=== design 1 ===
Figure 1. Sequential cells coloured by netlist name (design 1).
Drawn at 10 px/um. Other sequential cells in the stronger grey, the rest of the logic in the fainter grey.
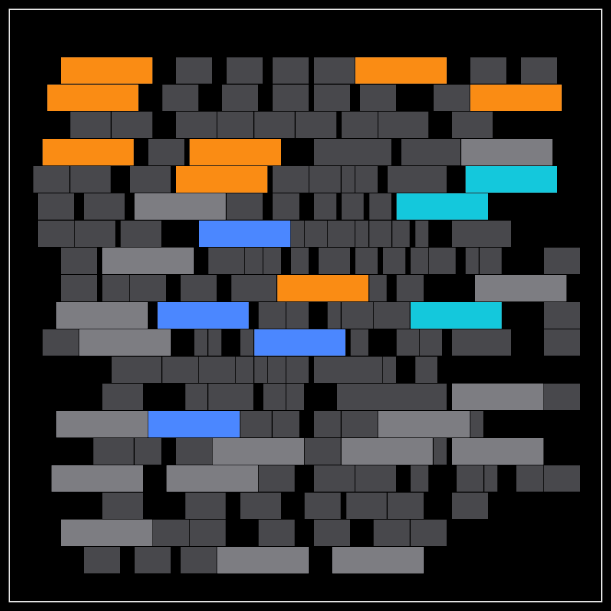

$ cat src/rtl/reg_cmd_pkg.sv
// Shared definitions for the register-file command master: default widths,
// frame opcodes and the controller state encoding.
package reg_cmd_pkg;

  localparam int         DATA_W_DEF     = 8;
  localparam int         ADD_W_DEF      = 4;
  localparam int         RD_TIMEOUT_DEF = 8;
  localparam logic [7:0] WR_CMD_DEF     = 8'hAA;
  localparam logic [7:0] RD_CMD_DEF     = 8'hBB;

  // Frame-parsing states; TX_REQ is entered once a read response is held
  typedef enum logic [2:0] {
    ST_IDLE    = 3'd0,
    ST_WR_ADDR = 3'd1,
    ST_WR_DATA = 3'd2,
    ST_RD_ADDR = 3'd3,
    ST_RD_WAIT = 3'd4,
    ST_TX_REQ  = 3'd5
  } state_t;

endpackage

$ cat src/rtl/reg_cmd_ctrl_tx_handshake.sv
// Holds a response byte and presents it to the UART transmitter with a
// valid/busy handshake: request rises on the first non-busy cycle and is
// held, with stable data, until the transmitter reports busy.
module tx_handshake #(
  parameter int DATA_W = 8
) (
  input  logic              clk,
  input  logic              rst_n,
  input  logic              load,
  input  logic [DATA_W-1:0] load_data,
  input  logic              busy,
  output logic [DATA_W-1:0] tx_data,
  output logic              tx_vld,
  output logic              done
);

  logic pending;

  // Capture the byte on load, then raise/hold/release the transmit request
  always_ff @(posedge clk or negedge rst_n) begin
    if (!rst_n) begin
      pending <= 1'b0;
      tx_vld  <= 1'b0;
      tx_data <= '0;
    end else if (load) begin
      tx_data <= load_data;
      pending <= 1'b1;
      tx_vld  <= 1'b0;
    end else if (pending) begin
      if (!tx_vld && !busy) begin
        tx_vld <= 1'b1;
      end else if (tx_vld && busy) begin
        tx_vld  <= 1'b0;
        pending <= 1'b0;
      end
    end
  end

  // The transmitter has accepted the byte on the edge that sees busy while
  // the request is up; the owner uses this to leave its response state.
  assign done = tx_vld && busy;

endmodule

$ cat src/rtl/reg_cmd_ctrl.sv
// Command-side master for the register file. Parses AA/addr/data write
// frames and BB/addr read frames from the UART receiver, issues one-cycle
// WrEn/RdEn strobes, and forwards read data to the UART transmitter.
module reg_cmd_ctrl
  import reg_cmd_pkg::*;
#(
  parameter int                DATA_W     = DATA_W_DEF,
  parameter int                ADD_W      = ADD_W_DEF,
  parameter logic [DATA_W-1:0] WR_CMD     = WR_CMD_DEF,
  parameter logic [DATA_W-1:0] RD_CMD     = RD_CMD_DEF,
  parameter int                RD_TIMEOUT = RD_TIMEOUT_DEF
) (
  input  logic              Clk,
  input  logic              RST_n,
  input  logic [DATA_W-1:0] RX_P_Data,
  input  logic              RX_D_VLD,
  input  logic [DATA_W-1:0] RdData,
  input  logic              RdData_Valid,
  input  logic              TX_Busy,
  output logic              WrEn,
  output logic              RdEn,
  output logic [ADD_W-1:0]  Address,
  output logic [DATA_W-1:0] WrData,
  output logic [DATA_W-1:0] TX_P_Data,
  output logic              TX_D_VLD,
  output logic              Cmd_Err
);

  localparam int CNT_W = $clog2(RD_TIMEOUT + 1);

  state_t             state;
  logic [CNT_W-1:0]   rd_cnt;
  logic               wr_en;
  logic               rd_en;
  logic               cmd_err;
  logic [ADD_W-1:0]   address;
  logic [DATA_W-1:0]  wr_data;
  logic               addr_bad;
  logic               tx_load;
  logic               tx_done;

  // Address bytes with any bit above the register-file range are rejected
  assign addr_bad = (RX_P_Data[DATA_W-1:ADD_W] != '0);

  // A read response is only accepted while a read is outstanding
  assign tx_load = (state == ST_RD_WAIT) && RdData_Valid;

  // Frame parser, strobe generation and read-response timeout
  always_ff @(posedge Clk or negedge RST_n) begin
    if (!RST_n) begin
      state   <= ST_IDLE;
      rd_cnt  <= '0;
      wr_en   <= 1'b0;
      rd_en   <= 1'b0;
      cmd_err <= 1'b0;
      address <= '0;
      wr_data <= '0;
    end else begin
      wr_en   <= 1'b0;
      rd_en   <= 1'b0;
      cmd_err <= 1'b0;
      case (state)
        ST_IDLE: begin
          if (RX_D_VLD) begin
            if (RX_P_Data == WR_CMD) begin
              state <= ST_WR_ADDR;
            end else if (RX_P_Data == RD_CMD) begin
              state <= ST_RD_ADDR;
            end else begin
              cmd_err <= 1'b1;
            end
          end
        end
        ST_WR_ADDR: begin
          if (RX_D_VLD) begin
            if (addr_bad) begin
              cmd_err <= 1'b1;
              state   <= ST_IDLE;
            end else begin
              address <= RX_P_Data[ADD_W-1:0];
              state   <= ST_WR_DATA;
            end
          end
        end
        ST_WR_DATA: begin
          if (RX_D_VLD) begin
            wr_data <= RX_P_Data;
            wr_en   <= 1'b1;
            state   <= ST_IDLE;
          end
        end
        ST_RD_ADDR: begin
          if (RX_D_VLD) begin
            if (addr_bad) begin
              cmd_err <= 1'b1;
              state   <= ST_IDLE;
            end else begin
              address <= RX_P_Data[ADD_W-1:0];
              rd_en   <= 1'b1;
              rd_cnt  <= '0;
              state   <= ST_RD_WAIT;
            end
          end
        end
        ST_RD_WAIT: begin
          // A byte arriving mid-read is dropped but flagged
          if (RX_D_VLD) begin
            cmd_err <= 1'b1;
          end
          if (RdData_Valid) begin
            state <= ST_TX_REQ;
          end else if (rd_cnt == CNT_W'(RD_TIMEOUT - 1)) begin
            cmd_err <= 1'b1;
            state   <= ST_IDLE;
          end else begin
            rd_cnt <= rd_cnt + 1'b1;
          end
        end
        ST_TX_REQ: begin
          if (RX_D_VLD) begin
            cmd_err <= 1'b1;
          end
          if (tx_done) begin
            state <= ST_IDLE;
          end
        end
        default: state <= ST_IDLE;
      endcase
    end
  end

  tx_handshake #(
    .DATA_W (DATA_W)
  ) u_tx_handshake (
    .clk       (Clk),
    .rst_n     (RST_n),
    .load      (tx_load),
    .load_data (RdData),
    .busy      (TX_Busy),
    .tx_data   (TX_P_Data),
    .tx_vld    (TX_D_VLD),
    .done      (tx_done)
  );

  assign WrEn    = wr_en;
  assign RdEn    = rd_en;
  assign Cmd_Err = cmd_err;
  assign Address = address;
  assign WrData  = wr_data;

endmodule

$ cat config.mk
export PLATFORM = sky130hd
export DESIGN_NAME = reg_cmd_ctrl
export DESIGN_NICKNAME = d
export VERILOG_FILES = /design/src/rtl/reg_cmd_pkg.sv /design/src/rtl/reg_cmd_ctrl_tx_handshake.sv /design/src/rtl/reg_cmd_ctrl.sv
export SDC_FILE = /design/constraint.sdc
export NUM_CORES = 1
export LEC_CHECK = 0
export CORE_MARGIN = 2
export CORE_UTILIZATION = 50
export CTS_CLUSTER_DIAMETER = 50
export CTS_CLUSTER_SIZE = 14
export DETAILED_ROUTE_END_ITERATION = 8
export PLACE_DENSITY = 0.88
export SLEW_MARGIN = 0
export SYNTH_ARGS = -nofsm -noshare
export SYNTH_HDL_FRONTEND = slang
export SYNTH_SLANG_ARGS = --single-unit
$ cat constraint.sdc
create_clock -name Clk -period 3.9 [get_ports Clk]
set_clock_uncertainty 0.1 [all_clocks]
set_input_delay 0.78 -clock Clk [delete_from_list [all_inputs] [get_ports Clk]]
set_output_delay 0.78 -clock Clk [all_outputs]
set_load 0.03 [all_outputs]
=== design 2 ===
**src/rtl/im_port_arbiter.sv**
```systemverilog
// Instruction-memory read-port arbiter: fetch (port 0) vs debug/loader (port 1), burst-credit fairness.
// Optional build macro IM_ARB_FIXED_PRIO_EN: port 0 always wins a conflict, burst credit disabled.

module im_port_capture #(
  parameter int DATA_W = 32
) (
  input  logic              clk,
  input  logic              reset,
  input  logic              gnt,
  input  logic [DATA_W-1:0] im_instr,
  output logic              rvalid,
  output logic [DATA_W-1:0] rdata
);
  localparam int STAGES = 1;

  logic [STAGES:0] vld_pipe;

  assign vld_pipe[0] = gnt;
  assign rvalid      = vld_pipe[STAGES];

  always_ff @(posedge clk) begin
    if (reset) begin
      vld_pipe[STAGES:1] <= '0;
      rdata              <= '0;
    end else begin
      vld_pipe[STAGES:1] <= vld_pipe[STAGES-1:0];
      if (gnt) rdata <= im_instr;
    end
  end
endmodule

module im_port_arbiter #(
  parameter int ADDR_W = 12,
  parameter int DATA_W = 32,
  parameter int BURST  = 4
) (
  input  logic              clk,
  input  logic              reset,
  input  logic              req0,
  input  logic [ADDR_W-1:0] addr0,
  input  logic              req1,
  input  logic [ADDR_W-1:0] addr1,
  output logic [ADDR_W-1:0] im_addr,
  input  logic [DATA_W-1:0] im_instr,
  output logic              gnt0,
  output logic              gnt1,
  output logic              rvalid0,
  output logic [DATA_W-1:0] rdata0,
  output logic              rvalid1,
  output logic [DATA_W-1:0] rdata1,
  output logic              owner
);
  localparam int          NUM_PORTS = 2;
  localparam logic [3:0]  BURST_L   = 4'(BURST);

  typedef enum logic {OWN0 = 1'b0, OWN1 = 1'b1} own_t;

  own_t                                own_q, own_d;
  logic [3:0]                          cnt_q, cnt_d;
  logic [NUM_PORTS-1:0]                req, gnt, rvalid;
  logic [NUM_PORTS-1:0][ADDR_W-1:0]    addr;
  logic [NUM_PORTS-1:0][DATA_W-1:0]    rdata;
  logic                                gnt_port;

  assign req  = {req1, req0};
  assign addr = {addr1, addr0};

  // Grant decision: single requester wins outright; on conflict the owner keeps
  // the port while it still has burst credit.
  always_comb begin
    gnt = '0;
    if (!reset) begin
      unique case (req)
        2'b01:   gnt = 2'b01;
        2'b10:   gnt = 2'b10;
        2'b11: begin
`ifdef IM_ARB_FIXED_PRIO_EN
          gnt = 2'b01;
`else
          if (cnt_q < BURST_L) gnt = (own_q == OWN1) ? 2'b10 : 2'b01;
          else                 gnt = (own_q == OWN1) ? 2'b01 : 2'b10;
`endif
        end
        default: gnt = '0;
      endcase
    end
  end

  assign gnt_port = gnt[1];
  assign im_addr  = gnt[1] ? addr[1] : (gnt[0] ? addr[0] : '0);

  always_comb begin
    own_d = own_q;
    cnt_d = cnt_q;
    if (gnt == '0) begin
      cnt_d = '0;
    end else if (own_t'(gnt_port) == own_q) begin
      if (cnt_q < BURST_L) cnt_d = cnt_q + 4'd1;
    end else begin
      own_d = own_t'(gnt_port);
      cnt_d = 4'd1;
    end
`ifdef IM_ARB_FIXED_PRIO_EN
    cnt_d = '0;
`endif
  end

  always_ff @(posedge clk) begin
    if (reset) begin
      own_q <= OWN0;
      cnt_q <= '0;
    end else begin
      own_q <= own_d;
      cnt_q <= cnt_d;
    end
  end

  for (genvar p = 0; p < NUM_PORTS; p++) begin : g_cap
    im_port_capture #(.DATA_W(DATA_W)) u_cap (
      .clk      (clk),
      .reset    (reset),
      .gnt      (gnt[p]),
      .im_instr (im_instr),
      .rvalid   (rvalid[p]),
      .rdata    (rdata[p])
    );
  end

  assign gnt0    = gnt[0];
  assign gnt1    = gnt[1];
  assign rvalid0 = rvalid[0];
  assign rvalid1 = rvalid[1];
  assign rdata0  = rdata[0];
  assign rdata1  = rdata[1];
  assign owner   = (own_q == OWN1);
endmodule

```
**config.mk**
```make
export PLATFORM = sky130hd
export DESIGN_NAME = im_port_arbiter
export DESIGN_NICKNAME = d
export VERILOG_FILES = /design/src/rtl/im_port_arbiter.sv
export SDC_FILE = /design/constraint.sdc
export NUM_CORES = 1
export LEC_CHECK = 0
export ABC_AREA = 1
export CAP_MARGIN = 5
export CELL_PAD_IN_SITES_DETAIL_PLACEMENT = 2
export CELL_PAD_IN_SITES_GLOBAL_PLACEMENT = 2
export CORE_MARGIN = 2
export CORE_UTILIZATION = 19
export CTS_CLUSTER_DIAMETER = 80
export CTS_CLUSTER_SIZE = 16
export DETAILED_ROUTE_END_ITERATION = 10
export GPL_TIMING_DRIVEN = 0
export PLACE_DENSITY_LB_ADDON = 0.2
export SLEW_MARGIN = 15
export SYNTH_ARGS = -nofsm -noshare
export SYNTH_HDL_FRONTEND = slang
export SYNTH_HIERARCHICAL = 1
export SYNTH_SLANG_ARGS = --single-unit
```
**constraint.sdc**
```tcl
create_clock -name clk -period 1.6 [get_ports clk]
set_input_delay 0.16 -clock clk [delete_from_list [all_inputs] [get_ports clk]]
set_output_delay 0.16 -clock clk [all_outputs]
set_load 0.02 [all_outputs]
```
=== design 3 ===
**config.mk**
```make
export PLATFORM = sky130hd
export DESIGN_NAME = alu_arbiter
export DESIGN_NICKNAME = d
export VERILOG_FILES = /design/src/rtl/alu_arbiter.sv
export SDC_FILE = /design/constraint.sdc
export NUM_CORES = 1
export LEC_CHECK = 0
export CAP_MARGIN = 20
export CORE_AREA = 5 5 155 157
export CTS_BUF_LIST = sky130_fd_sc_hd__clkbuf_2 sky130_fd_sc_hd__clkbuf_4 sky130_fd_sc_hd__clkbuf_8
export CTS_CLUSTER_SIZE = 28
export DETAILED_ROUTE_END_ITERATION = 8
export DIE_AREA = 0 0 160 162
export PLACE_DENSITY_LB_ADDON = 0.08
export SLEW_MARGIN = 20
export SYNTH_ARGS = -nofsm -noshare
export SYNTH_HDL_FRONTEND = slang
export SYNTH_SLANG_ARGS = --single-unit
```
**constraint.sdc**
```tcl
create_clock -name clk -period 1.5 [get_ports clk]
set_input_delay 0.3 -clock clk [delete_from_list [all_inputs] [get_ports clk]]
set_output_delay 0.3 -clock clk [all_outputs]
set_load 0.05 [all_outputs]
```
**src/rtl/alu_arbiter.sv**
```systemverilog
// alu_arbiter: round-robin arbiter sharing one ALU operand/select path among
// N_REQ requesters. The winner's operands are registered onto the ALU, the
// block waits SETTLE cycles for the result mux, then captures the result and
// pulses a one-hot ack for one cycle.
// Optional feature macro: ALU_ARB_OPCHECK_EN (illegal op codes 5..7 are
// rejected with an err pulse instead of being issued).
module alu_arbiter #(
  parameter int N_REQ  = 4,
  parameter int WIDTH  = 32,
  parameter int SETTLE = 2
) (
  input  logic                   clk,
  input  logic                   reset,
  input  logic [N_REQ-1:0]       req,
  input  logic [3*N_REQ-1:0]     op_flat,
  input  logic [WIDTH*N_REQ-1:0] a_flat,
  input  logic [WIDTH*N_REQ-1:0] b_flat,
  input  logic [WIDTH-1:0]       alu_out,
  output logic [3:0]             alu_ctl,
  output logic [WIDTH-1:0]       alu_a,
  output logic [WIDTH-1:0]       alu_b,
  output logic [N_REQ-1:0]       ack,
  output logic [WIDTH-1:0]       result,
  output logic                   busy,
  output logic                   err
);

  localparam int PTR_W = (N_REQ < 2) ? 1 : $clog2(N_REQ);
  localparam int CNT_W = $clog2(SETTLE + 1);

  typedef enum logic [1:0] {S_IDLE, S_WAIT, S_DONE} state_t;

  state_t             state_q, state_d;
  logic [PTR_W-1:0]   ptr_q, ptr_d;
  logic [PTR_W-1:0]   win_q, win_d;
  logic [CNT_W-1:0]   cnt_q, cnt_d;
  logic [3:0]         ctl_q, ctl_d;
  logic [WIDTH-1:0]   a_q, a_d;
  logic [WIDTH-1:0]   b_q, b_d;
  logic [WIDTH-1:0]   res_q, res_d;
  logic [N_REQ-1:0]   ack_q, ack_d;

  logic               grant_vld;
  logic [PTR_W-1:0]   grant_idx;
  logic [PTR_W-1:0]   ptr_nxt;
  logic [2:0]         op_g;
  logic [WIDTH-1:0]   a_g;
  logic [WIDTH-1:0]   b_g;
  logic               op_bad;

  // Round-robin search: first set req bit at or after ptr, wrapping upward
  always_comb begin
    grant_vld = 1'b0;
    grant_idx = '0;
    for (int k = 0; k < N_REQ; k++) begin
      if (!grant_vld && req[(int'(ptr_q) + k) % N_REQ]) begin
        grant_vld = 1'b1;
        grant_idx = PTR_W'((int'(ptr_q) + k) % N_REQ);
      end
    end
  end

  assign op_g    = op_flat[3*int'(grant_idx) +: 3];
  assign a_g     = a_flat[WIDTH*int'(grant_idx) +: WIDTH];
  assign b_g     = b_flat[WIDTH*int'(grant_idx) +: WIDTH];
  assign ptr_nxt = (int'(grant_idx) == N_REQ-1) ? '0 : grant_idx + 1'b1;

`ifdef ALU_ARB_OPCHECK_EN
  logic err_q, err_d;
  assign op_bad = (op_g > 3'd4);
`else
  assign op_bad = 1'b0;
`endif

  // Next-state and datapath-load decisions for the IDLE/WAIT/DONE sequence
  always_comb begin
    state_d = state_q;
    ptr_d   = ptr_q;
    win_d   = win_q;
    cnt_d   = cnt_q;
    ctl_d   = ctl_q;
    a_d     = a_q;
    b_d     = b_q;
    res_d   = res_q;
    ack_d   = '0;
`ifdef ALU_ARB_OPCHECK_EN
    err_d   = 1'b0;
`endif
    case (state_q)
      S_IDLE: begin
        if (grant_vld) begin
          ptr_d = ptr_nxt;
          win_d = grant_idx;
          if (op_bad) begin
            // Rejected op: ack immediately, leave ALU inputs and result alone
            ack_d   = {{(N_REQ-1){1'b0}}, 1'b1} << grant_idx;
            state_d = S_DONE;
`ifdef ALU_ARB_OPCHECK_EN
            err_d   = 1'b1;
`endif
          end else begin
            ctl_d   = {1'b0, op_g};
            a_d     = a_g;
            b_d     = b_g;
            cnt_d   = CNT_W'(SETTLE);
            state_d = S_WAIT;
          end
        end
      end
      S_WAIT: begin
        cnt_d = cnt_q - 1'b1;
        if (cnt_q == CNT_W'(1)) begin
          res_d   = alu_out;
          ack_d   = {{(N_REQ-1){1'b0}}, 1'b1} << win_q;
          state_d = S_DONE;
        end
      end
      S_DONE: begin
        state_d = S_IDLE;
      end
      default: begin
        state_d = S_IDLE;
      end
    endcase
  end

  // State and datapath registers; reset aborts any transaction in flight
  always_ff @(posedge clk) begin
    if (reset) begin
      state_q <= S_IDLE;
      ptr_q   <= '0;
      win_q   <= '0;
      cnt_q   <= '0;
      ctl_q   <= '0;
      a_q     <= '0;
      b_q     <= '0;
      res_q   <= '0;
      ack_q   <= '0;
`ifdef ALU_ARB_OPCHECK_EN
      err_q   <= 1'b0;
`endif
    end else begin
      state_q <= state_d;
      ptr_q   <= ptr_d;
      win_q   <= win_d;
      cnt_q   <= cnt_d;
      ctl_q   <= ctl_d;
      a_q     <= a_d;
      b_q     <= b_d;
      res_q   <= res_d;
      ack_q   <= ack_d;
`ifdef ALU_ARB_OPCHECK_EN
      err_q   <= err_d;
`endif
    end
  end

  assign alu_ctl = ctl_q;
  assign alu_a   = a_q;
  assign alu_b   = b_q;
  assign result  = res_q;
  assign ack     = ack_q;
  assign busy    = (state_q != S_IDLE);
`ifdef ALU_ARB_OPCHECK_EN
  assign err     = err_q;
`else
  assign err     = 1'b0;
`endif

endmodule

```
=== design 4 ===
--- src/rtl/swi_debounce.sv ---
// Switch input conditioner: 2-flop synchroniser, per-bit debounce counter, rise/fall/changed pulses.
// Optional per-bit push-on/push-off latch on swi_toggle, enabled by defining SWI_TOGGLE_EN.
module swi_debounce #(
    parameter int NBITS           = 8,
    parameter int DEBOUNCE_CYCLES = 4
) (
    input  logic             clk_2,
    input  logic             reset_n,
    input  logic [NBITS-1:0] swi_raw,
    output logic [NBITS-1:0] swi_stable,
    output logic [NBITS-1:0] swi_rise,
    output logic [NBITS-1:0] swi_fall,
    output logic             swi_changed,
    output logic [NBITS-1:0] swi_toggle
);

    localparam int            CW     = $clog2(DEBOUNCE_CYCLES + 1);
    localparam logic [CW-1:0] CNT_TC = CW'(DEBOUNCE_CYCLES - 1);

    logic [NBITS-1:0] sync0;
    logic [NBITS-1:0] sync1;
    logic [NBITS-1:0] accept;
    logic [CW-1:0]    cnt [NBITS];

    // A bit is accepted on the cycle its counter reaches terminal count while still differing.
    always_comb begin
        accept = '0;
        for (int i = 0; i < NBITS; i++) begin
            accept[i] = (sync1[i] != swi_stable[i]) && (cnt[i] == CNT_TC);
        end
    end

    always_ff @(posedge clk_2 or negedge reset_n) begin
        if (!reset_n) begin
            sync0       <= '0;
            sync1       <= '0;
            swi_stable  <= '0;
            swi_rise    <= '0;
            swi_fall    <= '0;
            swi_changed <= 1'b0;
            for (int i = 0; i < NBITS; i++) begin
                cnt[i] <= '0;
            end
        end else begin
            sync0 <= swi_raw;
            sync1 <= sync0;
            for (int i = 0; i < NBITS; i++) begin
                if ((sync1[i] == swi_stable[i]) || accept[i]) begin
                    cnt[i] <= '0;
                end else begin
                    cnt[i] <= cnt[i] + CW'(1);
                end
            end
            swi_stable  <= swi_stable ^ accept;
            swi_rise    <= accept & sync1;
            swi_fall    <= accept & ~sync1;
            swi_changed <= |accept;
        end
    end

`ifdef SWI_TOGGLE_EN
    always_ff @(posedge clk_2 or negedge reset_n) begin
        if (!reset_n) begin
            swi_toggle <= '0;
        end else begin
            swi_toggle <= swi_toggle ^ (accept & sync1);
        end
    end
`else
    assign swi_toggle = '0;
`endif

endmodule

--- config.mk ---
export PLATFORM = sky130hd
export DESIGN_NAME = swi_debounce
export DESIGN_NICKNAME = d
export VERILOG_FILES = /design/src/rtl/swi_debounce.sv
export SDC_FILE = /design/constraint.sdc
export NUM_CORES = 1
export LEC_CHECK = 0
export CORE_MARGIN = 3
export CORE_UTILIZATION = 46
export CTS_BUF_LIST = sky130_fd_sc_hd__clkbuf_16
export DETAILED_ROUTE_END_ITERATION = 12
export GPL_ROUTABILITY_DRIVEN = 0
export PLACE_DENSITY = 0.74
export SYNTH_ARGS = -nofsm -noshare
export SYNTH_HDL_FRONTEND = slang
export SYNTH_SLANG_ARGS = --single-unit
--- constraint.sdc ---
create_clock -name clk_2 -period 1.3 [get_ports clk_2]
set_input_delay 0.26 -clock clk_2 [delete_from_list [all_inputs] [get_ports clk_2]]
set_output_delay 0.26 -clock clk_2 [all_outputs]
set_load 0.05 [all_outputs]
=== design 5 ===
## src/rtl/snn_pkg.sv

```systemverilog
// snn_pkg: shared state type, drain length and address-width helper
// for the SNN timestep controller and its spike counter bank.
package snn_pkg;

   typedef enum logic [2:0] {
      IDLE,
      CLEAR,
      STREAM,
      DRAIN,
      SAMPLE,
      DONE
   } snn_ctrl_state_t;

   // memory latency + membrane update + PE compare register
   localparam int SNN_DRAIN_CYCLES = 3;
   localparam int SNN_DRAIN_W      = 2;

   function automatic int snn_addr_w(input int n);
      return (n < 2) ? 1 : $clog2(n);
   endfunction

endpackage

```

## src/rtl/spike_counter_bank.sv

```systemverilog
// spike_counter_bank: one saturating spike counter per neuron,
// cleared per inference and bumped on each sample strobe.
module spike_counter_bank
   import snn_pkg::*;
#(
   parameter int NUM_NEURONS = 8,
   parameter int CNT_W       = 8
) (
   input  logic                         clk,
   input  logic                         rstn,
   input  logic                         clear,
   input  logic                         sample_en,
   input  logic [NUM_NEURONS-1:0]       spikes,
   output logic [NUM_NEURONS*CNT_W-1:0] counts
);

   localparam logic [CNT_W-1:0] CNT_MAX = '1;

   for (genvar n = 0; n < NUM_NEURONS; n++) begin : g_cnt
      logic [CNT_W-1:0] cnt;

      always_ff @(posedge clk or negedge rstn) begin
         if (!rstn) begin
            cnt <= '0;
         end else if (clear) begin
            cnt <= '0;
         end else if (sample_en && spikes[n] && (cnt != CNT_MAX)) begin
            cnt <= cnt + CNT_W'(1);
         end
      end

      assign counts[n*CNT_W +: CNT_W] = cnt;
   end

endmodule

```

## src/rtl/snn_timestep_ctrl.sv

```systemverilog
// snn_timestep_ctrl: per-inference timestep sequencer for a PE row.
// Define SNN_CTRL_LEAK_RESET_EN to clear PE membranes every timestep.
module snn_timestep_ctrl
   import snn_pkg::*;
#(
   parameter int NUM_INPUTS  = 16,
   parameter int NUM_NEURONS = 8,
   parameter int TS_W        = 8,
   parameter int CNT_W       = 8
) (
   input  logic                                clk,
   input  logic                                rstn,
   input  logic                                start,
   input  logic [TS_W-1:0]                     num_steps,
   output logic                                busy,
   output logic                                done,
   output logic [snn_addr_w(NUM_INPUTS)-1:0]   spike_rd_addr,
   output logic                                spike_rd_en,
   input  logic                                spike_rd_data,
   output logic                                pe_rstn,
   output logic                                pe_valid,
   output logic                                pe_in_spike,
   output logic [snn_addr_w(NUM_INPUTS)-1:0]   w_addr,
   input  logic [NUM_NEURONS-1:0]              pe_out_spike,
   output logic [NUM_NEURONS*CNT_W-1:0]        spike_count
);

   localparam int AW = snn_addr_w(NUM_INPUTS);
   localparam logic [AW-1:0] LAST_ADDR = AW'(NUM_INPUTS - 1);
   localparam logic [SNN_DRAIN_W-1:0] DRAIN_LAST =
      SNN_DRAIN_W'(SNN_DRAIN_CYCLES - 1);

`ifdef SNN_CTRL_LEAK_RESET_EN
   localparam snn_ctrl_state_t NEXT_STEP = CLEAR;
`else
   localparam snn_ctrl_state_t NEXT_STEP = STREAM;
`endif

   snn_ctrl_state_t        state_q;
   snn_ctrl_state_t        state_d;
   logic [TS_W-1:0]        steps_q;
   logic [TS_W-1:0]        step_cnt;
   logic [SNN_DRAIN_W-1:0] drain_cnt;
   logic                   rd_en_d;
   logic [AW-1:0]          rd_addr_d;
   logic                   accept;
   logic                   more_steps;
   logic                   sample_en;

   assign accept     = (state_q == IDLE) && start;
   assign sample_en  = (state_q == SAMPLE);
   assign more_steps = (step_cnt != (steps_q - TS_W'(1)));

   always_comb begin
      state_d = state_q;
      unique case (state_q)
         IDLE: begin
            if (start) begin
               state_d = (num_steps == '0) ? DONE : CLEAR;
            end
         end
         CLEAR: begin
            state_d = STREAM;
         end
         STREAM: begin
            if (spike_rd_addr == LAST_ADDR) begin
               state_d = DRAIN;
            end
         end
         DRAIN: begin
            if (drain_cnt == DRAIN_LAST) begin
               state_d = SAMPLE;
            end
         end
         SAMPLE: begin
            state_d = more_steps ? NEXT_STEP : DONE;
         end
         DONE: begin
            state_d = IDLE;
         end
         default: begin
            state_d = IDLE;
         end
      endcase
   end

   always_ff @(posedge clk or negedge rstn) begin
      if (!rstn) begin
         state_q   <= IDLE;
         steps_q   <= '0;
         step_cnt  <= '0;
         drain_cnt <= '0;
      end else begin
         state_q <= state_d;
         if (accept) begin
            steps_q  <= num_steps;
            step_cnt <= '0;
         end else if (sample_en) begin
            step_cnt <= step_cnt + TS_W'(1);
         end
         if (state_q == DRAIN) begin
            drain_cnt <= drain_cnt + SNN_DRAIN_W'(1);
         end else begin
            drain_cnt <= '0;
         end
      end
   end

   // control outputs registered from the next state so they track state_q
   always_ff @(posedge clk or negedge rstn) begin
      if (!rstn) begin
         busy          <= 1'b0;
         done          <= 1'b0;
         pe_rstn       <= 1'b0;
         spike_rd_en   <= 1'b0;
         spike_rd_addr <= '0;
      end else begin
         busy        <= (state_d != IDLE);
         done        <= (state_d == DONE);
         pe_rstn     <= (state_d != IDLE) && (state_d != CLEAR);
         spike_rd_en <= (state_d == STREAM);
         if ((state_q == STREAM) && (state_d == STREAM)) begin
            spike_rd_addr <= spike_rd_addr + AW'(1);
         end else begin
            spike_rd_addr <= '0;
         end
      end
   end

   // rd_*_d tracks the read in flight; the PE side lands one cycle later
   always_ff @(posedge clk or negedge rstn) begin
      if (!rstn) begin
         rd_en_d     <= 1'b0;
         rd_addr_d   <= '0;
         pe_valid    <= 1'b0;
         pe_in_spike <= 1'b0;
         w_addr      <= '0;
      end else begin
         rd_en_d     <= spike_rd_en;
         rd_addr_d   <= spike_rd_addr;
         pe_valid    <= rd_en_d;
         pe_in_spike <= rd_en_d & spike_rd_data;
         w_addr      <= rd_en_d ? rd_addr_d : '0;
      end
   end

   spike_counter_bank #(
      .NUM_NEURONS (NUM_NEURONS),
      .CNT_W       (CNT_W)
   ) u_counters (
      .clk       (clk),
      .rstn      (rstn),
      .clear     (accept),
      .sample_en (sample_en),
      .spikes    (pe_out_spike),
      .counts    (spike_count)
   );

endmodule

```

## config.mk

```make
export PLATFORM = sky130hd
export DESIGN_NAME = snn_timestep_ctrl
export DESIGN_NICKNAME = d
export VERILOG_FILES = /design/src/rtl/snn_pkg.sv /design/src/rtl/spike_counter_bank.sv /design/src/rtl/snn_timestep_ctrl.sv
export SDC_FILE = /design/constraint.sdc
export NUM_CORES = 1
export LEC_CHECK = 0
export ABC_AREA = 1
export CORE_MARGIN = 5
export CORE_UTILIZATION = 46
export DETAILED_ROUTE_END_ITERATION = 6
export PLACE_DENSITY_LB_ADDON = 0.3
export SYNTH_ARGS = -nofsm -noshare
export SYNTH_HDL_FRONTEND = slang
export SYNTH_SLANG_ARGS = --single-unit
```

## constraint.sdc

```tcl
create_clock -name clk -period 2.4 [get_ports clk]
set_input_delay 0.48 -clock clk [delete_from_list [all_inputs] [get_ports clk]]
set_output_delay 0.48 -clock clk [all_outputs]
set_load 0.05 [all_outputs]
```


## Gallery

Routed metal, one colour a layer.
image #1
Drawn at 4 px/um. Two of the layers only.
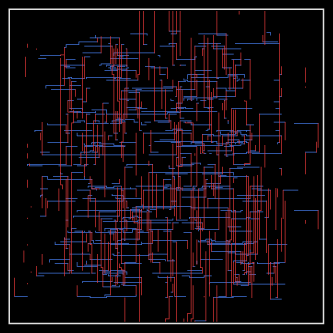
image #2
Drawn at 3 px/um. Two of the layers only.
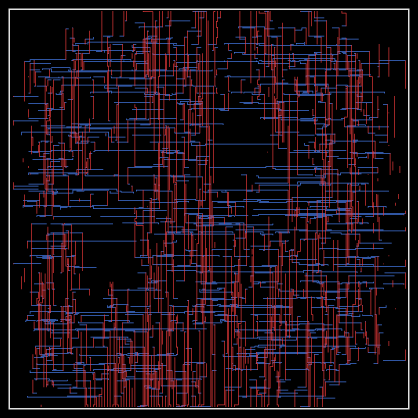
image #3
Drawn at 2 px/um. Two of the layers only.
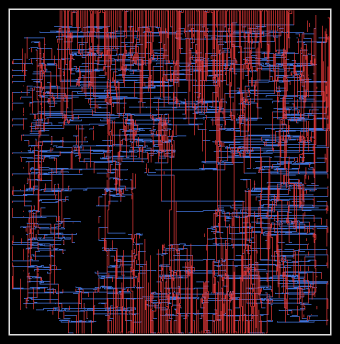
image #4
Drawn at 3 px/um. Two of the layers only.
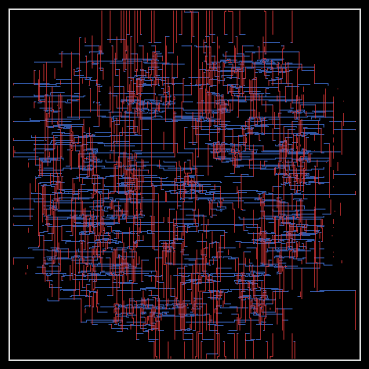
image #5
Drawn at 6 px/um. Two of the layers only.
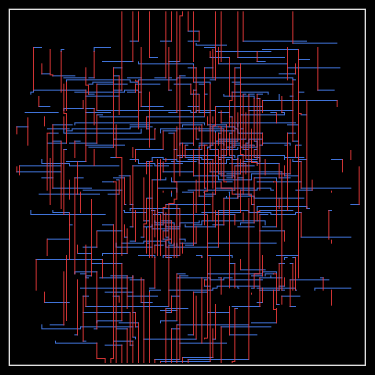
- image #1 = design 4
- image #2 = design 2
- image #5 = design 1
- image #4 = design 5
- image #3 = design 3
Of these, most wire: image #3
Of these, smallest die: image #5

Key to image #4:
| colour | layer | wire length |
|---|---|---|
| red | M2 | 5790 um |
| blue | M1 | 5130 um |

Figure 2. Sequential cells coloured by netlist name (design 3).
Drawn at 4 px/um. Other sequential cells in the stronger grey, the rest of the logic in the fainter grey.
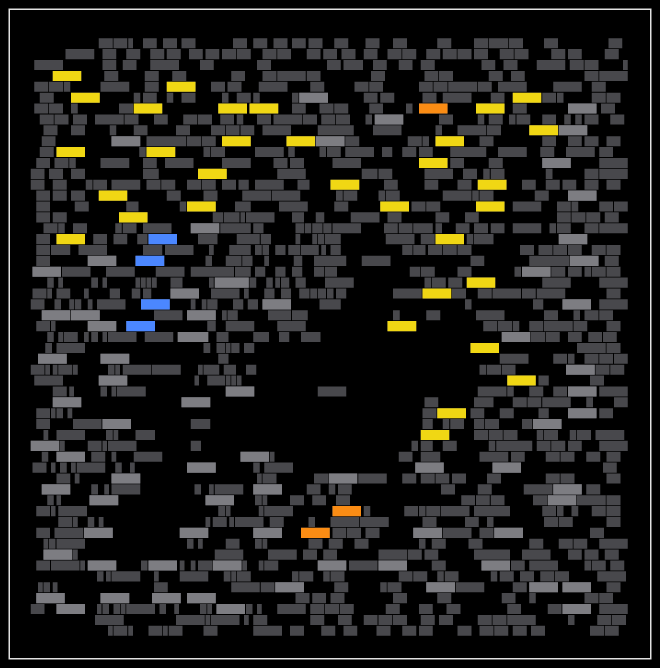
| colour | netlist name | sequential cells |
|---|---|---|
| yellow | `alu_b` | 32 |
| blue | `ack` | 4 |
| orange | `alu_ctl` | 3 |
not coloured: 72

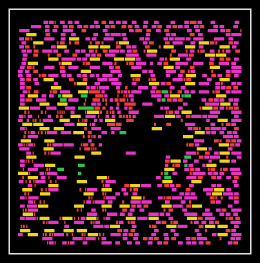
Figure 3: design 3, cell classes on the final placement.
Drawn at 1.5 px/um.
| colour | class | cells | share of their area |
|---|---|---|---|
| magenta | remaining buffers and delay cells | 470 | 55% |
| green | clock drivers and dummy loads | 16 | 1.8% |
| red | remaining logic cells | 360 | 23% |
| yellow | registers | 111 | 20% |
Core Area: 0.0224 mm^2
sequential cell area share: 19.8%
Finished Core Util: 50.3%

==> flow_summary_export.csv, design 3 <==
group,metric,value,unit
status,outcome,"finished, violations left",
status,failed_checks,"DRC, setup timing",
finish,lay_top_count,"clkdlybuf4s50_1",
grt,grt_pass1_wl,37.1,mm
power_and_ir_drop,power_frac_comb,46.4,%
power_and_ir_drop,p_per_area,927,mW/mm^2
finish,largestClassByArea,"buffers",
synthesis,yosysSeqAreaShare,45.2,%
finish,nClkBuffers,10,
drt,wl,25.8,mm
finish,stdcell_area,0.0112,mm^2
final_timing,tns,-13.08,ns
floorplan,die_h,162,um
final_timing,hold_viol,0,
critical_path,rr_worst_depth,7,
drt,drc,1,
synthesis,mux_share,13.9,%
synthesis,most_common_cell,"dfxtp_1",
floorplan,nWellTaps,285,
synthesis,synth_top_area_share,45.2,%
drt,dr.pass1.iters,9,
final_timing,setup_viol,68,
drt,drt_iter0_drc,593,
grt,grt_usage,18.4,%
final_timing,worst_hold_slack,0.196,ns
power_and_ir_drop,switchingPower,3700,uW
finish,nonClkBufAreaFrac,52.8,%
grt,grt.overflow.total,0,
run,drv_cap,0,
hold_path,hold_path_class,"input pin to register",
finish,num-nonclk-inverters,4,
final_timing,layout_setup_ws,-0.257,ns
finish,num-multi-input-gates,356,
final_timing,relSlewSlack,60.3,%
[design 3: routing by layer]
metal  routed length, um  share of wire (%)  up-vias  global-route usage [%]
met5                  27               0.10        -                       0
met4                 448                1.7        4                    4.65
met3                2310                8.9       27                    6.77
met2               13200                 51      261                    32.6
met1                9820                 38     2705                    20.9
li1                    -                  -     2869                       -
[design 3: power by group through the flow]
stage | clock (uW) | combinational [uW] | sequential (uW)
floorplan | 0 | 1020 | 4610
global placement | 0 | 4680 | 3710
detailed placement | 0 | 4690 | 3710
CTS | 2030 | 4810 | 3640
global route | 2150 | 5060 | 3680
finish | 1940 | 4840 | 3640
[design 3: sequential cells by signal, indices dropped and copies added, names as in the netlist]
register  cells
win_q         2
result       32
alu_b        32
state_q       2
ack           4
alu_a        32
alu_ctl       3
ptr_q         2
cnt_q         2
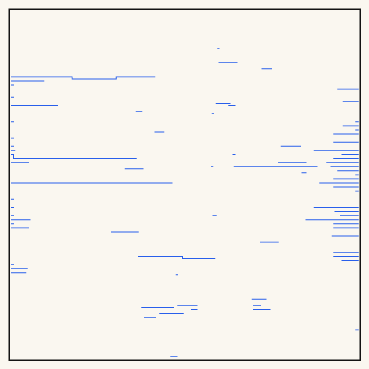
Figure 4: design 5, the metal 3 layer.
Drawn at 3 px/um.
wire length on this layer: 582 um
longest straight run: 53.6 um
share of all routed wire: 5.0%
main direction: horizontal
nets with wire on the layer: 71

==> flow_summary_export.csv, design 5 <==
group,metric,value,unit
drt,num_vias,4437,
final_timing,rsz0062_at_grt,"no",
clocking,cts_buffers,9,
floorplan,nWellTaps,140,
critical_path,crit_path_end_kind,"primary output",
critical_path,worstPathArrival,1.65,ns
final_timing,fmax,0.470,GHz
floorplan,die_h,116,um
drt,dr.pass1.iters,4,
synthesis,ys_ff,104,
clocking,tritoncts,"built",
synthesis,synth_top_area_share,49.9,%
finish,largestClassByArea,"sequential cells",
final_timing,hold_viol,0,
critical_path,crit_family,"buffers and inverters",
clocking,htree_levels,3,
critical_path,cp_cell_sequence,"clkdlybuf4s50_1",
finish,antennaDiodeCount,0,
final_timing,drv_slew,0,
clocking,clock_latency,0.34,ns
synthesis,ys_sh_aoi,12.4,%
synthesis,top_area_cell,"dfrtp_1",
critical_path,cp-start-kind,"register",
synthesis,synth_area,0.00522,mm^2
clocking,clk_transition_reported_paths,0.07,ns
synthesis,yosys-top-cells-area,"dfrtp_1 50%, nand2_1 8.4%, inv_1 7.1%, nor2_1 4.5%, a21oi_1 4.3%",
grt,grt_pass1_wl,19.9,mm
drt,wl_per_cell,13.4,um
clocking,clockBufferDepth,2,
finish,n_fill_cell,950,
clocking,cts_resized,0,
finish,buffers,104,
clocking,cts_root_buf,"clkbuf_16",
finish,nClkBuffers,9,
synthesis,synthFlopType,"dfrtp_1",
finish,nonClkBufAreaFrac,15.5,%
synthesis,yosysWarnings,0,
synthesis,yosysChipArea,0.00522,mm^2
finish,largestRegisters,"u_counters.g_cnt.cnt x64, step_cnt x8, steps_q x8",
placed_design,gp_congestion,0.846,
finish,syn2layout_area_growth,28.2,%
placed_design,dp_slack,0.474,ns
status,outcome,"finished clean",
synthesis,synthSimpleGateAreaFrac,23.7,%
floorplan,die_w,116,um
## design 5: final timing paths
kind                                               to  slack (ns)  depth (start not counted)
hold reg to reg                               rd_en_d        0.40                          0
max in group asynchronous                  steps_q[3]        1.51                          2
hold / removal             u_counters.g_cnt[3].cnt[6]        0.12                          1
setup / recovery                      spike_count[28]        0.27                          1
setup reg to reg                     spike_rd_addr[2]        0.49                         12
min in group clk                              rd_en_d        0.40                          0
## design 5: metrics by stage
stage	instances	instance area [um^2]	total power, uW	utilization [%]	hold slack (ns)
floorplan	621	5220	4670	-	0.184
global placement	855	6380	5650	58.1	0.385
detailed placement	855	6380	5750	58.1	0.382
CTS	871	6690	7280	60.9	0.142
global route	871	6690	7670	60.9	0.165
finish	871	6690	7200	60.9	0.123
## design 5: report_power, final
part / total [uW] / leakage, uW / switching, uW / internal [uW]
registers: 2590 / 0.00139 / 390 / 2200
logic: 3100 / 0.00163 / 2100 / 1000
clock network: 1510 / 0.000146 / 679 / 831
total: 7200 / 0.00316 / 3160 / 4030
## design 5: layer usage
metal / vias to the layer above / global-route usage (%)
li1: 2207 / -
met1: 2114 / 23.4
met2: 102 / 31.3
met3: 14 / 4.25
met4: 0 / 4.02
met5: - / 0
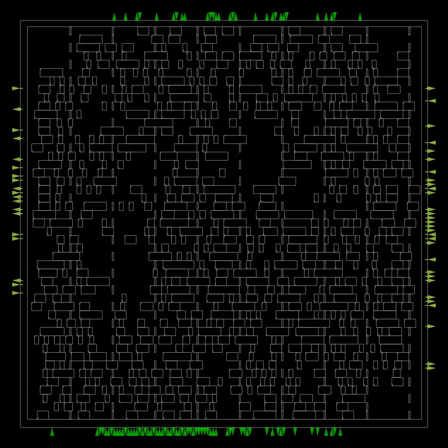
Figure 5: design 2, placed standard cells.
row count: 47
Core Area: 0.0164 mm^2

==> flow_summary_export.csv, design 2 <==
group,metric,value,unit
grt,grt.overflow.total,0,
power_and_ir_drop,power.total,5300,uW
final_timing,layout_setup_ws,-0.200,ns
synthesis,synthCells,483,
clocking,htree_levels,3,
synthesis,synth_area_per_cell,6.51,um^2
finish,num-nonclk-inverters,74,
clocking,clk_transition_reported_paths,0.06,ns
synthesis,top_area_cell,"dfxtp_1",
grt,grt_pass1_wl,20.4,mm
floorplan,die_h,133,um
grt,antenna_found_initial,0,
floorplan,nWellTaps,220,
grt,grt_use_met2,28.2,%
floorplan,pin_count,141,
finish,seq_area_share,23.1,%
critical_path,timing.rr.start,"cnt_q[3]",
status,failed_checks,"setup timing",
clocking,tritoncts,"built",
power_and_ir_drop,power_frac_comb,28.0,%
finish,stdcell_count,892,
hold_path,whs_path_depth,2,
power_and_ir_drop,ir_drop,0.000568,V
final_timing,worst_hold_slack,0.358,ns
drt,wl_per_cell,15.3,um
final_timing,rsz0062_at_grt,"yes",
clocking,clock-sinks,71,
placed_design,dp_hpwl,8.93,mm
power_and_ir_drop,leakagePower,0.00289,uW
final_timing,hold_viol,0,
drt,postRouteAntennaNets,0,
drt,viasPerCell,3.93,
placed_design,placed_area,0.00482,mm^2
synthesis,synth_top_area_share,45.2,%
placed_design,dpl.cell_count,843,
drt,num_vias,3506,
drt,wl_met1,5.54,mm
critical_path,cp-start-kind,"register",
grt,grt_pass1_vias,3818,
critical_path,crit_path_end_kind,"primary output",
synthesis,yosysSeqAreaShare,45.2,%
synthesis,yosysWarnings,6,
drt,routed-wl-met2,7.47,mm
critical_path,reg2reg_to,"g_cap[0].u_cap/rdata[19]",
synthesis,synthFlopType,"dfxtp_1",
final_timing,setup_viol,78,
status,outcome,"finished, violations left",
## design 2: cell families (layout without fill, tap and decap cells)
group                    Yosys count  count (layout)  share of synthesized area (%)
AND/OR/NAND/NOR                  309             309                           38.1
buffers and inverters             96             285                           14.6
flip-flops                        71              71                           45.2
AND-OR/OR-AND                      4               4                           1.07
adder cells (fa/ha/maj)            1               1                          0.398
XOR/XNOR                           1               1                          0.279
multiplexers                       1               1                          0.318
## design 2: critical path, stage by stage (launching register included)
cell and delay (ns):
dfxtp_4 0.36, o21ai_4 0.17, nand3_4 0.12, a21boi_4 0.23
buf_6 0.18, nand2_2 0.05, nand2_2 0.07, buf_6 0.12
## design 2: placed cells by master, fill, tap and decap left out, types with 2 or more instances in the layout
cell	n
nand2_2	54
clkdlybuf4s50_1	123
nand2_1	105
buf_4	14
inv_4	2
clkinv_2	3
clkbuf_1	3
buf_12	11
dlygate4sd2_1	2
nor2_2	18
clkbuf_16	15
nand3_4	2
dfxtp_4	2
inv_1	70
buf_8	8
dfxtp_1	68
nor2_4	21
buf_16	6
nand2_4	9
buf_6	18
nor2_1	97
buf_2	6
nand3_1	2
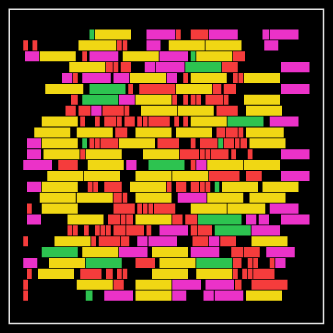
Figure 6: design 4, cell classes on the final placement.
Drawn at 4 px/um.
| colour | class | cells | share of their area |
|---|---|---|---|
| green | clock drivers and dummy loads | 16 | 8.0% |
| red | remaining logic cells | 125 | 25% |
| magenta | remaining buffers and delay cells | 50 | 21% |
| yellow | registers | 65 | 47% |

==> flow_summary_export.csv, design 4 <==
group,metric,value,unit
status,outcome,"finished, violations left",
status,failed_checks,"setup timing",
final_timing,drv_slew,0,
critical_path,max_stage_delay,0.39,ns
drt,dr.pass1.iters,4,
grt,grt.overflow.total,0,
power_and_ir_drop,internal-power,5230,uW
grt,antenna_found_initial,0,
synthesis,synthCells,191,
clocking,post-cts-setup-buffer-count,1,
synthesis,synth_area_per_cell,12.6,um^2
final_timing,setup_viol,2,
power_and_ir_drop,power_combinational,2780,uW
power_and_ir_drop,power.total,7810,uW
critical_path,worstSetupPathType,"register to register",
final_timing,layout_setup_ws,-0.229,ns
grt,grt_pass1_vias,1551,
grt,grt_usage,15.2,%
critical_path,worstPathArrival,1.72,ns
synthesis,ys_types,19,
[design 4: worst paths after layout]
path / end / depth (start not counted) / start
worst max register to register: swi_changed / 7 / cnt[3]
worst max-delay path: swi_changed / 7 / cnt[3]
min in group asynchronous: swi_fall[5] / 3 / reset_n
worst min register to register: sync1[5] / 0 / sync0[5]
max in group asynchronous: async pin / 3 / reset_n
worst min-delay path: sync1[5] / 0 / sync0[5]
[design 4: final cells by class]
cell class              instances  area (um^2)  share of cell area, %
multi-input cells             102          779                   21.7
clock inverters                 7         53.8                   1.50
flip-flops and latches         65         1630                   45.5
clock buffers                   9          225                   6.28
well taps                      67         83.8                   2.34
repair buffers                 50          728                   20.3
inverters                      23         86.3                   2.41
[design 4: per-layer routing]
metal,share of wire [%],track usage [%],wire (um)
met5,0,0,0
met4,3.7,11.2,158
met3,5.1,3.67,215
met2,52,25.2,2180
met1,39,16.9,1670
[design 4: logic make-up after synthesis]
kind of cell	after synthesis	share of synthesized area, %
AND-OR/OR-AND	10	2.76
flip-flops	65	67.8
AND/OR/NAND/NOR	59	11.4
adder cells (fa/ha/maj)	16	8.35
other	1	0.156
XOR/XNOR	8	2.92
multiplexers	1	0.469
buffers and inverters	31	6.10
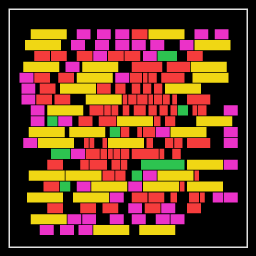
Figure 7: design 1, cell classes on the final placement.
Drawn at 4 px/um.
| colour | class | cells | share of their area |
|---|---|---|---|
| green | clock drivers and dummy loads | 8 | 4.7% |
| magenta | remaining buffers and delay cells | 45 | 22% |
| red | remaining logic cells | 83 | 34% |
| yellow | registers | 32 | 39% |
Core Area: 0.00283 mm^2
Finished Core Util: 73.1%
sequential cell area share: 38.7%
row count: 19
Final Cell Area: 0.00207 mm^2

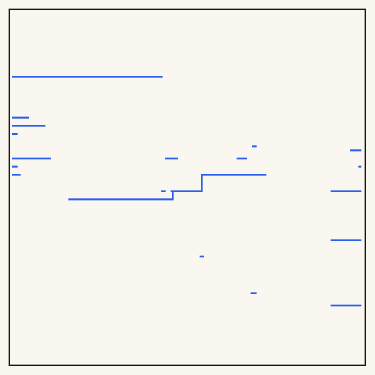
Figure 8: design 1, the metal 3 layer.
Drawn at 6 px/um.
main direction: horizontal
nets with wire on the layer: 16
wire length on this layer: 99.3 um
longest straight run: 24.8 um
share of all routed wire: 3.1%

Notes on Figure 1 above:
| colour | netlist name | sequential cells |
|---|---|---|
| blue | `rd_cnt` | 4 |
| cyan | `state` | 3 |
| orange | `WrData` | 8 |
not coloured: 17
Reg area: 801 um^2
Seq group: 473 uW

==> flow_summary_export.csv, design 1 <==
group,metric,value,unit
status,outcome,"finished clean",
finish,clock_cell_area_share,4.60,%
clocking,tritoncts,"built",
drt,dr.max_layer_used,"met4",
critical_path,path_max_fanout,4,
grt,grt_usage,20.8,%
finish,nonClkBufAreaFrac,21.7,%
floorplan,fp_util,53.6,%
synthesis,most_common_cell,"dfrtp_1",
drt,postRouteAntennaNets,0,
critical_path,worst-r2r-setup-slack,2.07,ns
critical_path,worstPathArrival,1.41,ns
drt,dr.pass1.iters,4,
critical_path,cp_cell_sequence,"clkdlybuf4s50_1",
power_and_ir_drop,power_top_consumer,"registers",
power_and_ir_drop,internal-power,784,uW
final_timing,rsz0062_at_grt,"no",
synthesis,synth_area_per_cell,12.8,um^2
placed_design,dp_slack,1.36,ns
finish,nets,189,
floorplan,pin_count,45,
floorplan,die_w,59.1,um
finish,lay_top_cells,"44 x clkdlybuf4s50_1, 32 x dfrtp_1, 20 x mux2_2",
placed_design,placed_area,0.00197,mm^2
final_timing,finalClockPeriodUsage,58.6,%
grt,busiest_layer,"met2",
finish,layout-drive-gt1-share,23.8,%
power_and_ir_drop,switchingPower,398,uW
placed_design,dp_hpwl,2.37,mm
power_and_ir_drop,p_per_area,572,mW/mm^2
power_and_ir_drop,switching_share,33.7,%
floorplan,die_h,59.1,um
final_timing,layout_setup_ws,1.61,ns
clocking,cts_root_buf,"clkbuf_4",
grt,grt_pass1_wl,5.36,mm
grt,grt_use_met2,32.4,%
synthesis,yosysWarnings,0,
critical_path,worstSetupPathType,"register to primary output",
final_timing,setup_viol,0,
synthesis,ys_types,39,
clocking,hold_buffers,0,
## design 1: kinds of logic (layout without fill, tap and decap cells)
logic type                 after synthesis  count (layout)  synth area share (%)
buffers and inverters                    9              58                  3.30
xor gates and xnor gates                 1               1                 0.577
AOI/OAI and AO/OA                       20              20                  9.97
DFF                                     32              32                  52.8
and+or+nand+nor                         32              32                  15.1
muxes                                   24              24                  17.5
adders and majority gates                1               1                 0.824
## design 1: registers in the layout, indices dropped and copies added, names as in the netlist
signal and count:
WrData 8, u_tx_handshake.tx_data 8, Address 4, rd_cnt 4, state 3, Cmd_Err 1, RdEn 1, WrEn 1
u_tx_handshake.pending 1, u_tx_handshake.tx_vld 1
## design 1: how the worst min path moves through the flow
stage                        endpoint              startpoint
3_3_place_gp   u_tx_handshake.pending  u_tx_handshake.pending
4_1_cts        u_tx_handshake.pending  u_tx_handshake.pending
3_5_place_dp               Address[3]              Address[3]
6_report                    rd_cnt[0]               rd_cnt[0]
5_1_grt                     rd_cnt[0]               rd_cnt[0]
2_1_floorplan  u_tx_handshake.pending  u_tx_handshake.pending

=== design 6 ===
Figure 9. Cell classes on the final placement (design 6).
Drawn at 2 px/um.
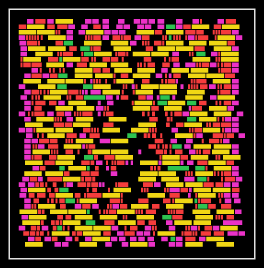

==> src/rtl/alu_pkg.sv <==
// Shared encodings for the ALU issue stage:
// opcodes, result-mux selects, decoded-control record and FIFO states.
package alu_pkg;

    typedef enum logic [2:0] {
        OP_ADD  = 3'd0,
        OP_SUB  = 3'd1,
        OP_XOR  = 3'd2,
        OP_SLT  = 3'd3,
        OP_AND  = 3'd4,
        OP_NAND = 3'd5,
        OP_NOR  = 3'd6,
        OP_OR   = 3'd7
    } op_e;

    typedef enum logic [1:0] {
        SEL_ADD   = 2'b00,
        SEL_XOR   = 2'b01,
        SEL_SLT   = 2'b10,
        SEL_LOGIC = 2'b11
    } sel_e;

    typedef struct packed {
        sel_e sel;
        logic invb;
        logic invout;
        logic orsel;
    } ctrl_t;

    localparam int CTRL_W = $bits(ctrl_t);

    typedef enum logic [1:0] {
        ST_EMPTY = 2'd0,
        ST_ONE   = 2'd1,
        ST_FULL  = 2'd2
    } fifo_st_e;

endpackage

==> src/rtl/alu_op_decode.sv <==
// Opcode to bit-slice control decoder.
// Pure combinational; record layout is {sel, invb, invout, orsel}.
module alu_op_decode
    import alu_pkg::*;
(
    input  logic [2:0] op_i,
    output logic       address0_o,
    output logic       address1_o,
    output logic       invb_o,
    output logic       invout_o,
    output logic       orsel_o
);

    logic [CTRL_W-1:0] rec;

    always_comb begin
        rec = '0;
        unique case (op_e'(op_i))
            OP_ADD:  rec = {SEL_ADD,   3'b000};
            OP_SUB:  rec = {SEL_ADD,   3'b100};
            OP_XOR:  rec = {SEL_XOR,   3'b000};
            OP_SLT:  rec = {SEL_SLT,   3'b100};
            OP_AND:  rec = {SEL_LOGIC, 3'b000};
            OP_NAND: rec = {SEL_LOGIC, 3'b010};
            OP_NOR:  rec = {SEL_LOGIC, 3'b011};
            OP_OR:   rec = {SEL_LOGIC, 3'b001};
            default: rec = '0;
        endcase
    end

    assign {address1_o, address0_o, invb_o, invout_o, orsel_o} = rec;

endmodule

==> src/rtl/alu_issue_stage.sv <==
// ALU issue stage: decode on accept, 2-entry skid FIFO of decoded
// commands toward the bit-slice/mux stage, plus an issue counter.
module alu_issue_stage #(
    parameter int WIDTH = 32,
    parameter int DEPTH = 2
) (
    input  logic             clk,
    input  logic             rst_n,
    input  logic             in_valid,
    output logic             in_ready,
    input  logic [2:0]       in_op,
    input  logic [WIDTH-1:0] in_a,
    input  logic [WIDTH-1:0] in_b,
    output logic             out_valid,
    input  logic             out_ready,
    output logic             out_address0,
    output logic             out_address1,
    output logic             out_invb,
    output logic             out_invout,
    output logic             out_orsel,
    output logic [WIDTH-1:0] out_a,
    output logic [WIDTH-1:0] out_b,
    output logic [15:0]      issue_count
);

    import alu_pkg::*;

    typedef struct packed {
        ctrl_t            ctrl;
        logic [WIDTH-1:0] a;
        logic [WIDTH-1:0] b;
    } entry_t;

    fifo_st_e state_q, state_d;
    logic     init_q;
    logic     wr_ptr_q, rd_ptr_q;
    entry_t   mem_q [DEPTH];
    entry_t   head;
    logic [15:0] cnt_q;
    logic     push, pop;
    logic     d_a0, d_a1, d_invb, d_invout, d_orsel;
    ctrl_t    dec;

    alu_op_decode u_dec (
        .op_i       (in_op),
        .address0_o (d_a0),
        .address1_o (d_a1),
        .invb_o     (d_invb),
        .invout_o   (d_invout),
        .orsel_o    (d_orsel)
    );

    assign dec = '{sel: sel_e'({d_a1, d_a0}), invb: d_invb,
                   invout: d_invout, orsel: d_orsel};

    assign push = in_valid && in_ready;
    assign pop  = out_valid && out_ready;

    always_ff @(posedge clk or negedge rst_n) begin
        if (!rst_n) begin
            state_q <= ST_EMPTY;
        end else begin
            state_q <= state_d;
        end
    end

    always_comb begin
        state_d = state_q;
        unique case (state_q)
            ST_EMPTY: if (push) state_d = ST_ONE;
            ST_ONE: begin
                if (push && !pop)      state_d = ST_FULL;
                else if (pop && !push) state_d = ST_EMPTY;
            end
            ST_FULL:  if (pop) state_d = ST_ONE;
            default:  state_d = ST_EMPTY;
        endcase
    end

    // in_ready stays low until the first edge after reset release
    always_comb begin
        in_ready  = 1'b0;
        out_valid = 1'b0;
        unique case (state_q)
            ST_EMPTY: in_ready = init_q;
            ST_ONE: begin
                in_ready  = init_q;
                out_valid = 1'b1;
            end
            ST_FULL:  out_valid = 1'b1;
            default: ;
        endcase
    end

    always_ff @(posedge clk or negedge rst_n) begin
        if (!rst_n) begin
            init_q   <= 1'b0;
            wr_ptr_q <= 1'b0;
            rd_ptr_q <= 1'b0;
            cnt_q    <= '0;
            for (int i = 0; i < DEPTH; i++) begin
                mem_q[i] <= '0;
            end
        end else begin
            init_q <= 1'b1;
            if (push) begin
                mem_q[wr_ptr_q] <= '{ctrl: dec, a: in_a, b: in_b};
                wr_ptr_q        <= ~wr_ptr_q;
            end
            if (pop) begin
                rd_ptr_q <= ~rd_ptr_q;
                cnt_q    <= cnt_q + 16'd1;
            end
        end
    end

    assign head         = mem_q[rd_ptr_q];
    assign out_address0 = head.ctrl.sel[0];
    assign out_address1 = head.ctrl.sel[1];
    assign out_invb     = head.ctrl.invb;
    assign out_invout   = head.ctrl.invout;
    assign out_orsel    = head.ctrl.orsel;
    assign out_a        = head.a;
    assign out_b        = head.b;
    assign issue_count  = cnt_q;

endmodule

==> config.mk <==
export PLATFORM = sky130hd
export DESIGN_NAME = alu_issue_stage
export DESIGN_NICKNAME = d
export VERILOG_FILES = /design/src/rtl/alu_pkg.sv /design/src/rtl/alu_op_decode.sv /design/src/rtl/alu_issue_stage.sv
export SDC_FILE = /design/constraint.sdc
export NUM_CORES = 1
export LEC_CHECK = 0
export CAP_MARGIN = 30
export CORE_AREA = 4 4 118 120
export CTS_BUF_LIST = sky130_fd_sc_hd__clkbuf_8
export DETAILED_ROUTE_END_ITERATION = 12
export DIE_AREA = 0 0 122 124
export GPL_ROUTABILITY_DRIVEN = 0
export GPL_TIMING_DRIVEN = 0
export HOLD_SLACK_MARGIN = 0.15
export PLACE_DENSITY_LB_ADDON = 0.1
export SLEW_MARGIN = 20
export SYNTH_ARGS = -nofsm -noshare
export SYNTH_HDL_FRONTEND = slang
export SYNTH_SLANG_ARGS = --single-unit
export TNS_END_PERCENT = 20
==> constraint.sdc <==
create_clock -name clk -period 4.25 [get_ports clk]
set_clock_uncertainty 0.1 [all_clocks]
set_input_delay 0.6375 -clock clk [delete_from_list [all_inputs] [get_ports clk]]
set_output_delay 0.6375 -clock clk [all_outputs]
set_load 0.05 [all_outputs]
=== design 7 ===
`config.mk`:
```
export PLATFORM = sky130hd
export DESIGN_NAME = input_vc_buf_flat
export DESIGN_NICKNAME = d
export VERILOG_FILES = /design/src/rtl/input_vc_buf_pkg.sv /design/src/rtl/input_vc_buf_if.sv /design/src/rtl/input_vc_buf_vc_fifo.sv /design/src/rtl/input_vc_buf.sv /design/src/flat_wrapper.sv
export SDC_FILE = /design/constraint.sdc
export NUM_CORES = 1
export LEC_CHECK = 0
export ABC_AREA = 0
export CORE_MARGIN = 1.5
export CORE_UTILIZATION = 56
export CTS_CLUSTER_SIZE = 20
export DETAILED_ROUTE_END_ITERATION = 8
export HOLD_SLACK_MARGIN = 0.08
export PLACE_DENSITY = 0.92
export SYNTH_ARGS = -nofsm -noshare
export SYNTH_HDL_FRONTEND = slang
export SYNTH_HIERARCHICAL = 1
export SYNTH_SLANG_ARGS = --single-unit
```
`constraint.sdc`:
```
create_clock -name clk -period 6.5 [get_ports clk]
set_input_delay 1.3 -clock clk [delete_from_list [all_inputs] [get_ports clk]]
set_output_delay 1.3 -clock clk [all_outputs]
set_load 0.01 [all_outputs]
```
`src/rtl/input_vc_buf_pkg.sv`:
```
// Shared flit format, type codes, VC FSM states and sizing for the input VC buffer.
package input_vc_buf_pkg;

  localparam int unsigned DATAW         = 32;
  localparam int unsigned TYPE_W        = 2;
  localparam int unsigned VCH_W         = 2;
  localparam int unsigned PAYLOAD_W     = DATAW - TYPE_W - VCH_W;
  localparam int unsigned BUF_DEPTH_DEF = 4;
  localparam int unsigned VCH_NUM_DEF   = 2;

  typedef enum logic [TYPE_W-1:0] {
    FT_HEAD     = 2'd0,
    FT_BODY     = 2'd1,
    FT_TAIL     = 2'd2,
    FT_HEADTAIL = 2'd3
  } flit_type_e;

  // Type lives in the top bits, then the VC id, then the payload.
  typedef struct packed {
    flit_type_e           ftype;
    logic [VCH_W-1:0]     vc;
    logic [PAYLOAD_W-1:0] payload;
  } flit_t;

  typedef enum logic [1:0] {
    VC_IDLE   = 2'd0,
    VC_RC     = 2'd1,
    VC_ACTIVE = 2'd2
  } vc_state_e;

  // A flit that may open a packet.
  function automatic logic is_head(input flit_type_e t);
    return (t == FT_HEAD) || (t == FT_HEADTAIL);
  endfunction

  // A flit that closes a packet.
  function automatic logic is_tail(input flit_type_e t);
    return (t == FT_TAIL) || (t == FT_HEADTAIL);
  endfunction

endpackage

```
`src/rtl/input_vc_buf_if.sv`:
```
// Link, route-compute, switch-allocator and crossbar signals of one input port.
interface input_vc_buf_if
  import input_vc_buf_pkg::*;
#(
  parameter int unsigned VCH_NUM = VCH_NUM_DEF
) ();

  flit_t                  idata;
  logic                   ivalid;
  flit_t [VCH_NUM-1:0]    bdata_vc;
  logic  [VCH_NUM-1:0]    rt_en;
  logic  [VCH_NUM-1:0]    sw_req;
  logic  [VCH_NUM-1:0]    sw_gnt;
  flit_t                  odata;
  logic                   ovalid;
  logic  [VCH_NUM-1:0]    ocredit;
  logic                   ovf;

  // Buffer side.
  modport slave (
    input  idata, ivalid, sw_gnt,
    output bdata_vc, rt_en, sw_req, odata, ovalid, ocredit, ovf
  );

  // Upstream link / allocator side.
  modport master (
    output idata, ivalid, sw_gnt,
    input  bdata_vc, rt_en, sw_req, odata, ovalid, ocredit, ovf
  );

endinterface

```
`src/rtl/input_vc_buf_vc_fifo.sv`:
```
// Single-VC flit FIFO with wrap-bit pointers and a combinational front entry.
module input_vc_buf_vc_fifo
  import input_vc_buf_pkg::*;
#(
  parameter int unsigned DEPTH = BUF_DEPTH_DEF
) (
  input  logic  clk,
  input  logic  rst_n,
  input  logic  wr_en,
  input  flit_t wr_data,
  input  logic  rd_en,
  output logic  full,
  output logic  empty,
  output logic  empty_nxt,
  output flit_t front
);

  localparam int unsigned AW = $clog2(DEPTH);
  localparam int unsigned PW = AW + 1;

  logic [PW-1:0] wr_ptr;
  logic [PW-1:0] rd_ptr;
  logic [PW-1:0] wr_ptr_nxt;
  logic [PW-1:0] rd_ptr_nxt;
  logic          do_wr;
  logic          do_rd;
  flit_t         mem [DEPTH];

  // Status, accept decisions and next pointers; a read frees the slot a full write needs.
  always_comb begin
    empty      = (wr_ptr == rd_ptr);
    full       = (wr_ptr[AW] != rd_ptr[AW]) && (wr_ptr[AW-1:0] == rd_ptr[AW-1:0]);
    do_rd      = rd_en && !empty;
    do_wr      = wr_en && (!full || do_rd);
    wr_ptr_nxt = do_wr ? wr_ptr + PW'(1) : wr_ptr;
    rd_ptr_nxt = do_rd ? rd_ptr + PW'(1) : rd_ptr;
    empty_nxt  = (wr_ptr_nxt == rd_ptr_nxt);
    front      = empty ? '0 : mem[rd_ptr[AW-1:0]];
  end

  // Pointer registers.
  always_ff @(posedge clk or negedge rst_n) begin
    if (!rst_n) begin
      wr_ptr <= '0;
      rd_ptr <= '0;
    end else begin
      wr_ptr <= wr_ptr_nxt;
      rd_ptr <= rd_ptr_nxt;
    end
  end

  // Flit storage; contents are meaningless until the pointers say otherwise.
  always_ff @(posedge clk) begin
    if (do_wr) begin
      mem[wr_ptr[AW-1:0]] <= wr_data;
    end
  end

endmodule

```
`src/rtl/input_vc_buf.sv`:
```
// Router input port: per-VC FIFOs, per-VC IDLE/RC/ACTIVE control, switch request and dequeue.
module input_vc_buf
  import input_vc_buf_pkg::*;
#(
  parameter int unsigned BUF_DEPTH = BUF_DEPTH_DEF,
  parameter int unsigned VCH_NUM   = VCH_NUM_DEF
) (
  input logic           clk,
  input logic           rst_n,
  input_vc_buf_if.slave bus
);

  flit_t              front     [VCH_NUM];
  vc_state_e          state_q   [VCH_NUM];
  vc_state_e          state_d   [VCH_NUM];
  logic [VCH_NUM-1:0] wr_en;
  logic [VCH_NUM-1:0] rd_en;
  logic [VCH_NUM-1:0] full;
  logic [VCH_NUM-1:0] empty;
  logic [VCH_NUM-1:0] empty_nxt;
  logic [VCH_NUM-1:0] discard;
  logic [VCH_NUM-1:0] req_c;
  logic [VCH_NUM-1:0] gnt_c;
  logic [VCH_NUM-1:0] deq;
  flit_t              deq_flit;
  logic               drop;

  logic [VCH_NUM-1:0] rt_en_q;
  logic [VCH_NUM-1:0] sw_req_q;
  logic [VCH_NUM-1:0] ocredit_q;
  flit_t              odata_q;
  logic               ovalid_q;
  logic               ovf_q;

  for (genvar v = 0; v < VCH_NUM; v++) begin : g_vc
    input_vc_buf_vc_fifo #(
      .DEPTH (BUF_DEPTH)
    ) u_fifo (
      .clk       (clk),
      .rst_n     (rst_n),
      .wr_en     (wr_en[v]),
      .wr_data   (bus.idata),
      .rd_en     (rd_en[v]),
      .full      (full[v]),
      .empty     (empty[v]),
      .empty_nxt (empty_nxt[v]),
      .front     (front[v])
    );
  end

  // Steer the incoming flit to the FIFO named by its VC field.
  always_comb begin
    wr_en = '0;
    for (int unsigned v = 0; v < VCH_NUM; v++) begin
      wr_en[v] = bus.ivalid && (bus.idata.vc == VCH_W'(v));
    end
  end

  // Requests, lowest-index grant filter, and discard of stray BODY/TAIL at an idle VC.
  always_comb begin
    req_c   = '0;
    discard = '0;
    for (int unsigned v = 0; v < VCH_NUM; v++) begin
      req_c[v]   = (state_q[v] == VC_ACTIVE) && !empty[v];
      discard[v] = (state_q[v] == VC_IDLE) && !empty[v] && !is_head(front[v].ftype);
    end
    gnt_c = bus.sw_gnt & req_c;
    deq   = gnt_c & (~gnt_c + VCH_NUM'(1));
    rd_en = deq | discard;
  end

  // Select the flit leaving through the crossbar and detect dropped writes.
  always_comb begin
    deq_flit = '0;
    for (int unsigned v = 0; v < VCH_NUM; v++) begin
      if (deq[v]) begin
        deq_flit = front[v];
      end
    end
    drop = |(wr_en & full & ~rd_en);
  end

  // Per-VC state register.
  always_ff @(posedge clk or negedge rst_n) begin
    if (!rst_n) begin
      for (int unsigned v = 0; v < VCH_NUM; v++) begin
        state_q[v] <= VC_IDLE;
      end
    end else begin
      for (int unsigned v = 0; v < VCH_NUM; v++) begin
        state_q[v] <= state_d[v];
      end
    end
  end

  // Per-VC next state: a head opens route compute, a dequeued tail closes the packet.
  always_comb begin
    for (int unsigned v = 0; v < VCH_NUM; v++) begin
      state_d[v] = state_q[v];
      case (state_q[v])
        VC_IDLE: begin
          if (!empty[v] && is_head(front[v].ftype)) begin
            state_d[v] = VC_RC;
          end
        end
        VC_RC: begin
          state_d[v] = VC_ACTIVE;
        end
        VC_ACTIVE: begin
          if (deq[v] && is_tail(front[v].ftype)) begin
            state_d[v] = VC_IDLE;
          end
        end
        default: begin
          state_d[v] = VC_IDLE;
        end
      endcase
    end
  end

  // Output registers, loaded from next-state values so they line up with the state register.
  always_ff @(posedge clk or negedge rst_n) begin
    if (!rst_n) begin
      rt_en_q   <= '0;
      sw_req_q  <= '0;
      ocredit_q <= '0;
      odata_q   <= '0;
      ovalid_q  <= 1'b0;
      ovf_q     <= 1'b0;
    end else begin
      for (int unsigned v = 0; v < VCH_NUM; v++) begin
        rt_en_q[v]  <= (state_d[v] == VC_RC);
        sw_req_q[v] <= (state_d[v] == VC_ACTIVE) && !empty_nxt[v];
      end
      ocredit_q <= rd_en;
      odata_q   <= deq_flit;
      ovalid_q  <= |deq;
      if (drop) begin
        ovf_q <= 1'b1;
      end
    end
  end

  // Drive the port bundle.
  always_comb begin
    for (int unsigned v = 0; v < VCH_NUM; v++) begin
      bus.bdata_vc[v] = front[v];
    end
    bus.rt_en   = rt_en_q;
    bus.sw_req  = sw_req_q;
    bus.ocredit = ocredit_q;
    bus.odata   = odata_q;
    bus.ovalid  = ovalid_q;
    bus.ovf     = ovf_q;
  end

endmodule

```
`src/flat_wrapper.sv`:
```
// flat-port wrapper written by rule: the top's interface ports become plain ports
module input_vc_buf_flat import input_vc_buf_pkg::*;
#(
  parameter int unsigned BUF_DEPTH = BUF_DEPTH_DEF,
  parameter int unsigned VCH_NUM   = VCH_NUM_DEF
)
  (clk, rst_n, bus_idata, bus_ivalid, bus_sw_gnt, bus_bdata_vc, bus_rt_en, bus_sw_req, bus_odata, bus_ovalid, bus_ocredit, bus_ovf);
  input_vc_buf_if #(.VCH_NUM(VCH_NUM)) bus_i ();
  input logic clk;
  input logic rst_n;
  input wire logic [$bits(bus_i.idata)-1:0] bus_idata;
  input wire logic [$bits(bus_i.ivalid)-1:0] bus_ivalid;
  input wire logic [$bits(bus_i.sw_gnt)-1:0] bus_sw_gnt;
  output wire logic [$bits(bus_i.bdata_vc)-1:0] bus_bdata_vc;
  output wire logic [$bits(bus_i.rt_en)-1:0] bus_rt_en;
  output wire logic [$bits(bus_i.sw_req)-1:0] bus_sw_req;
  output wire logic [$bits(bus_i.odata)-1:0] bus_odata;
  output wire logic [$bits(bus_i.ovalid)-1:0] bus_ovalid;
  output wire logic [$bits(bus_i.ocredit)-1:0] bus_ocredit;
  output wire logic [$bits(bus_i.ovf)-1:0] bus_ovf;
  assign bus_i.idata = bus_idata;
  assign bus_i.ivalid = bus_ivalid;
  assign bus_i.sw_gnt = bus_sw_gnt;
  assign bus_bdata_vc = bus_i.bdata_vc;
  assign bus_rt_en = bus_i.rt_en;
  assign bus_sw_req = bus_i.sw_req;
  assign bus_odata = bus_i.odata;
  assign bus_ovalid = bus_i.ovalid;
  assign bus_ocredit = bus_i.ocredit;
  assign bus_ovf = bus_i.ovf;
  input_vc_buf #(.BUF_DEPTH(BUF_DEPTH), .VCH_NUM(VCH_NUM)) u_core (.clk(clk), .rst_n(rst_n), .bus(bus_i));
endmodule
```
=== design 8 ===
**src/rtl/multicycle_sequencer_if.sv**
```systemverilog
// Control bundle between the multi-cycle sequencer and its datapath/memories.
// The sequencer side uses the master modport; the environment uses slave.
interface multicycle_sequencer_if #(
  parameter int CNT_W = 16
) ();
  logic             run;
  logic [1:0]       op;
  logic             imem_ack;
  logic             dmem_ack;
  logic             imem_req;
  logic             dmem_req;
  logic             ir_write;
  logic             pc_write;
  logic             pc_src;
  logic [1:0]       alu_op;
  logic             reg_write;
  logic             mem_read;
  logic             mem_write;
  logic             busy;
  logic             fault;
  logic [2:0]       state;
  logic [CNT_W-1:0] instr_count;

  modport master (
    input  run, op, imem_ack, dmem_ack,
    output imem_req, dmem_req, ir_write, pc_write, pc_src, alu_op,
           reg_write, mem_read, mem_write, busy, fault, state, instr_count
  );

  modport slave (
    output run, op, imem_ack, dmem_ack,
    input  imem_req, dmem_req, ir_write, pc_write, pc_src, alu_op,
           reg_write, mem_read, mem_write, busy, fault, state, instr_count
  );
endinterface

```
**src/rtl/multicycle_sequencer.sv**
```systemverilog
// FETCH/DECODE/EXEC/MEM/WB controller for the 2-bit-opcode core, with
// req/ack memory handshakes and a sticky FAULT trap on ack timeout.
module multicycle_sequencer_chk (
  input logic clk,
  input logic reset,
  input logic reg_write,
  input logic mem_read,
  input logic mem_write,
  input logic ir_write,
  input logic imem_ack
);
  a_one_strobe: assert property (@(posedge clk) disable iff (reset)
    $onehot0({reg_write, mem_read, mem_write}));

  a_ir_needs_ack: assert property (@(posedge clk) disable iff (reset)
    ir_write |-> imem_ack);
endmodule

module multicycle_sequencer #(
  parameter int ACK_TIMEOUT = 15,
  parameter int CNT_W       = 16
) (
  input logic                    clk,
  input logic                    reset,
  multicycle_sequencer_if.master bus
);
  typedef enum logic [2:0] {
    S_IDLE   = 3'd0,
    S_FETCH  = 3'd1,
    S_DECODE = 3'd2,
    S_EXEC   = 3'd3,
    S_MEM    = 3'd4,
    S_WB     = 3'd5,
    S_FAULT  = 3'd6
  } state_e;

  localparam logic [1:0] OP_ADD   = 2'b00;
  localparam logic [1:0] OP_LOAD  = 2'b01;
  localparam logic [1:0] OP_STORE = 2'b10;
  localparam logic [1:0] OP_JUMP  = 2'b11;

  // Wait counter only has to reach ACK_TIMEOUT-1; the next miss traps.
  localparam int WAIT_W = (ACK_TIMEOUT > 2) ? $clog2(ACK_TIMEOUT) : 1;
  localparam logic [WAIT_W-1:0] WAIT_LAST = WAIT_W'((ACK_TIMEOUT > 0) ? ACK_TIMEOUT - 1 : 0);

  state_e             state_q, state_d;
  logic [1:0]         op_q, op_d;
  logic [WAIT_W-1:0]  wait_q, wait_d;
  logic [CNT_W-1:0]   cnt_q, cnt_d;
  logic               retire_s;
  logic               waiting_s;
  logic               ack_s;
  logic               timeout_s;

  assign timeout_s = (ACK_TIMEOUT != 0) && (wait_q == WAIT_LAST);

  // State, latched opcode, wait counter and retire counter.
  always_ff @(posedge clk or posedge reset) begin
    if (reset) begin
      state_q <= S_IDLE;
      op_q    <= 2'b00;
      wait_q  <= {WAIT_W{1'b0}};
      cnt_q   <= {CNT_W{1'b0}};
    end else begin
      state_q <= state_d;
      op_q    <= op_d;
      wait_q  <= wait_d;
      cnt_q   <= cnt_d;
    end
  end

  // Next-state, retire and counter logic.
  always_comb begin
    state_d   = state_q;
    op_d      = op_q;
    retire_s  = 1'b0;
    waiting_s = 1'b0;
    ack_s     = 1'b0;
    case (state_q)
      S_IDLE: begin
        if (bus.run) state_d = S_FETCH;
        else         state_d = S_IDLE;
      end
      S_FETCH: begin
        waiting_s = 1'b1;
        ack_s     = bus.imem_ack;
        if (bus.imem_ack) state_d = S_DECODE;
        else if (timeout_s) state_d = S_FAULT;
        else state_d = S_FETCH;
      end
      S_DECODE: begin
        op_d    = bus.op;
        state_d = S_EXEC;
      end
      S_EXEC: begin
        case (op_q)
          OP_ADD:           state_d = S_WB;
          OP_LOAD, OP_STORE: state_d = S_MEM;
          default: begin
            retire_s = 1'b1;
            state_d  = bus.run ? S_FETCH : S_IDLE;
          end
        endcase
      end
      S_MEM: begin
        waiting_s = 1'b1;
        ack_s     = bus.dmem_ack;
        if (bus.dmem_ack) begin
          if (op_q == OP_LOAD) begin
            state_d = S_WB;
          end else begin
            retire_s = 1'b1;
            state_d  = bus.run ? S_FETCH : S_IDLE;
          end
        end else if (timeout_s) begin
          state_d = S_FAULT;
        end else begin
          state_d = S_MEM;
        end
      end
      S_WB: begin
        retire_s = 1'b1;
        state_d  = bus.run ? S_FETCH : S_IDLE;
      end
      S_FAULT: state_d = S_FAULT;
      default: state_d = S_FAULT;
    endcase

    if (waiting_s && !ack_s && (ACK_TIMEOUT != 0)) wait_d = wait_q + WAIT_W'(1'b1);
    else                                          wait_d = {WAIT_W{1'b0}};

    if (retire_s) cnt_d = cnt_q + CNT_W'(1'b1);
    else          cnt_d = cnt_q;
  end

  // Strobes decoded from state, latched opcode and the live acks.
  always_comb begin
    bus.imem_req  = 1'b0;
    bus.dmem_req  = 1'b0;
    bus.ir_write  = 1'b0;
    bus.pc_write  = 1'b0;
    bus.pc_src    = 1'b0;
    bus.alu_op    = 2'b00;
    bus.reg_write = 1'b0;
    bus.mem_read  = 1'b0;
    bus.mem_write = 1'b0;
    case (state_q)
      S_FETCH: begin
        bus.imem_req = 1'b1;
        bus.ir_write = bus.imem_ack;
        bus.pc_write = bus.imem_ack;
      end
      S_EXEC: begin
        bus.pc_write = (op_q == OP_JUMP);
        bus.pc_src   = (op_q == OP_JUMP);
      end
      S_MEM: begin
        bus.dmem_req  = 1'b1;
        bus.mem_read  = (op_q == OP_LOAD);
        bus.mem_write = (op_q == OP_STORE);
      end
      S_WB:    bus.reg_write = 1'b1;
      default: bus.alu_op    = 2'b00;
    endcase
  end

  assign bus.busy        = (state_q != S_IDLE);
  assign bus.fault       = (state_q == S_FAULT);
  assign bus.state       = state_q;
  assign bus.instr_count = cnt_q;

  multicycle_sequencer_chk u_chk (
    .clk       (clk),
    .reset     (reset),
    .reg_write (bus.reg_write),
    .mem_read  (bus.mem_read),
    .mem_write (bus.mem_write),
    .ir_write  (bus.ir_write),
    .imem_ack  (bus.imem_ack)
  );
endmodule

```
**src/flat_wrapper.sv**
```systemverilog
// flat-port wrapper written by rule: the top's interface ports become plain ports
module multicycle_sequencer_flat 
#(
  parameter int ACK_TIMEOUT = 15,
  parameter int CNT_W       = 16
)
  (clk, reset, bus_run, bus_op, bus_imem_ack, bus_dmem_ack, bus_imem_req, bus_dmem_req, bus_ir_write, bus_pc_write, bus_pc_src, bus_alu_op, bus_reg_write, bus_mem_read, bus_mem_write, bus_busy, bus_fault, bus_state, bus_instr_count);
  multicycle_sequencer_if #(.CNT_W(CNT_W)) bus_i ();
  input logic clk;
  input logic reset;
  input wire logic [$bits(bus_i.run)-1:0] bus_run;
  input wire logic [$bits(bus_i.op)-1:0] bus_op;
  input wire logic [$bits(bus_i.imem_ack)-1:0] bus_imem_ack;
  input wire logic [$bits(bus_i.dmem_ack)-1:0] bus_dmem_ack;
  output wire logic [$bits(bus_i.imem_req)-1:0] bus_imem_req;
  output wire logic [$bits(bus_i.dmem_req)-1:0] bus_dmem_req;
  output wire logic [$bits(bus_i.ir_write)-1:0] bus_ir_write;
  output wire logic [$bits(bus_i.pc_write)-1:0] bus_pc_write;
  output wire logic [$bits(bus_i.pc_src)-1:0] bus_pc_src;
  output wire logic [$bits(bus_i.alu_op)-1:0] bus_alu_op;
  output wire logic [$bits(bus_i.reg_write)-1:0] bus_reg_write;
  output wire logic [$bits(bus_i.mem_read)-1:0] bus_mem_read;
  output wire logic [$bits(bus_i.mem_write)-1:0] bus_mem_write;
  output wire logic [$bits(bus_i.busy)-1:0] bus_busy;
  output wire logic [$bits(bus_i.fault)-1:0] bus_fault;
  output wire logic [$bits(bus_i.state)-1:0] bus_state;
  output wire logic [$bits(bus_i.instr_count)-1:0] bus_instr_count;
  assign bus_i.run = bus_run;
  assign bus_i.op = bus_op;
  assign bus_i.imem_ack = bus_imem_ack;
  assign bus_i.dmem_ack = bus_dmem_ack;
  assign bus_imem_req = bus_i.imem_req;
  assign bus_dmem_req = bus_i.dmem_req;
  assign bus_ir_write = bus_i.ir_write;
  assign bus_pc_write = bus_i.pc_write;
  assign bus_pc_src = bus_i.pc_src;
  assign bus_alu_op = bus_i.alu_op;
  assign bus_reg_write = bus_i.reg_write;
  assign bus_mem_read = bus_i.mem_read;
  assign bus_mem_write = bus_i.mem_write;
  assign bus_busy = bus_i.busy;
  assign bus_fault = bus_i.fault;
  assign bus_state = bus_i.state;
  assign bus_instr_count = bus_i.instr_count;
  multicycle_sequencer #(.ACK_TIMEOUT(ACK_TIMEOUT), .CNT_W(CNT_W)) u_core (.clk(clk), .reset(reset), .bus(bus_i));
endmodule
```
**config.mk**
```make
export PLATFORM = sky130hd
export DESIGN_NAME = multicycle_sequencer_flat
export DESIGN_NICKNAME = d
export VERILOG_FILES = /design/src/rtl/multicycle_sequencer_if.sv /design/src/rtl/multicycle_sequencer.sv /design/src/flat_wrapper.sv
export SDC_FILE = /design/constraint.sdc
export NUM_CORES = 1
export LEC_CHECK = 0
export CAP_MARGIN = 20
export CORE_AREA = 4 4 60 62
export CTS_BUF_LIST = sky130_fd_sc_hd__clkbuf_4 sky130_fd_sc_hd__clkbuf_8
export DETAILED_ROUTE_END_ITERATION = 12
export DIE_AREA = 0 0 64 66
export PLACE_DENSITY = 0.71
export SLEW_MARGIN = 10
export SYNTH_ARGS = -nofsm -noshare
export SYNTH_HDL_FRONTEND = slang
export SYNTH_HIERARCHICAL = 1
export SYNTH_SLANG_ARGS = --single-unit
```
**constraint.sdc**
```tcl
create_clock -name clk -period 2.25 [get_ports clk]
set_clock_uncertainty 0.1 [all_clocks]
set_input_delay 0.225 -clock clk [delete_from_list [all_inputs] [get_ports clk]]
set_output_delay 0.225 -clock clk [all_outputs]
set_load 0.01 [all_outputs]
```
Figure 10. Cell classes on the final placement (design 7).
Drawn at 2 px/um.
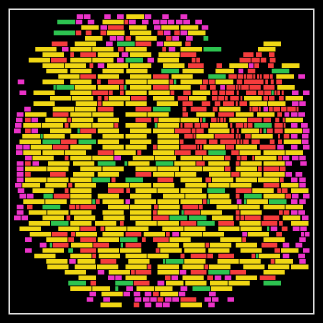
| colour | class | cells | share of their area |
|---|---|---|---|
| magenta | remaining buffers and delay cells | 149 | 10% |
| yellow | registers | 312 | 62% |
| red | remaining logic cells | 282 | 22% |
| green | clock drivers and dummy loads | 56 | 6.4% |
Final Cell Area: 0.0150 mm^2
sequential cell area share: 60.4%

==> flow_summary_export.csv, design 7 <==
group,metric,value,unit
floorplan,core,0.0218,mm^2
grt,grt.overflow.total,0,
finish,clock_cell_area_share,6.29,%
power_and_ir_drop,power.total,7700,uW
finish,nClkBuffers,40,
status,outcome,"finished clean",
critical_path,critPathLaunch,"u_core/g_vc[1].u_fifo/rd_ptr[1]",
final_timing,rsz0062_at_grt,"no",
synthesis,yosysSeqAreaShare,73.6,%
floorplan,dieArea,0.0230,mm^2
synthesis,yosysChipArea,0.0124,mm^2
clocking,cts_buffers,30,
finish,stdcell_count,1079,
grt,grt_pass1_vias,6943,
final_timing,drv_slew,0,
finish,antennaDiodeCount,0,
critical_path,cp-start-kind,"register",
placed_design,gp_congestion,0.771,
drt,drt_iter0_drc,493,
placed_design,io_buffers,140,
hold_path,hold_end,"u_core/bus.ovf",
hold_path,worstHoldStart,"u_core/bus.ovf",
run,drv_cap,0,
synthesis,yosys-stat-cells,625,
drt,num_vias,6501,
clocking,clock_latency,0.55,ns
clocking,htree_levels,1,
final_timing,fmax,0.192,GHz
floorplan,fp_util,56.8,%
clocking,post-cts-setup-buffer-count,0,
drt,wl,26.4,mm
-- design 7: cell families (layout without fill, tap and decap cells) --
family / count (synthesis) / in the layout / synth area share (%)
and+or+nand+nor: 103 / 103 / 5.04
AOI/OAI and AO/OA: 51 / 51 / 3.62
xor gates and xnor gates: 29 / 29 / 2.30
DFF: 312 / 312 / 73.6
adders and majority gates: 14 / 14 / 1.42
muxes: 68 / 68 / 12.2
buffers and inverters: 48 / 222 / 1.91
-- design 7: critical path, stage by stage, from the launching register on --
cell and delay, ns:
dfrtp_2 1.00, xnor2_1 0.28, nand2_1 0.18, nor2_4 0.21, buf_4 0.40, nand4bb_1 0.37
o21ai_1 0.30, o41ai_2 1.05, mux2_4 0.37, xor2_1 0.18, a2111oi_1 0.62, a211oi_2 0.09
-- design 7: routing by layer --
layer  vias to the layer above  wire length, um  part of all wire (%)
met2                       322            13700                    52
met5                         -               11                 0.042
met4                         2              998                   3.8
met1                      3341             9910                    38
li1                       2761                -                     -
met3                        75             1790                   6.8
-- design 7: power breakdown --
part	internal, uW	switching [uW]
registers	2450	219
logic	1670	1690
clock network	960	697
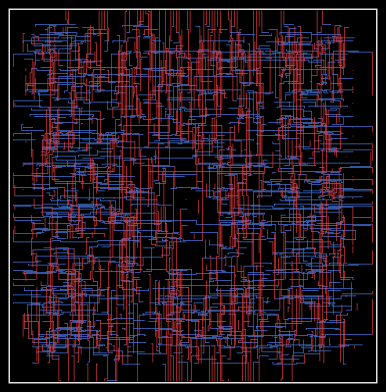
Figure 11: design 6, routed metal, one colour a layer.
Drawn at 3 px/um. Two of the layers only.
| colour | layer | wire length |
|---|---|---|
| blue | M1 | 7070 um |
| red | M2 | 8250 um |
via count: 5051
Tot GR Track Use: 23.2%
WL/cell: 16.8 um

About Figure 9:
| colour | class | cells | share of their area |
|---|---|---|---|
| green | clock drivers and dummy loads | 32 | 4.4% |
| yellow | registers | 159 | 43% |
| red | remaining logic cells | 422 | 33% |
| magenta | remaining buffers and delay cells | 190 | 20% |

==> flow_summary_export.csv, design 6 <==
group,metric,value,unit
status,outcome,"finished clean",
clocking,cts_root_buf,"clkbuf_8",
finish,layout-drive-gt1-share,24.7,%
finish,regArea,0.00398,mm^2
clocking,cts_buffers,17,
final_timing,tns,0,ns
floorplan,num_rows,42,
drt,drc,0,
floorplan,die_h,124,um
final_timing,setup_viol,0,
drt,dr.pass1.iters,4,
synthesis,fp_nets,691,
synthesis,yosysWarnings,0,
hold_path,worstHoldStart,"issue_count[15]",
clocking,hold_buffers,1,
grt,grt.overflow.total,0,
synthesis,ys_ff,159,
finish,antennaDiodeCount,0,
critical_path,crit_path_end_kind,"primary output",
power_and_ir_drop,clk-power,1130,uW
critical_path,rr_worst_depth,9,
critical_path,worstSetupPathType,"register to primary output",
hold_path,hold_path_class,"register to register",
synthesis,synthCells,612,
finish,comb-cell-share,32.0,%
grt,antenna_found_initial,0,
final_timing,tightest_slew,0.560,ns
finish,clock_cell_area_share,4.34,%
critical_path,critPathLaunch,"rd_ptr_q",
finish,nets,869,
finish,nFlopsAndLatches,159,
grt,grt_pass1_vias,5434,
power_and_ir_drop,power_combinational,4940,uW
drt,drt_iter0_drc,304,
critical_path,path_max_fanout,10,
final_timing,rsz0062_at_grt,"no",
synthesis,top_area_cell,"dfrtp_1",
synthesis,common_cells,"210 x nand2_1, 159 x dfrtp_1, 84 x mux2_2",
clocking,clock_latency,0.45,ns
grt,grt_util_met3,5.22,%
power_and_ir_drop,powerSeq,2570,uW
## design 6: kinds of logic (layout without fill, tap and decap cells)
group           after synthesis  in the layout  synth area share (%)
simple gates                240            240                  13.4
flops                       159            159                  54.9
mux                         135            135                  23.6
buf+inv                      37            228                  3.20
compound gates               16             16                  1.52
xor+xnor                     16             16                  1.93
fa+ha+maj                     8              8                  1.38
other cells                   1              1                0.0518
## design 6: state kept, by name, indices dropped and copies added, names as in the netlist
signal       count
state_q          2
wr_ptr_q         1
rd_ptr_q         1
issue_count     16
mem_q          138
init_q           1
## design 6: critical path, stage by stage (launching register included)
cell and delay (ns):
dfrtp_1 0.32, clkbuf_1 0.26, buf_2 0.34, mux2_2 0.38
clkdlybuf4s50_1 0.74
## design 6: metrics by stage
step / instance area (um^2) / cells / total power [uW] / worst slack, ns
global placement: 9030 / 945 / 7420 / -3.76
floorplan: 7240 / 612 / 6070 / 1.74
CTS: 9490 / 979 / 8720 / 0.920
global route: 9490 / 979 / 9110 / 0.883
detailed placement: 9070 / 946 / 7540 / 1.47
finish: 9490 / 979 / 8650 / 1.01
## design 6: layer usage
metal  wire (um)  share of wire, %
met1        7070                43
met2        8250                50
met3         898               5.5
met4         255               1.5
met5           0                 0
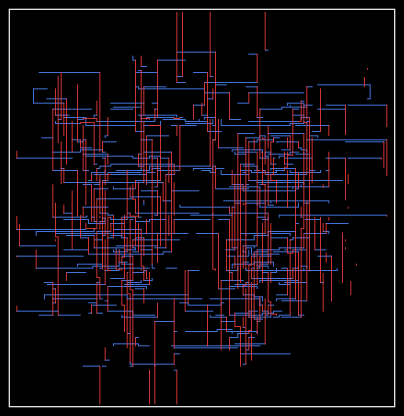
Figure 12: design 8, routed metal, one colour a layer.
Drawn at 6 px/um. Two of the layers only.
| colour | layer | wire length |
|---|---|---|
| blue | M1 | 1380 um |
| red | M2 | 1450 um |

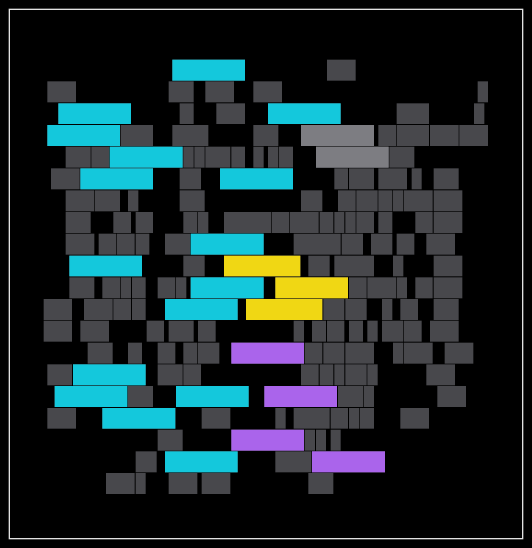
Figure 13: design 8, sequential cells coloured by netlist name.
Drawn at 8 px/um. Other sequential cells in the stronger grey, the rest of the logic in the fainter grey.
| colour | netlist name | sequential cells |
|---|---|---|
| cyan | `u_core/bus.instr_count` | 16 |
| yellow | `u_core/bus.state` | 3 |
| purple | `u_core/wait_q` | 4 |
not coloured: 2

==> flow_summary_export.csv, design 8 <==
group,metric,value,unit
status,outcome,"finished clean",
floorplan,dieArea,0.00422,mm^2
floorplan,die_w,64,um
grt,busiest_layer,"met2",
clocking,clock_latency,0.31,ns
synthesis,ys_types,38,
finish,lay_top_count,"clkdlybuf4s50_1",
power_and_ir_drop,p_seq_share,66.9,%
placed_design,placed_area,0.00175,mm^2
critical_path,worstPathArrival,1.85,ns
floorplan,die_h,66,um
synthesis,synthSimpleGateAreaFrac,24.9,%
drt,routed-wl-met2,1.45,mm
synthesis,most_common_cell,"dfrtp_1",
clocking,htree_levels,1,
drt,postRouteAntennaNets,0,
synthesis,synth-edff-count,0,
placed_design,dp_slack,0.244,ns
clocking,hold_buffers,0,
floorplan,fp_util,44.7,%
synthesis,async_reset_ff_share,100,%
power_and_ir_drop,internal-power,528,uW
synthesis,yosys-stat-cells,137,
final_timing,fmax,0.459,GHz
power_and_ir_drop,powerSeq,449,uW
finish,lay_top_cells,"33 x clkdlybuf4s50_1, 23 x dfrtp_1, 15 x xnor2_1",
finish,largest_register_ffs,16,
run,warning_count,27,
clocking,clockBufferDepth,2,
power_and_ir_drop,power_combinational,27.4,uW
power_and_ir_drop,clk-power,195,uW
==> design 8: cell type report <==
cell class | count | area (um^2) | share of cell area (%)
sequential | 25 | 628 | 35.0
clock buffer | 3 | 22.5 | 1.25
inverter | 4 | 15.0 | 0.836
clock inverter | 1 | 5.00 | 0.279
timing repair buffer | 41 | 393 | 21.9
multi-input combinational | 102 | 678 | 37.7
tap | 44 | 55.1 | 3.06
==> design 8: critical path: cells and delay by family (launching register included) <==
kind / cells / cell delay (ns)
flops: 1 / 0.46
buf+inv: 3 / 0.77
simple gates: 1 / 0.30
==> design 8: final timing paths <==
kind	end	start	slack, ns	cells after the start
worst max-delay path	bus_busy	u_core/bus.state[2]	0.07	4
worst min register to register	u_core/bus.instr_count[15]	u_core/bus.instr_count[15]	0.39	1
worst min-delay path	u_core/bus.instr_count[6]	reset	0.13	3
min in group clk	u_core/bus.instr_count[15]	u_core/bus.instr_count[15]	0.39	1
worst max register to register	u_core/bus.instr_count[12]	u_core/bus.state[1]	0.49	5
max in group asynchronous	u_core/bus.state[1]	reset	1.64	3
==> design 8: what timing repair did <==
action,CTS,global route
setup buffers,3,0
endpoints found under the setup margin,3,0
gates resized,4,0

==> screenshots <==
Placed standard cells.
(a)
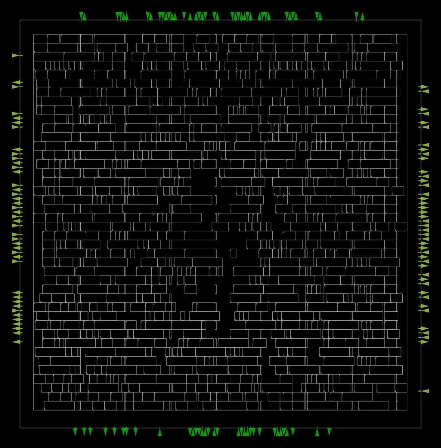
(b)
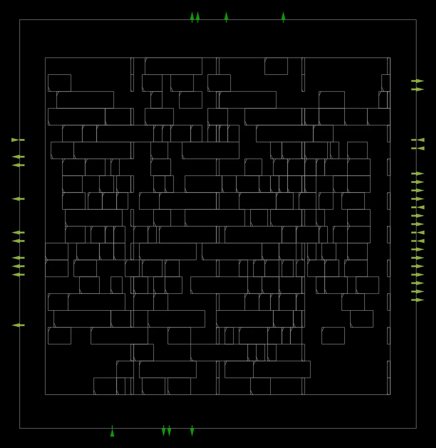
(c)
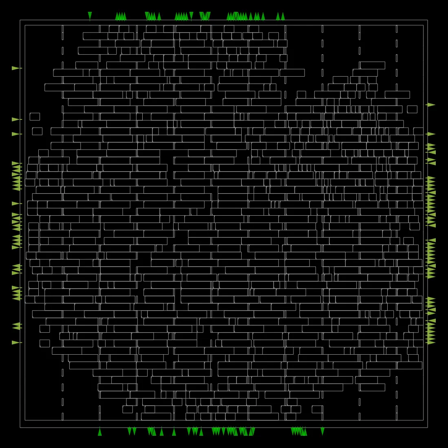
| picture | from |
|---|---|
| (a) | design 6 |
| (c) | design 7 |
| (b) | design 8 |
The one with the fewest sequential cells is (b).


=== design 9 ===
==> src/rtl/mem_stage_if.sv <==
// Data-memory bus between the MEM stage (master) and data memory (slave):
// request/grant for the address phase, rvalid for returning load data.
interface mem_stage_if;
  logic        dmem_req;
  logic        dmem_we;
  logic [31:0] dmem_addr;
  logic [31:0] dmem_wdata;
  logic [3:0]  dmem_be;
  logic        dmem_gnt;
  logic        dmem_rvalid;
  logic [31:0] dmem_rdata;

  modport master (
    output dmem_req, dmem_we, dmem_addr, dmem_wdata, dmem_be,
    input  dmem_gnt, dmem_rvalid, dmem_rdata
  );

  modport slave (
    input  dmem_req, dmem_we, dmem_addr, dmem_wdata, dmem_be,
    output dmem_gnt, dmem_rvalid, dmem_rdata
  );
endinterface

==> src/rtl/mem_stage.sv <==
// Memory-access pipeline stage: byte-lane steering, load extension, alignment
// checks and a bounded bus handshake between EX/MEM and MEM/WB.
module mem_stage #(
  parameter int MAX_WAIT = 255
) (
  input  logic        clk,
  input  logic        rst,
  input  logic        in_valid,
  output logic        in_ready,
  input  logic [31:0] in_addr,
  input  logic [31:0] in_sd,
  input  logic        in_load,
  input  logic        in_store,
  input  logic [2:0]  in_size,
  input  logic [4:0]  in_rd,
  input  logic        in_reg_write,
  output logic        stall,
  mem_stage_if.master bus,
  output logic        out_valid,
  input  logic        out_ready,
  output logic [31:0] out_data,
  output logic [4:0]  out_rd,
  output logic        out_reg_write,
  output logic        out_exc,
  output logic [1:0]  out_exc_cause
);

  // Counter only needs to reach MAX_WAIT-1; the access always ends there.
  localparam int CW = (MAX_WAIT > 2) ? $clog2(MAX_WAIT) : 1;

  typedef enum logic [1:0] {IDLE = 2'd0, REQ = 2'd1, WAIT = 2'd2} state_t;

  state_t          state, state_nx;
  logic [31:0]     r_addr, r_wdata;
  logic [3:0]      r_be;
  logic            r_we;
  logic [2:0]      r_size;
  logic [4:0]      r_rd;
  logic            r_reg_write;
  logic [CW-1:0]   cnt;

  logic            accept, is_mem, misaligned, start, timeout;
  logic [31:0]     st_wdata;
  logic [3:0]      st_be;
  logic [7:0]      ld_byte;
  logic [15:0]     ld_half;
  logic [31:0]     ld_data;

  logic            res_load;
  logic [31:0]     res_data;
  logic [4:0]      res_rd;
  logic            res_rw;
  logic            res_exc;
  logic [1:0]      res_cause;

  assign in_ready   = (state == IDLE) & (~out_valid | out_ready);
  assign stall      = in_valid & ~in_ready;
  assign accept     = in_valid & in_ready;
  assign is_mem     = in_load | in_store;
  assign misaligned = ((in_size[1:0] == 2'b01) & in_addr[0])
                    | (in_size[1] & (in_addr[1:0] != 2'b00));
  assign start      = accept & is_mem & ~misaligned;
  assign timeout    = (cnt == CW'(MAX_WAIT - 1));

  assign bus.dmem_req   = (state == REQ);
  assign bus.dmem_we    = r_we;
  assign bus.dmem_addr  = {r_addr[31:2], 2'b00};
  assign bus.dmem_wdata = r_wdata;
  assign bus.dmem_be    = (state == REQ) ? r_be : 4'b0000;

  always_comb begin
    st_wdata = in_sd;
    st_be    = 4'b1111;
    case (in_size[1:0])
      2'b00: begin
        st_wdata = {4{in_sd[7:0]}};
        st_be    = 4'b0001 << in_addr[1:0];
      end
      2'b01: begin
        st_wdata = {2{in_sd[15:0]}};
        st_be    = in_addr[1] ? 4'b1100 : 4'b0011;
      end
      default: ;
    endcase
    if (!in_store) st_be = 4'b0000;
  end

  assign ld_byte = bus.dmem_rdata[{r_addr[1:0], 3'b000} +: 8];
  assign ld_half = r_addr[1] ? bus.dmem_rdata[31:16] : bus.dmem_rdata[15:0];

  // size[2] marks the unsigned variants, which suppress sign extension.
  always_comb begin
    case (r_size[1:0])
      2'b00:   ld_data = {{24{ld_byte[7] & ~r_size[2]}}, ld_byte};
      2'b01:   ld_data = {{16{ld_half[15] & ~r_size[2]}}, ld_half};
      default: ld_data = bus.dmem_rdata;
    endcase
  end

  always_comb begin
    state_nx  = state;
    res_load  = 1'b0;
    res_data  = '0;
    res_rd    = r_rd;
    res_rw    = 1'b0;
    res_exc   = 1'b0;
    res_cause = 2'b00;
    case (state)
      IDLE: begin
        if (accept) begin
          res_rd   = in_rd;
          res_data = in_addr;
          if (!is_mem) begin
            res_load = 1'b1;
            res_rw   = in_reg_write;
          end else if (misaligned) begin
            res_load  = 1'b1;
            res_exc   = 1'b1;
            res_cause = in_load ? 2'b01 : 2'b10;
          end else begin
            state_nx = REQ;
          end
        end
      end
      REQ: begin
        // A grant on the last allowed cycle still completes the access.
        if (bus.dmem_gnt) begin
          if (r_we) begin
            res_load = 1'b1;
            res_rw   = r_reg_write;
            state_nx = IDLE;
          end else begin
            state_nx = WAIT;
          end
        end else if (timeout) begin
          res_load  = 1'b1;
          res_exc   = 1'b1;
          res_cause = 2'b11;
          res_data  = r_addr;
          state_nx  = IDLE;
        end
      end
      WAIT: begin
        if (bus.dmem_rvalid) begin
          res_load = 1'b1;
          res_data = ld_data;
          res_rw   = r_reg_write;
          state_nx = IDLE;
        end else if (timeout) begin
          res_load  = 1'b1;
          res_exc   = 1'b1;
          res_cause = 2'b11;
          res_data  = r_addr;
          state_nx  = IDLE;
        end
      end
      default: state_nx = IDLE;
    endcase
  end

  always_ff @(posedge clk or negedge rst) begin
    if (!rst) begin
      state       <= IDLE;
      cnt         <= '0;
      r_addr      <= '0;
      r_wdata     <= '0;
      r_be        <= '0;
      r_we        <= 1'b0;
      r_size      <= '0;
      r_rd        <= '0;
      r_reg_write <= 1'b0;
    end else begin
      state <= state_nx;
      if (start) begin
        r_addr      <= in_addr;
        r_wdata     <= st_wdata;
        r_be        <= st_be;
        r_we        <= in_store;
        r_size      <= in_size;
        r_rd        <= in_rd;
        r_reg_write <= in_reg_write;
        cnt         <= '0;
      end else if (state != IDLE) begin
        cnt <= cnt + CW'(1);
      end
    end
  end

  // A new result may load on the same edge the previous one drains.
  always_ff @(posedge clk or negedge rst) begin
    if (!rst) begin
      out_valid     <= 1'b0;
      out_data      <= '0;
      out_rd        <= '0;
      out_reg_write <= 1'b0;
      out_exc       <= 1'b0;
      out_exc_cause <= 2'b00;
    end else if (res_load) begin
      out_valid     <= 1'b1;
      out_data      <= res_data;
      out_rd        <= res_rd;
      out_reg_write <= res_rw;
      out_exc       <= res_exc;
      out_exc_cause <= res_cause;
    end else if (out_ready) begin
      out_valid <= 1'b0;
    end
  end

endmodule

==> src/flat_wrapper.sv <==
// flat-port wrapper written by rule: the top's interface ports become plain ports
module mem_stage_flat 
#(
  parameter int MAX_WAIT = 255
)
  (clk, rst, in_valid, in_ready, in_addr, in_sd, in_load, in_store, in_size, in_rd, in_reg_write, stall, out_valid, out_ready, out_data, out_rd, out_reg_write, out_exc, out_exc_cause, bus_dmem_req, bus_dmem_we, bus_dmem_addr, bus_dmem_wdata, bus_dmem_be, bus_dmem_gnt, bus_dmem_rvalid, bus_dmem_rdata);
  mem_stage_if bus_i ();
  input  logic clk;
  input  logic rst;
  input  logic in_valid;
  output logic in_ready;
  input  logic [31:0] in_addr;
  input  logic [31:0] in_sd;
  input  logic in_load;
  input  logic in_store;
  input  logic [2:0] in_size;
  input  logic [4:0] in_rd;
  input  logic in_reg_write;
  output logic stall;
  output logic out_valid;
  input  logic out_ready;
  output logic [31:0] out_data;
  output logic [4:0] out_rd;
  output logic out_reg_write;
  output logic out_exc;
  output logic [1:0] out_exc_cause;
  output wire logic [$bits(bus_i.dmem_req)-1:0] bus_dmem_req;
  output wire logic [$bits(bus_i.dmem_we)-1:0] bus_dmem_we;
  output wire logic [$bits(bus_i.dmem_addr)-1:0] bus_dmem_addr;
  output wire logic [$bits(bus_i.dmem_wdata)-1:0] bus_dmem_wdata;
  output wire logic [$bits(bus_i.dmem_be)-1:0] bus_dmem_be;
  input wire logic [$bits(bus_i.dmem_gnt)-1:0] bus_dmem_gnt;
  input wire logic [$bits(bus_i.dmem_rvalid)-1:0] bus_dmem_rvalid;
  input wire logic [$bits(bus_i.dmem_rdata)-1:0] bus_dmem_rdata;
  assign bus_dmem_req = bus_i.dmem_req;
  assign bus_dmem_we = bus_i.dmem_we;
  assign bus_dmem_addr = bus_i.dmem_addr;
  assign bus_dmem_wdata = bus_i.dmem_wdata;
  assign bus_dmem_be = bus_i.dmem_be;
  assign bus_i.dmem_gnt = bus_dmem_gnt;
  assign bus_i.dmem_rvalid = bus_dmem_rvalid;
  assign bus_i.dmem_rdata = bus_dmem_rdata;
  mem_stage #(.MAX_WAIT(MAX_WAIT)) u_core (.clk(clk), .rst(rst), .in_valid(in_valid), .in_ready(in_ready), .in_addr(in_addr), .in_sd(in_sd), .in_load(in_load), .in_store(in_store), .in_size(in_size), .in_rd(in_rd), .in_reg_write(in_reg_write), .stall(stall), .bus(bus_i), .out_valid(out_valid), .out_ready(out_ready), .out_data(out_data), .out_rd(out_rd), .out_reg_write(out_reg_write), .out_exc(out_exc), .out_exc_cause(out_exc_cause));
endmodule
==> config.mk <==
export PLATFORM = sky130hd
export DESIGN_NAME = mem_stage_flat
export DESIGN_NICKNAME = d
export VERILOG_FILES = /design/src/rtl/mem_stage_if.sv /design/src/rtl/mem_stage.sv /design/src/flat_wrapper.sv
export SDC_FILE = /design/constraint.sdc
export NUM_CORES = 1
export LEC_CHECK = 0
export CAP_MARGIN = 20
export CORE_ASPECT_RATIO = 0.8
export CORE_MARGIN = 1
export CORE_UTILIZATION = 38
export CTS_CLUSTER_DIAMETER = 30
export DETAILED_ROUTE_END_ITERATION = 6
export PLACE_DENSITY = 0.68
export SLEW_MARGIN = 30
export SYNTH_ARGS = -nofsm -noshare
export SYNTH_HDL_FRONTEND = slang
export SYNTH_SLANG_ARGS = --single-unit
==> constraint.sdc <==
create_clock -name clk -period 2.2 [get_ports clk]
set_input_delay 0.22 -clock clk [delete_from_list [all_inputs] [get_ports clk]]
set_output_delay 0.22 -clock clk [all_outputs]
set_load 0.05 [all_outputs]
=== design 10 ===
### src/rtl/alu_pkg.sv
// Shared types for the ALU pipeline: opcodes and control-FSM states.
package alu_pkg;

    typedef enum logic [2:0] {
        ADD  = 3'd0,
        SUB  = 3'd1,
        MULT = 3'd2,
        AND  = 3'd3,
        OR   = 3'd4,
        XOR  = 3'd5
    } opcode_t;

    typedef enum logic [1:0] {
        IDLE = 2'd0,
        MUL  = 2'd1,
        OUT  = 2'd2
    } state_t;

endpackage

### src/rtl/alu_pipe_if.sv
// Operation request / result handshake bundle between a producer and the ALU.
interface alu_pipe_if #(
    parameter int WIDTH = 32
);
    import alu_pkg::*;

    logic             in_valid;
    logic             in_ready;
    opcode_t          op;
    logic [WIDTH-1:0] a;
    logic [WIDTH-1:0] b;
    logic             out_valid;
    logic             out_ready;
    logic [WIDTH-1:0] result;
    logic             overflow;

    modport master (
        output in_valid, op, a, b, out_ready,
        input  in_ready, out_valid, result, overflow
    );

    modport slave (
        input  in_valid, op, a, b, out_ready,
        output in_ready, out_valid, result, overflow
    );

endinterface

### src/rtl/alu_mult_seq.sv
// Iterative unsigned shift-add multiplier: one partial product per clock, WIDTH clocks per product.
module alu_mult_seq #(
    parameter int WIDTH = 32
) (
    input  logic                 clk,
    input  logic                 rst,
    input  logic                 start,
    input  logic [WIDTH-1:0]     a,
    input  logic [WIDTH-1:0]     b,
    output logic                 done,
    output logic [2*WIDTH-1:0]   product
);

    localparam int CNT_W = $clog2(WIDTH);

    logic                 r_busy;
    logic [CNT_W-1:0]     r_cnt;
    logic [2*WIDTH-1:0]   r_mcand;
    logic [2*WIDTH-1:0]   r_acc;
    logic [WIDTH-1:0]     r_mplier;
    logic [2*WIDTH-1:0]   w_acc_next;

    // product already includes the final partial product while done is high,
    // so the consumer can capture it on the same edge that ends the run.
    assign w_acc_next = r_mplier[0] ? (r_acc + r_mcand) : r_acc;
    assign done       = r_busy && (r_cnt == CNT_W'(WIDTH - 1));
    assign product    = w_acc_next;

    always_ff @(posedge clk) begin
        if (rst) begin
            r_busy   <= 1'b0;
            r_cnt    <= '0;
            r_mcand  <= '0;
            r_acc    <= '0;
            r_mplier <= '0;
        end else if (start) begin
            r_busy   <= 1'b1;
            r_cnt    <= '0;
            r_mcand  <= {{WIDTH{1'b0}}, a};
            r_acc    <= '0;
            r_mplier <= b;
        end else if (r_busy) begin
            r_acc    <= w_acc_next;
            r_mcand  <= r_mcand << 1;
            r_mplier <= r_mplier >> 1;
            if (done) begin
                r_cnt  <= '0;
                r_busy <= 1'b0;
            end else begin
                r_cnt  <= r_cnt + CNT_W'(1);
            end
        end
    end

endmodule

### src/rtl/alu_pipe.sv
// Handshaked ALU: single-cycle add/sub/logic ops, multi-cycle multiply via alu_mult_seq.
module alu_pipe
    import alu_pkg::*;
#(
    parameter int WIDTH = 32
) (
    input  logic        clk,
    input  logic        rst,
    alu_pipe_if.slave   bus
);

    state_t               r_state;
    state_t               w_state_next;
    logic [WIDTH-1:0]     r_result;
    logic                 r_overflow;
    logic                 w_accept;
    logic                 w_start;
    logic                 w_mult_done;
    logic [2*WIDTH-1:0]   w_product;
    logic [WIDTH:0]       w_alu;

    // Returns {flag, result}; MULT and undefined opcodes fall to zero here.
    function automatic logic [WIDTH:0] alu_eval(
        input opcode_t          op,
        input logic [WIDTH-1:0] a,
        input logic [WIDTH-1:0] b
    );
        logic [WIDTH:0] t;
        case (op)
            ADD:     t = {1'b0, a} + {1'b0, b};
            SUB:     t = {1'b0, a} - {1'b0, b};
            AND:     t = {1'b0, a & b};
            OR:      t = {1'b0, a | b};
            XOR:     t = {1'b0, a ^ b};
            default: t = '0;
        endcase
        return t;
    endfunction

    assign w_accept = (r_state == IDLE) && bus.in_valid;
    assign w_start  = w_accept && (bus.op == MULT);
    assign w_alu    = alu_eval(bus.op, bus.a, bus.b);

    alu_mult_seq #(
        .WIDTH (WIDTH)
    ) u_mult (
        .clk     (clk),
        .rst     (rst),
        .start   (w_start),
        .a       (bus.a),
        .b       (bus.b),
        .done    (w_mult_done),
        .product (w_product)
    );

    always_comb begin
        w_state_next = r_state;
        case (r_state)
            IDLE:    if (w_accept) w_state_next = (bus.op == MULT) ? MUL : OUT;
            MUL:     if (w_mult_done) w_state_next = OUT;
            OUT:     if (bus.out_ready) w_state_next = IDLE;
            default: w_state_next = IDLE;
        endcase
    end

    always_ff @(posedge clk) begin
        if (rst) begin
            r_state    <= IDLE;
            r_result   <= '0;
            r_overflow <= 1'b0;
        end else begin
            r_state <= w_state_next;
            if (w_accept && (bus.op != MULT)) begin
                r_result   <= w_alu[WIDTH-1:0];
                r_overflow <= w_alu[WIDTH];
            end else if ((r_state == MUL) && w_mult_done) begin
                r_result   <= w_product[WIDTH-1:0];
                r_overflow <= |w_product[2*WIDTH-1:WIDTH];
            end
        end
    end

    assign bus.in_ready  = (r_state == IDLE);
    assign bus.out_valid = (r_state == OUT);
    assign bus.result    = r_result;
    assign bus.overflow  = r_overflow;

endmodule

### src/flat_wrapper.sv
// flat-port wrapper written by rule: the top's interface ports become plain ports
module alu_pipe_flat import alu_pkg::*;
#(
    parameter int WIDTH = 32
)
  (clk, rst, bus_in_valid, bus_op, bus_a, bus_b, bus_out_ready, bus_in_ready, bus_out_valid, bus_result, bus_overflow);
  alu_pipe_if #(.WIDTH(WIDTH)) bus_i ();
  input  logic clk;
  input  logic rst;
  input wire logic [$bits(bus_i.in_valid)-1:0] bus_in_valid;
  input wire logic [$bits(bus_i.op)-1:0] bus_op;
  input wire logic [$bits(bus_i.a)-1:0] bus_a;
  input wire logic [$bits(bus_i.b)-1:0] bus_b;
  input wire logic [$bits(bus_i.out_ready)-1:0] bus_out_ready;
  output wire logic [$bits(bus_i.in_ready)-1:0] bus_in_ready;
  output wire logic [$bits(bus_i.out_valid)-1:0] bus_out_valid;
  output wire logic [$bits(bus_i.result)-1:0] bus_result;
  output wire logic [$bits(bus_i.overflow)-1:0] bus_overflow;
  assign bus_i.in_valid = bus_in_valid;
  assign bus_i.op = bus_op;
  assign bus_i.a = bus_a;
  assign bus_i.b = bus_b;
  assign bus_i.out_ready = bus_out_ready;
  assign bus_in_ready = bus_i.in_ready;
  assign bus_out_valid = bus_i.out_valid;
  assign bus_result = bus_i.result;
  assign bus_overflow = bus_i.overflow;
  alu_pipe #(.WIDTH(WIDTH)) u_core (.clk(clk), .rst(rst), .bus(bus_i));
endmodule
### config.mk
export PLATFORM = sky130hd
export DESIGN_NAME = alu_pipe_flat
export DESIGN_NICKNAME = d
export VERILOG_FILES = /design/src/rtl/alu_pkg.sv /design/src/rtl/alu_pipe_if.sv /design/src/rtl/alu_mult_seq.sv /design/src/rtl/alu_pipe.sv /design/src/flat_wrapper.sv
export SDC_FILE = /design/constraint.sdc
export NUM_CORES = 1
export LEC_CHECK = 0
export CORE_MARGIN = 3
export CORE_UTILIZATION = 65
export DETAILED_ROUTE_END_ITERATION = 10
export HOLD_SLACK_MARGIN = 0.12
export PLACE_DENSITY_LB_ADDON = 0.1
export SETUP_SLACK_MARGIN = 0.1
export SYNTH_ARGS = -nofsm -noshare
export SYNTH_HDL_FRONTEND = slang
export SYNTH_HIERARCHICAL = 1
export SYNTH_SLANG_ARGS = --single-unit
### constraint.sdc
create_clock -name clk -period 12.19 [get_ports clk]
set_clock_uncertainty 0.2 [all_clocks]
set_input_delay 3.657 -clock clk [delete_from_list [all_inputs] [get_ports clk]]
set_output_delay 3.657 -clock clk [all_outputs]
set_load 0.05 [all_outputs]
Figure 14. Routed metal, one colour a layer (design 9).
Drawn at 2 px/um. Two of the layers only.
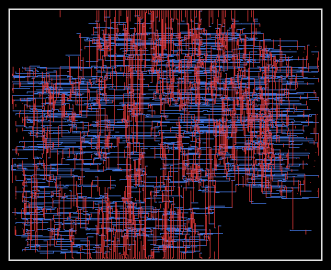
| colour | layer | wire length |
|---|---|---|
| red | M2 | 9390 um |
| blue | M1 | 10200 um |

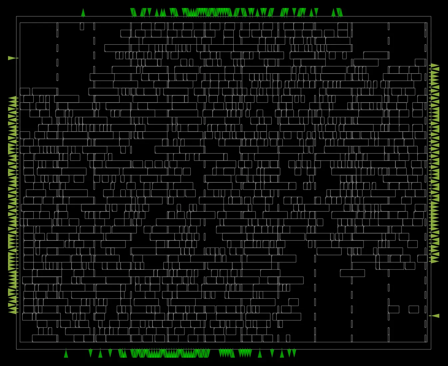
Figure 15: design 9, placed standard cells.
Flops: 130
final cell count without fillers: 1277

==> flow_summary_export.csv, design 9 <==
group,metric,value,unit
grt,grt_usage,23.2,%
synthesis,synthCells,826,
finish,comb-cell-share,31.9,%
synthesis,async_reset_ff_share,100,%
finish,logic_area,0.00326,mm^2
status,outcome,"finished clean",
power_and_ir_drop,power_frac_comb,53.0,%
critical_path,critPathSlowestCell,"dfrtp_1",
final_timing,drv_slew,0,
grt,antenna_found_initial,0,
critical_path,max_stage_delay,0.37,ns
clocking,cts_resized,0,
critical_path,worstSetupPathType,"register to register",
grt,grt.overflow.total,0,
grt,grt_pass1_wl,34.8,mm
critical_path,worstPathArrival,2.38,ns
grt,grt_pass1_vias,6216,
critical_path,critPathLaunch,"u_core.cnt[0]",
final_timing,tns,0,ns
[design 9: metal layers]
layer / vias to the layer above / share of wire, %
met1: 3093 / 47
met3: 18 / 9.7
met2: 276 / 43
li1: 3182 / -
met4: 0 / 1.1
met5: - / 0
[design 9: logic make-up after synthesis]
logic type      share of synthesized area (%)
xor+xnor                                0.734
simple gates                             20.3
other cells                            0.0524
mux                                      5.24
flops                                    45.4
fa+ha+maj                               0.349
compound gates                           18.4
buf+inv                                  9.47
[design 9: cells in the final DEF, fill, tap and decap left out, types with 4 or more instances in the layout]
master / instances
clkdlybuf4s50_1: 216
buf_12: 7
inv_1: 32
nand2b_1: 4
nor2_1: 59
a22oi_1: 24
clkbuf_16: 17
mux2_2: 4
nand2_1: 199
o21ai_0: 44
o21ai_1: 8
dfrtp_1: 130
nor2b_1: 8
and2_1: 6
a222oi_1: 5
bufinv_16: 7
o221ai_1: 11
a31oi_2: 4
a21oi_1: 39
a211oi_1: 4
xor2_1: 4
and3b_1: 5
a31oi_1: 39
a221o_1: 4
and3_1: 7
nand3_1: 22
buf_4: 29
mux2i_1: 30
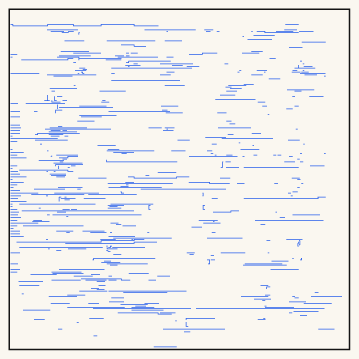
Figure 16: design 10, the metal 3 layer.
Drawn at 2 px/um.
main direction: horizontal
nets with wire on the layer: 287
share of all routed wire: 7.1%
longest straight run: 63.9 um
wire length on this layer: 3710 um
final wirelength: 51.9 mm
met3 usage: 4.43%
via count: 17027

==> flow_summary_export.csv, design 10 <==
group,metric,value,unit
floorplan,core,0.0261,mm^2
finish,fin_util,74.0,%
status,outcome,"finished clean",
synthesis,yosys.area_share.adder,11.9,%
final_timing,layout_setup_ws,4.06,ns
hold_path,hold_path_class,"register to register",
finish,lay_top_count,"nor2_1",
finish,largestClassByArea,"combinational gates",
finish,clock_cell_area_share,4.56,%
finish,comb-cell-share,64.2,%
placed_design,dp_hpwl,37.6,mm
synthesis,ys_sh_xor,5.20,%
critical_path,critPathSlowestCell,"or4_1",
finish,stdcell_count,2604,
synthesis,synth_area,0.0174,mm^2
power_and_ir_drop,leakagePower,0.00797,uW
clocking,clk_transition_reported_paths,0.06,ns
drt,viasPerCell,6.54,
finish,num-nonclk-inverters,106,
floorplan,die_w,169,um
finish,num-multi-input-gates,1790,
grt,grt_usage,34.5,%
critical_path,cp_cell_sequence,"clkdlybuf4s50_1 > or4_1 > nor4_1 > nand3_1 > nor2_1 > a41oi_1 > xnor2_1 > ha_1 > a21o_1 > a211o_1 > a2111o_1 > a211o_1 > a31o_2 > a21oi_1 > xor2_1 > o31ai_1",
synthesis,synthFlopType,"dfxtp_1",
finish,buffers,126,
final_timing,tightest_slew,1.04,ns
clocking,tritoncts,"built",
finish,logic_area,0.0124,mm^2
floorplan,fp_util,66.4,%
synthesis,async_reset_ff_share,0,%
final_timing,rsz0062_at_grt,"no",
drt,wl_met3,3.71,mm
finish,regArea,0.00403,mm^2
power_and_ir_drop,p_per_area,97.4,mW/mm^2
finish,nClkBuffers,33,
synthesis,most_common_cell,"nor2_1",
floorplan,dieArea,0.0287,mm^2
drt,wl_per_cell,19.9,um
finish,layout-drive-gt1-share,7.62,%
finish,syn2layout_area_growth,11.5,%
grt,busiest_layer,"met2",
critical_path,worstPathRequired,12.36,ns
-- design 10: report_power, final --
| part | total [uW] | switching (uW) | leakage [uW] | internal, uW |
|---|---|---|---|---|
| Combinational | 416 | 260 | 0.00593 | 156 |
| Clock | 784 | 304 | 0.000421 | 480 |
| Sequential | 685 | 12.9 | 0.00163 | 673 |
-- design 10: worst max-delay path, delay by kind of cell --
kind	cells	cell delay [ns]
xor+xnor	2	0.32
buf+inv	1	0.57
fa+ha+maj	1	0.38
compound gates	8	1.88
simple gates	4	1.49
-- design 10: flip-flops by register name, indices dropped and copies added, names as in the netlist --
signal,count
u_core/bus.overflow,1
u_core/bus.result,32
u_core/r_state,2
u_core/u_mult/r_acc,64
u_core/u_mult/r_busy,1
u_core/u_mult/r_cnt,5
u_core/u_mult/r_mcand,64
u_core/u_mult/r_mplier,32
-- design 10: worst paths after layout --
path / slack, ns / endpoint / cells past startpoint
max reg2reg: 7.29 / u_core/bus.overflow / 17
min reg2reg: 0.28 / u_core/u_mult/r_acc[38] / 2
max: 4.06 / u_core/bus.result[30] / 16
min: 0.28 / u_core/u_mult/r_acc[38] / 2

==> layout pictures side by side <==
Cell classes on the final placement.
panel A
Drawn at 1.5 px/um.
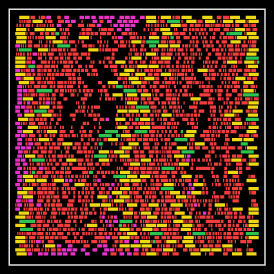
panel B
Drawn at 2 px/um.
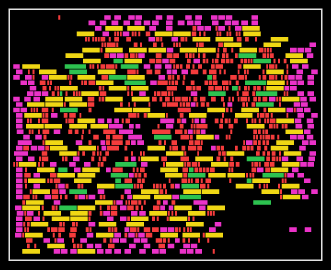
Panel B comes from design 9.
Panel A comes from design 10.
The one with the largest die is panel A.
The one with the most sequential cells is panel A.



## Gallery

Sequential cells coloured by netlist name.
Plate I
Drawn at 4 px/um. Other sequential cells in the stronger grey, the rest of the logic in the fainter grey.
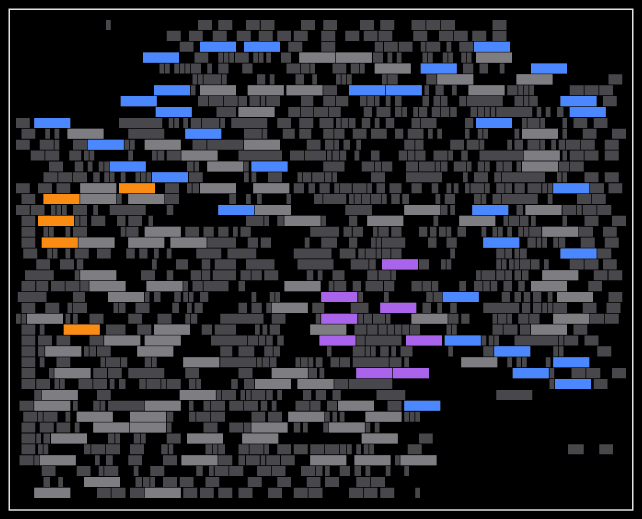
Plate II
Drawn at 4 px/um. Other sequential cells in the stronger grey, the rest of the logic in the fainter grey.
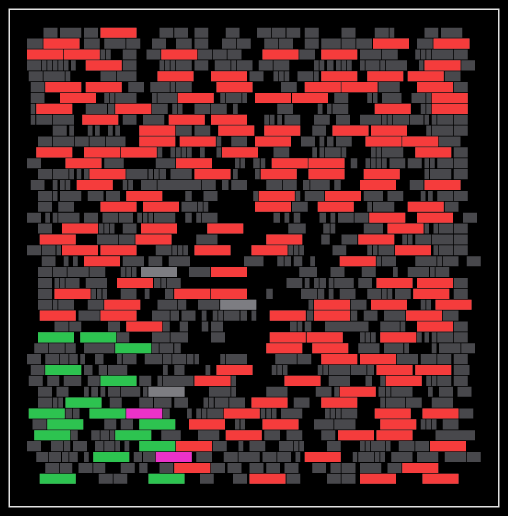
Plate III
Drawn at 3 px/um. Other sequential cells in the stronger grey, the rest of the logic in the fainter grey.
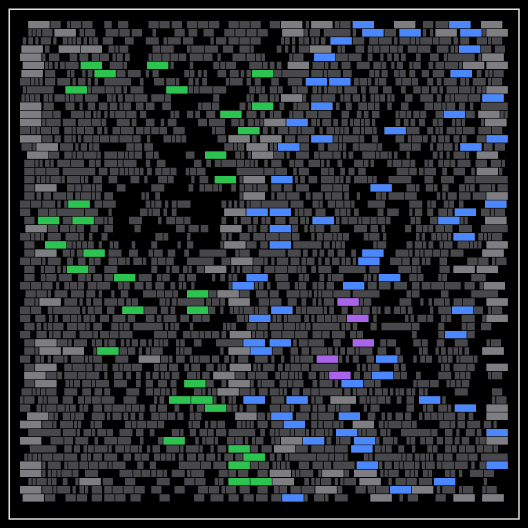
Plate IV
Drawn at 8 px/um. Other sequential cells in the stronger grey, the rest of the logic in the fainter grey.
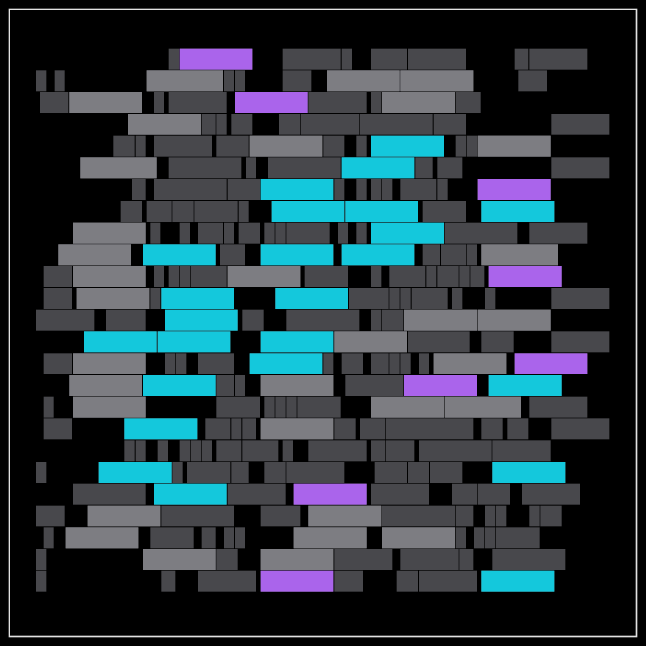
Plate V
Drawn at 4 px/um. Other sequential cells in the stronger grey, the rest of the logic in the fainter grey.
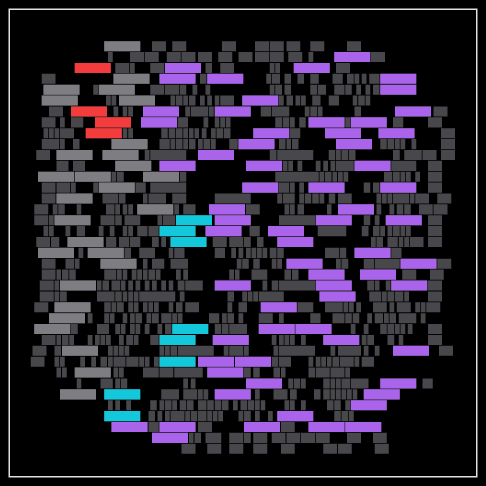
Plate VI
Drawn at 4 px/um. Other sequential cells in the stronger grey, the rest of the logic in the fainter grey.
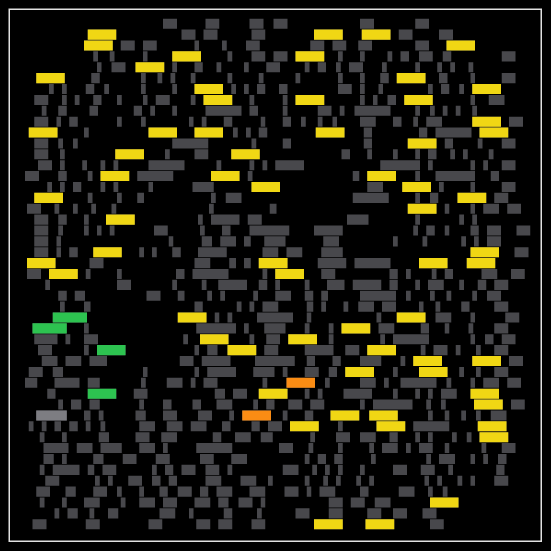
design 9 -> Plate I
design 10 -> Plate III
design 4 -> Plate IV
design 5 -> Plate V
design 2 -> Plate VI
design 6 -> Plate II

Key to Plate I:
| colour | netlist name | sequential cells |
|---|---|---|
| purple | `u_core.cnt` | 8 |
| blue | `u_core.r_addr` | 32 |
| orange | `u_core.r_rd` | 5 |
not coloured: 85


==> screenshots <==
Placed standard cells.
shot_01.png
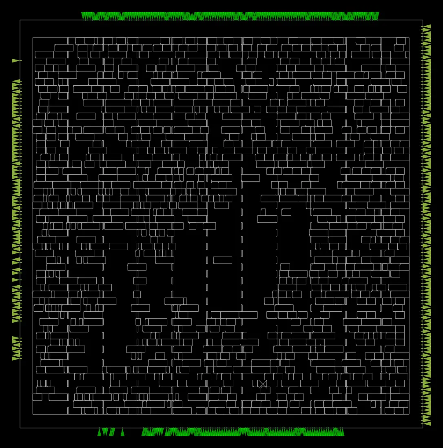
shot_02.png
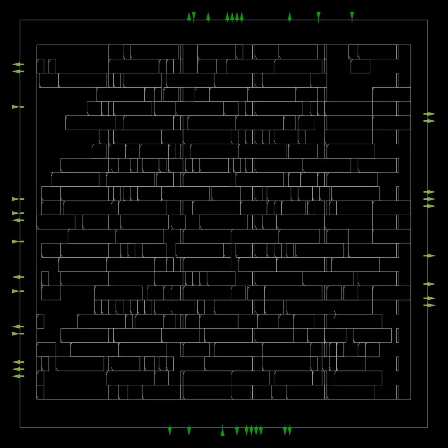
shot_03.png
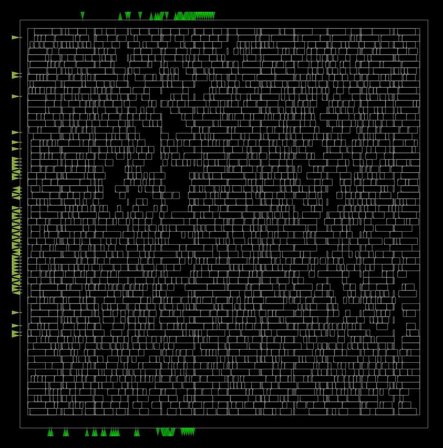
shot_04.png
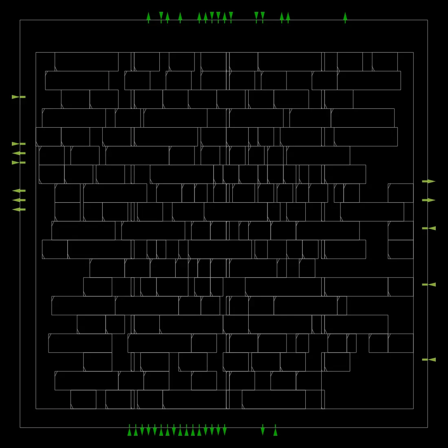
shot_05.png
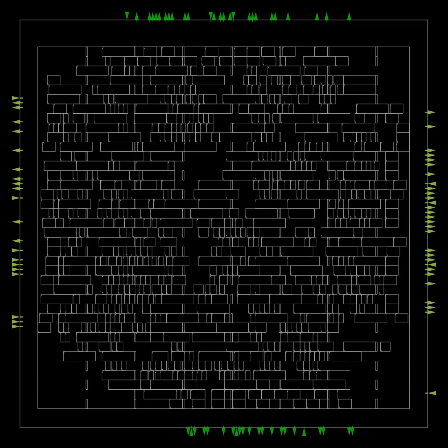
- shot_05.png = design 5
- shot_01.png = design 3
- shot_03.png = design 10
- shot_04.png = design 1
- shot_02.png = design 4
- most sequential cells: shot_03.png

No activity file was given, so power comes from the tool's default toggle rates.
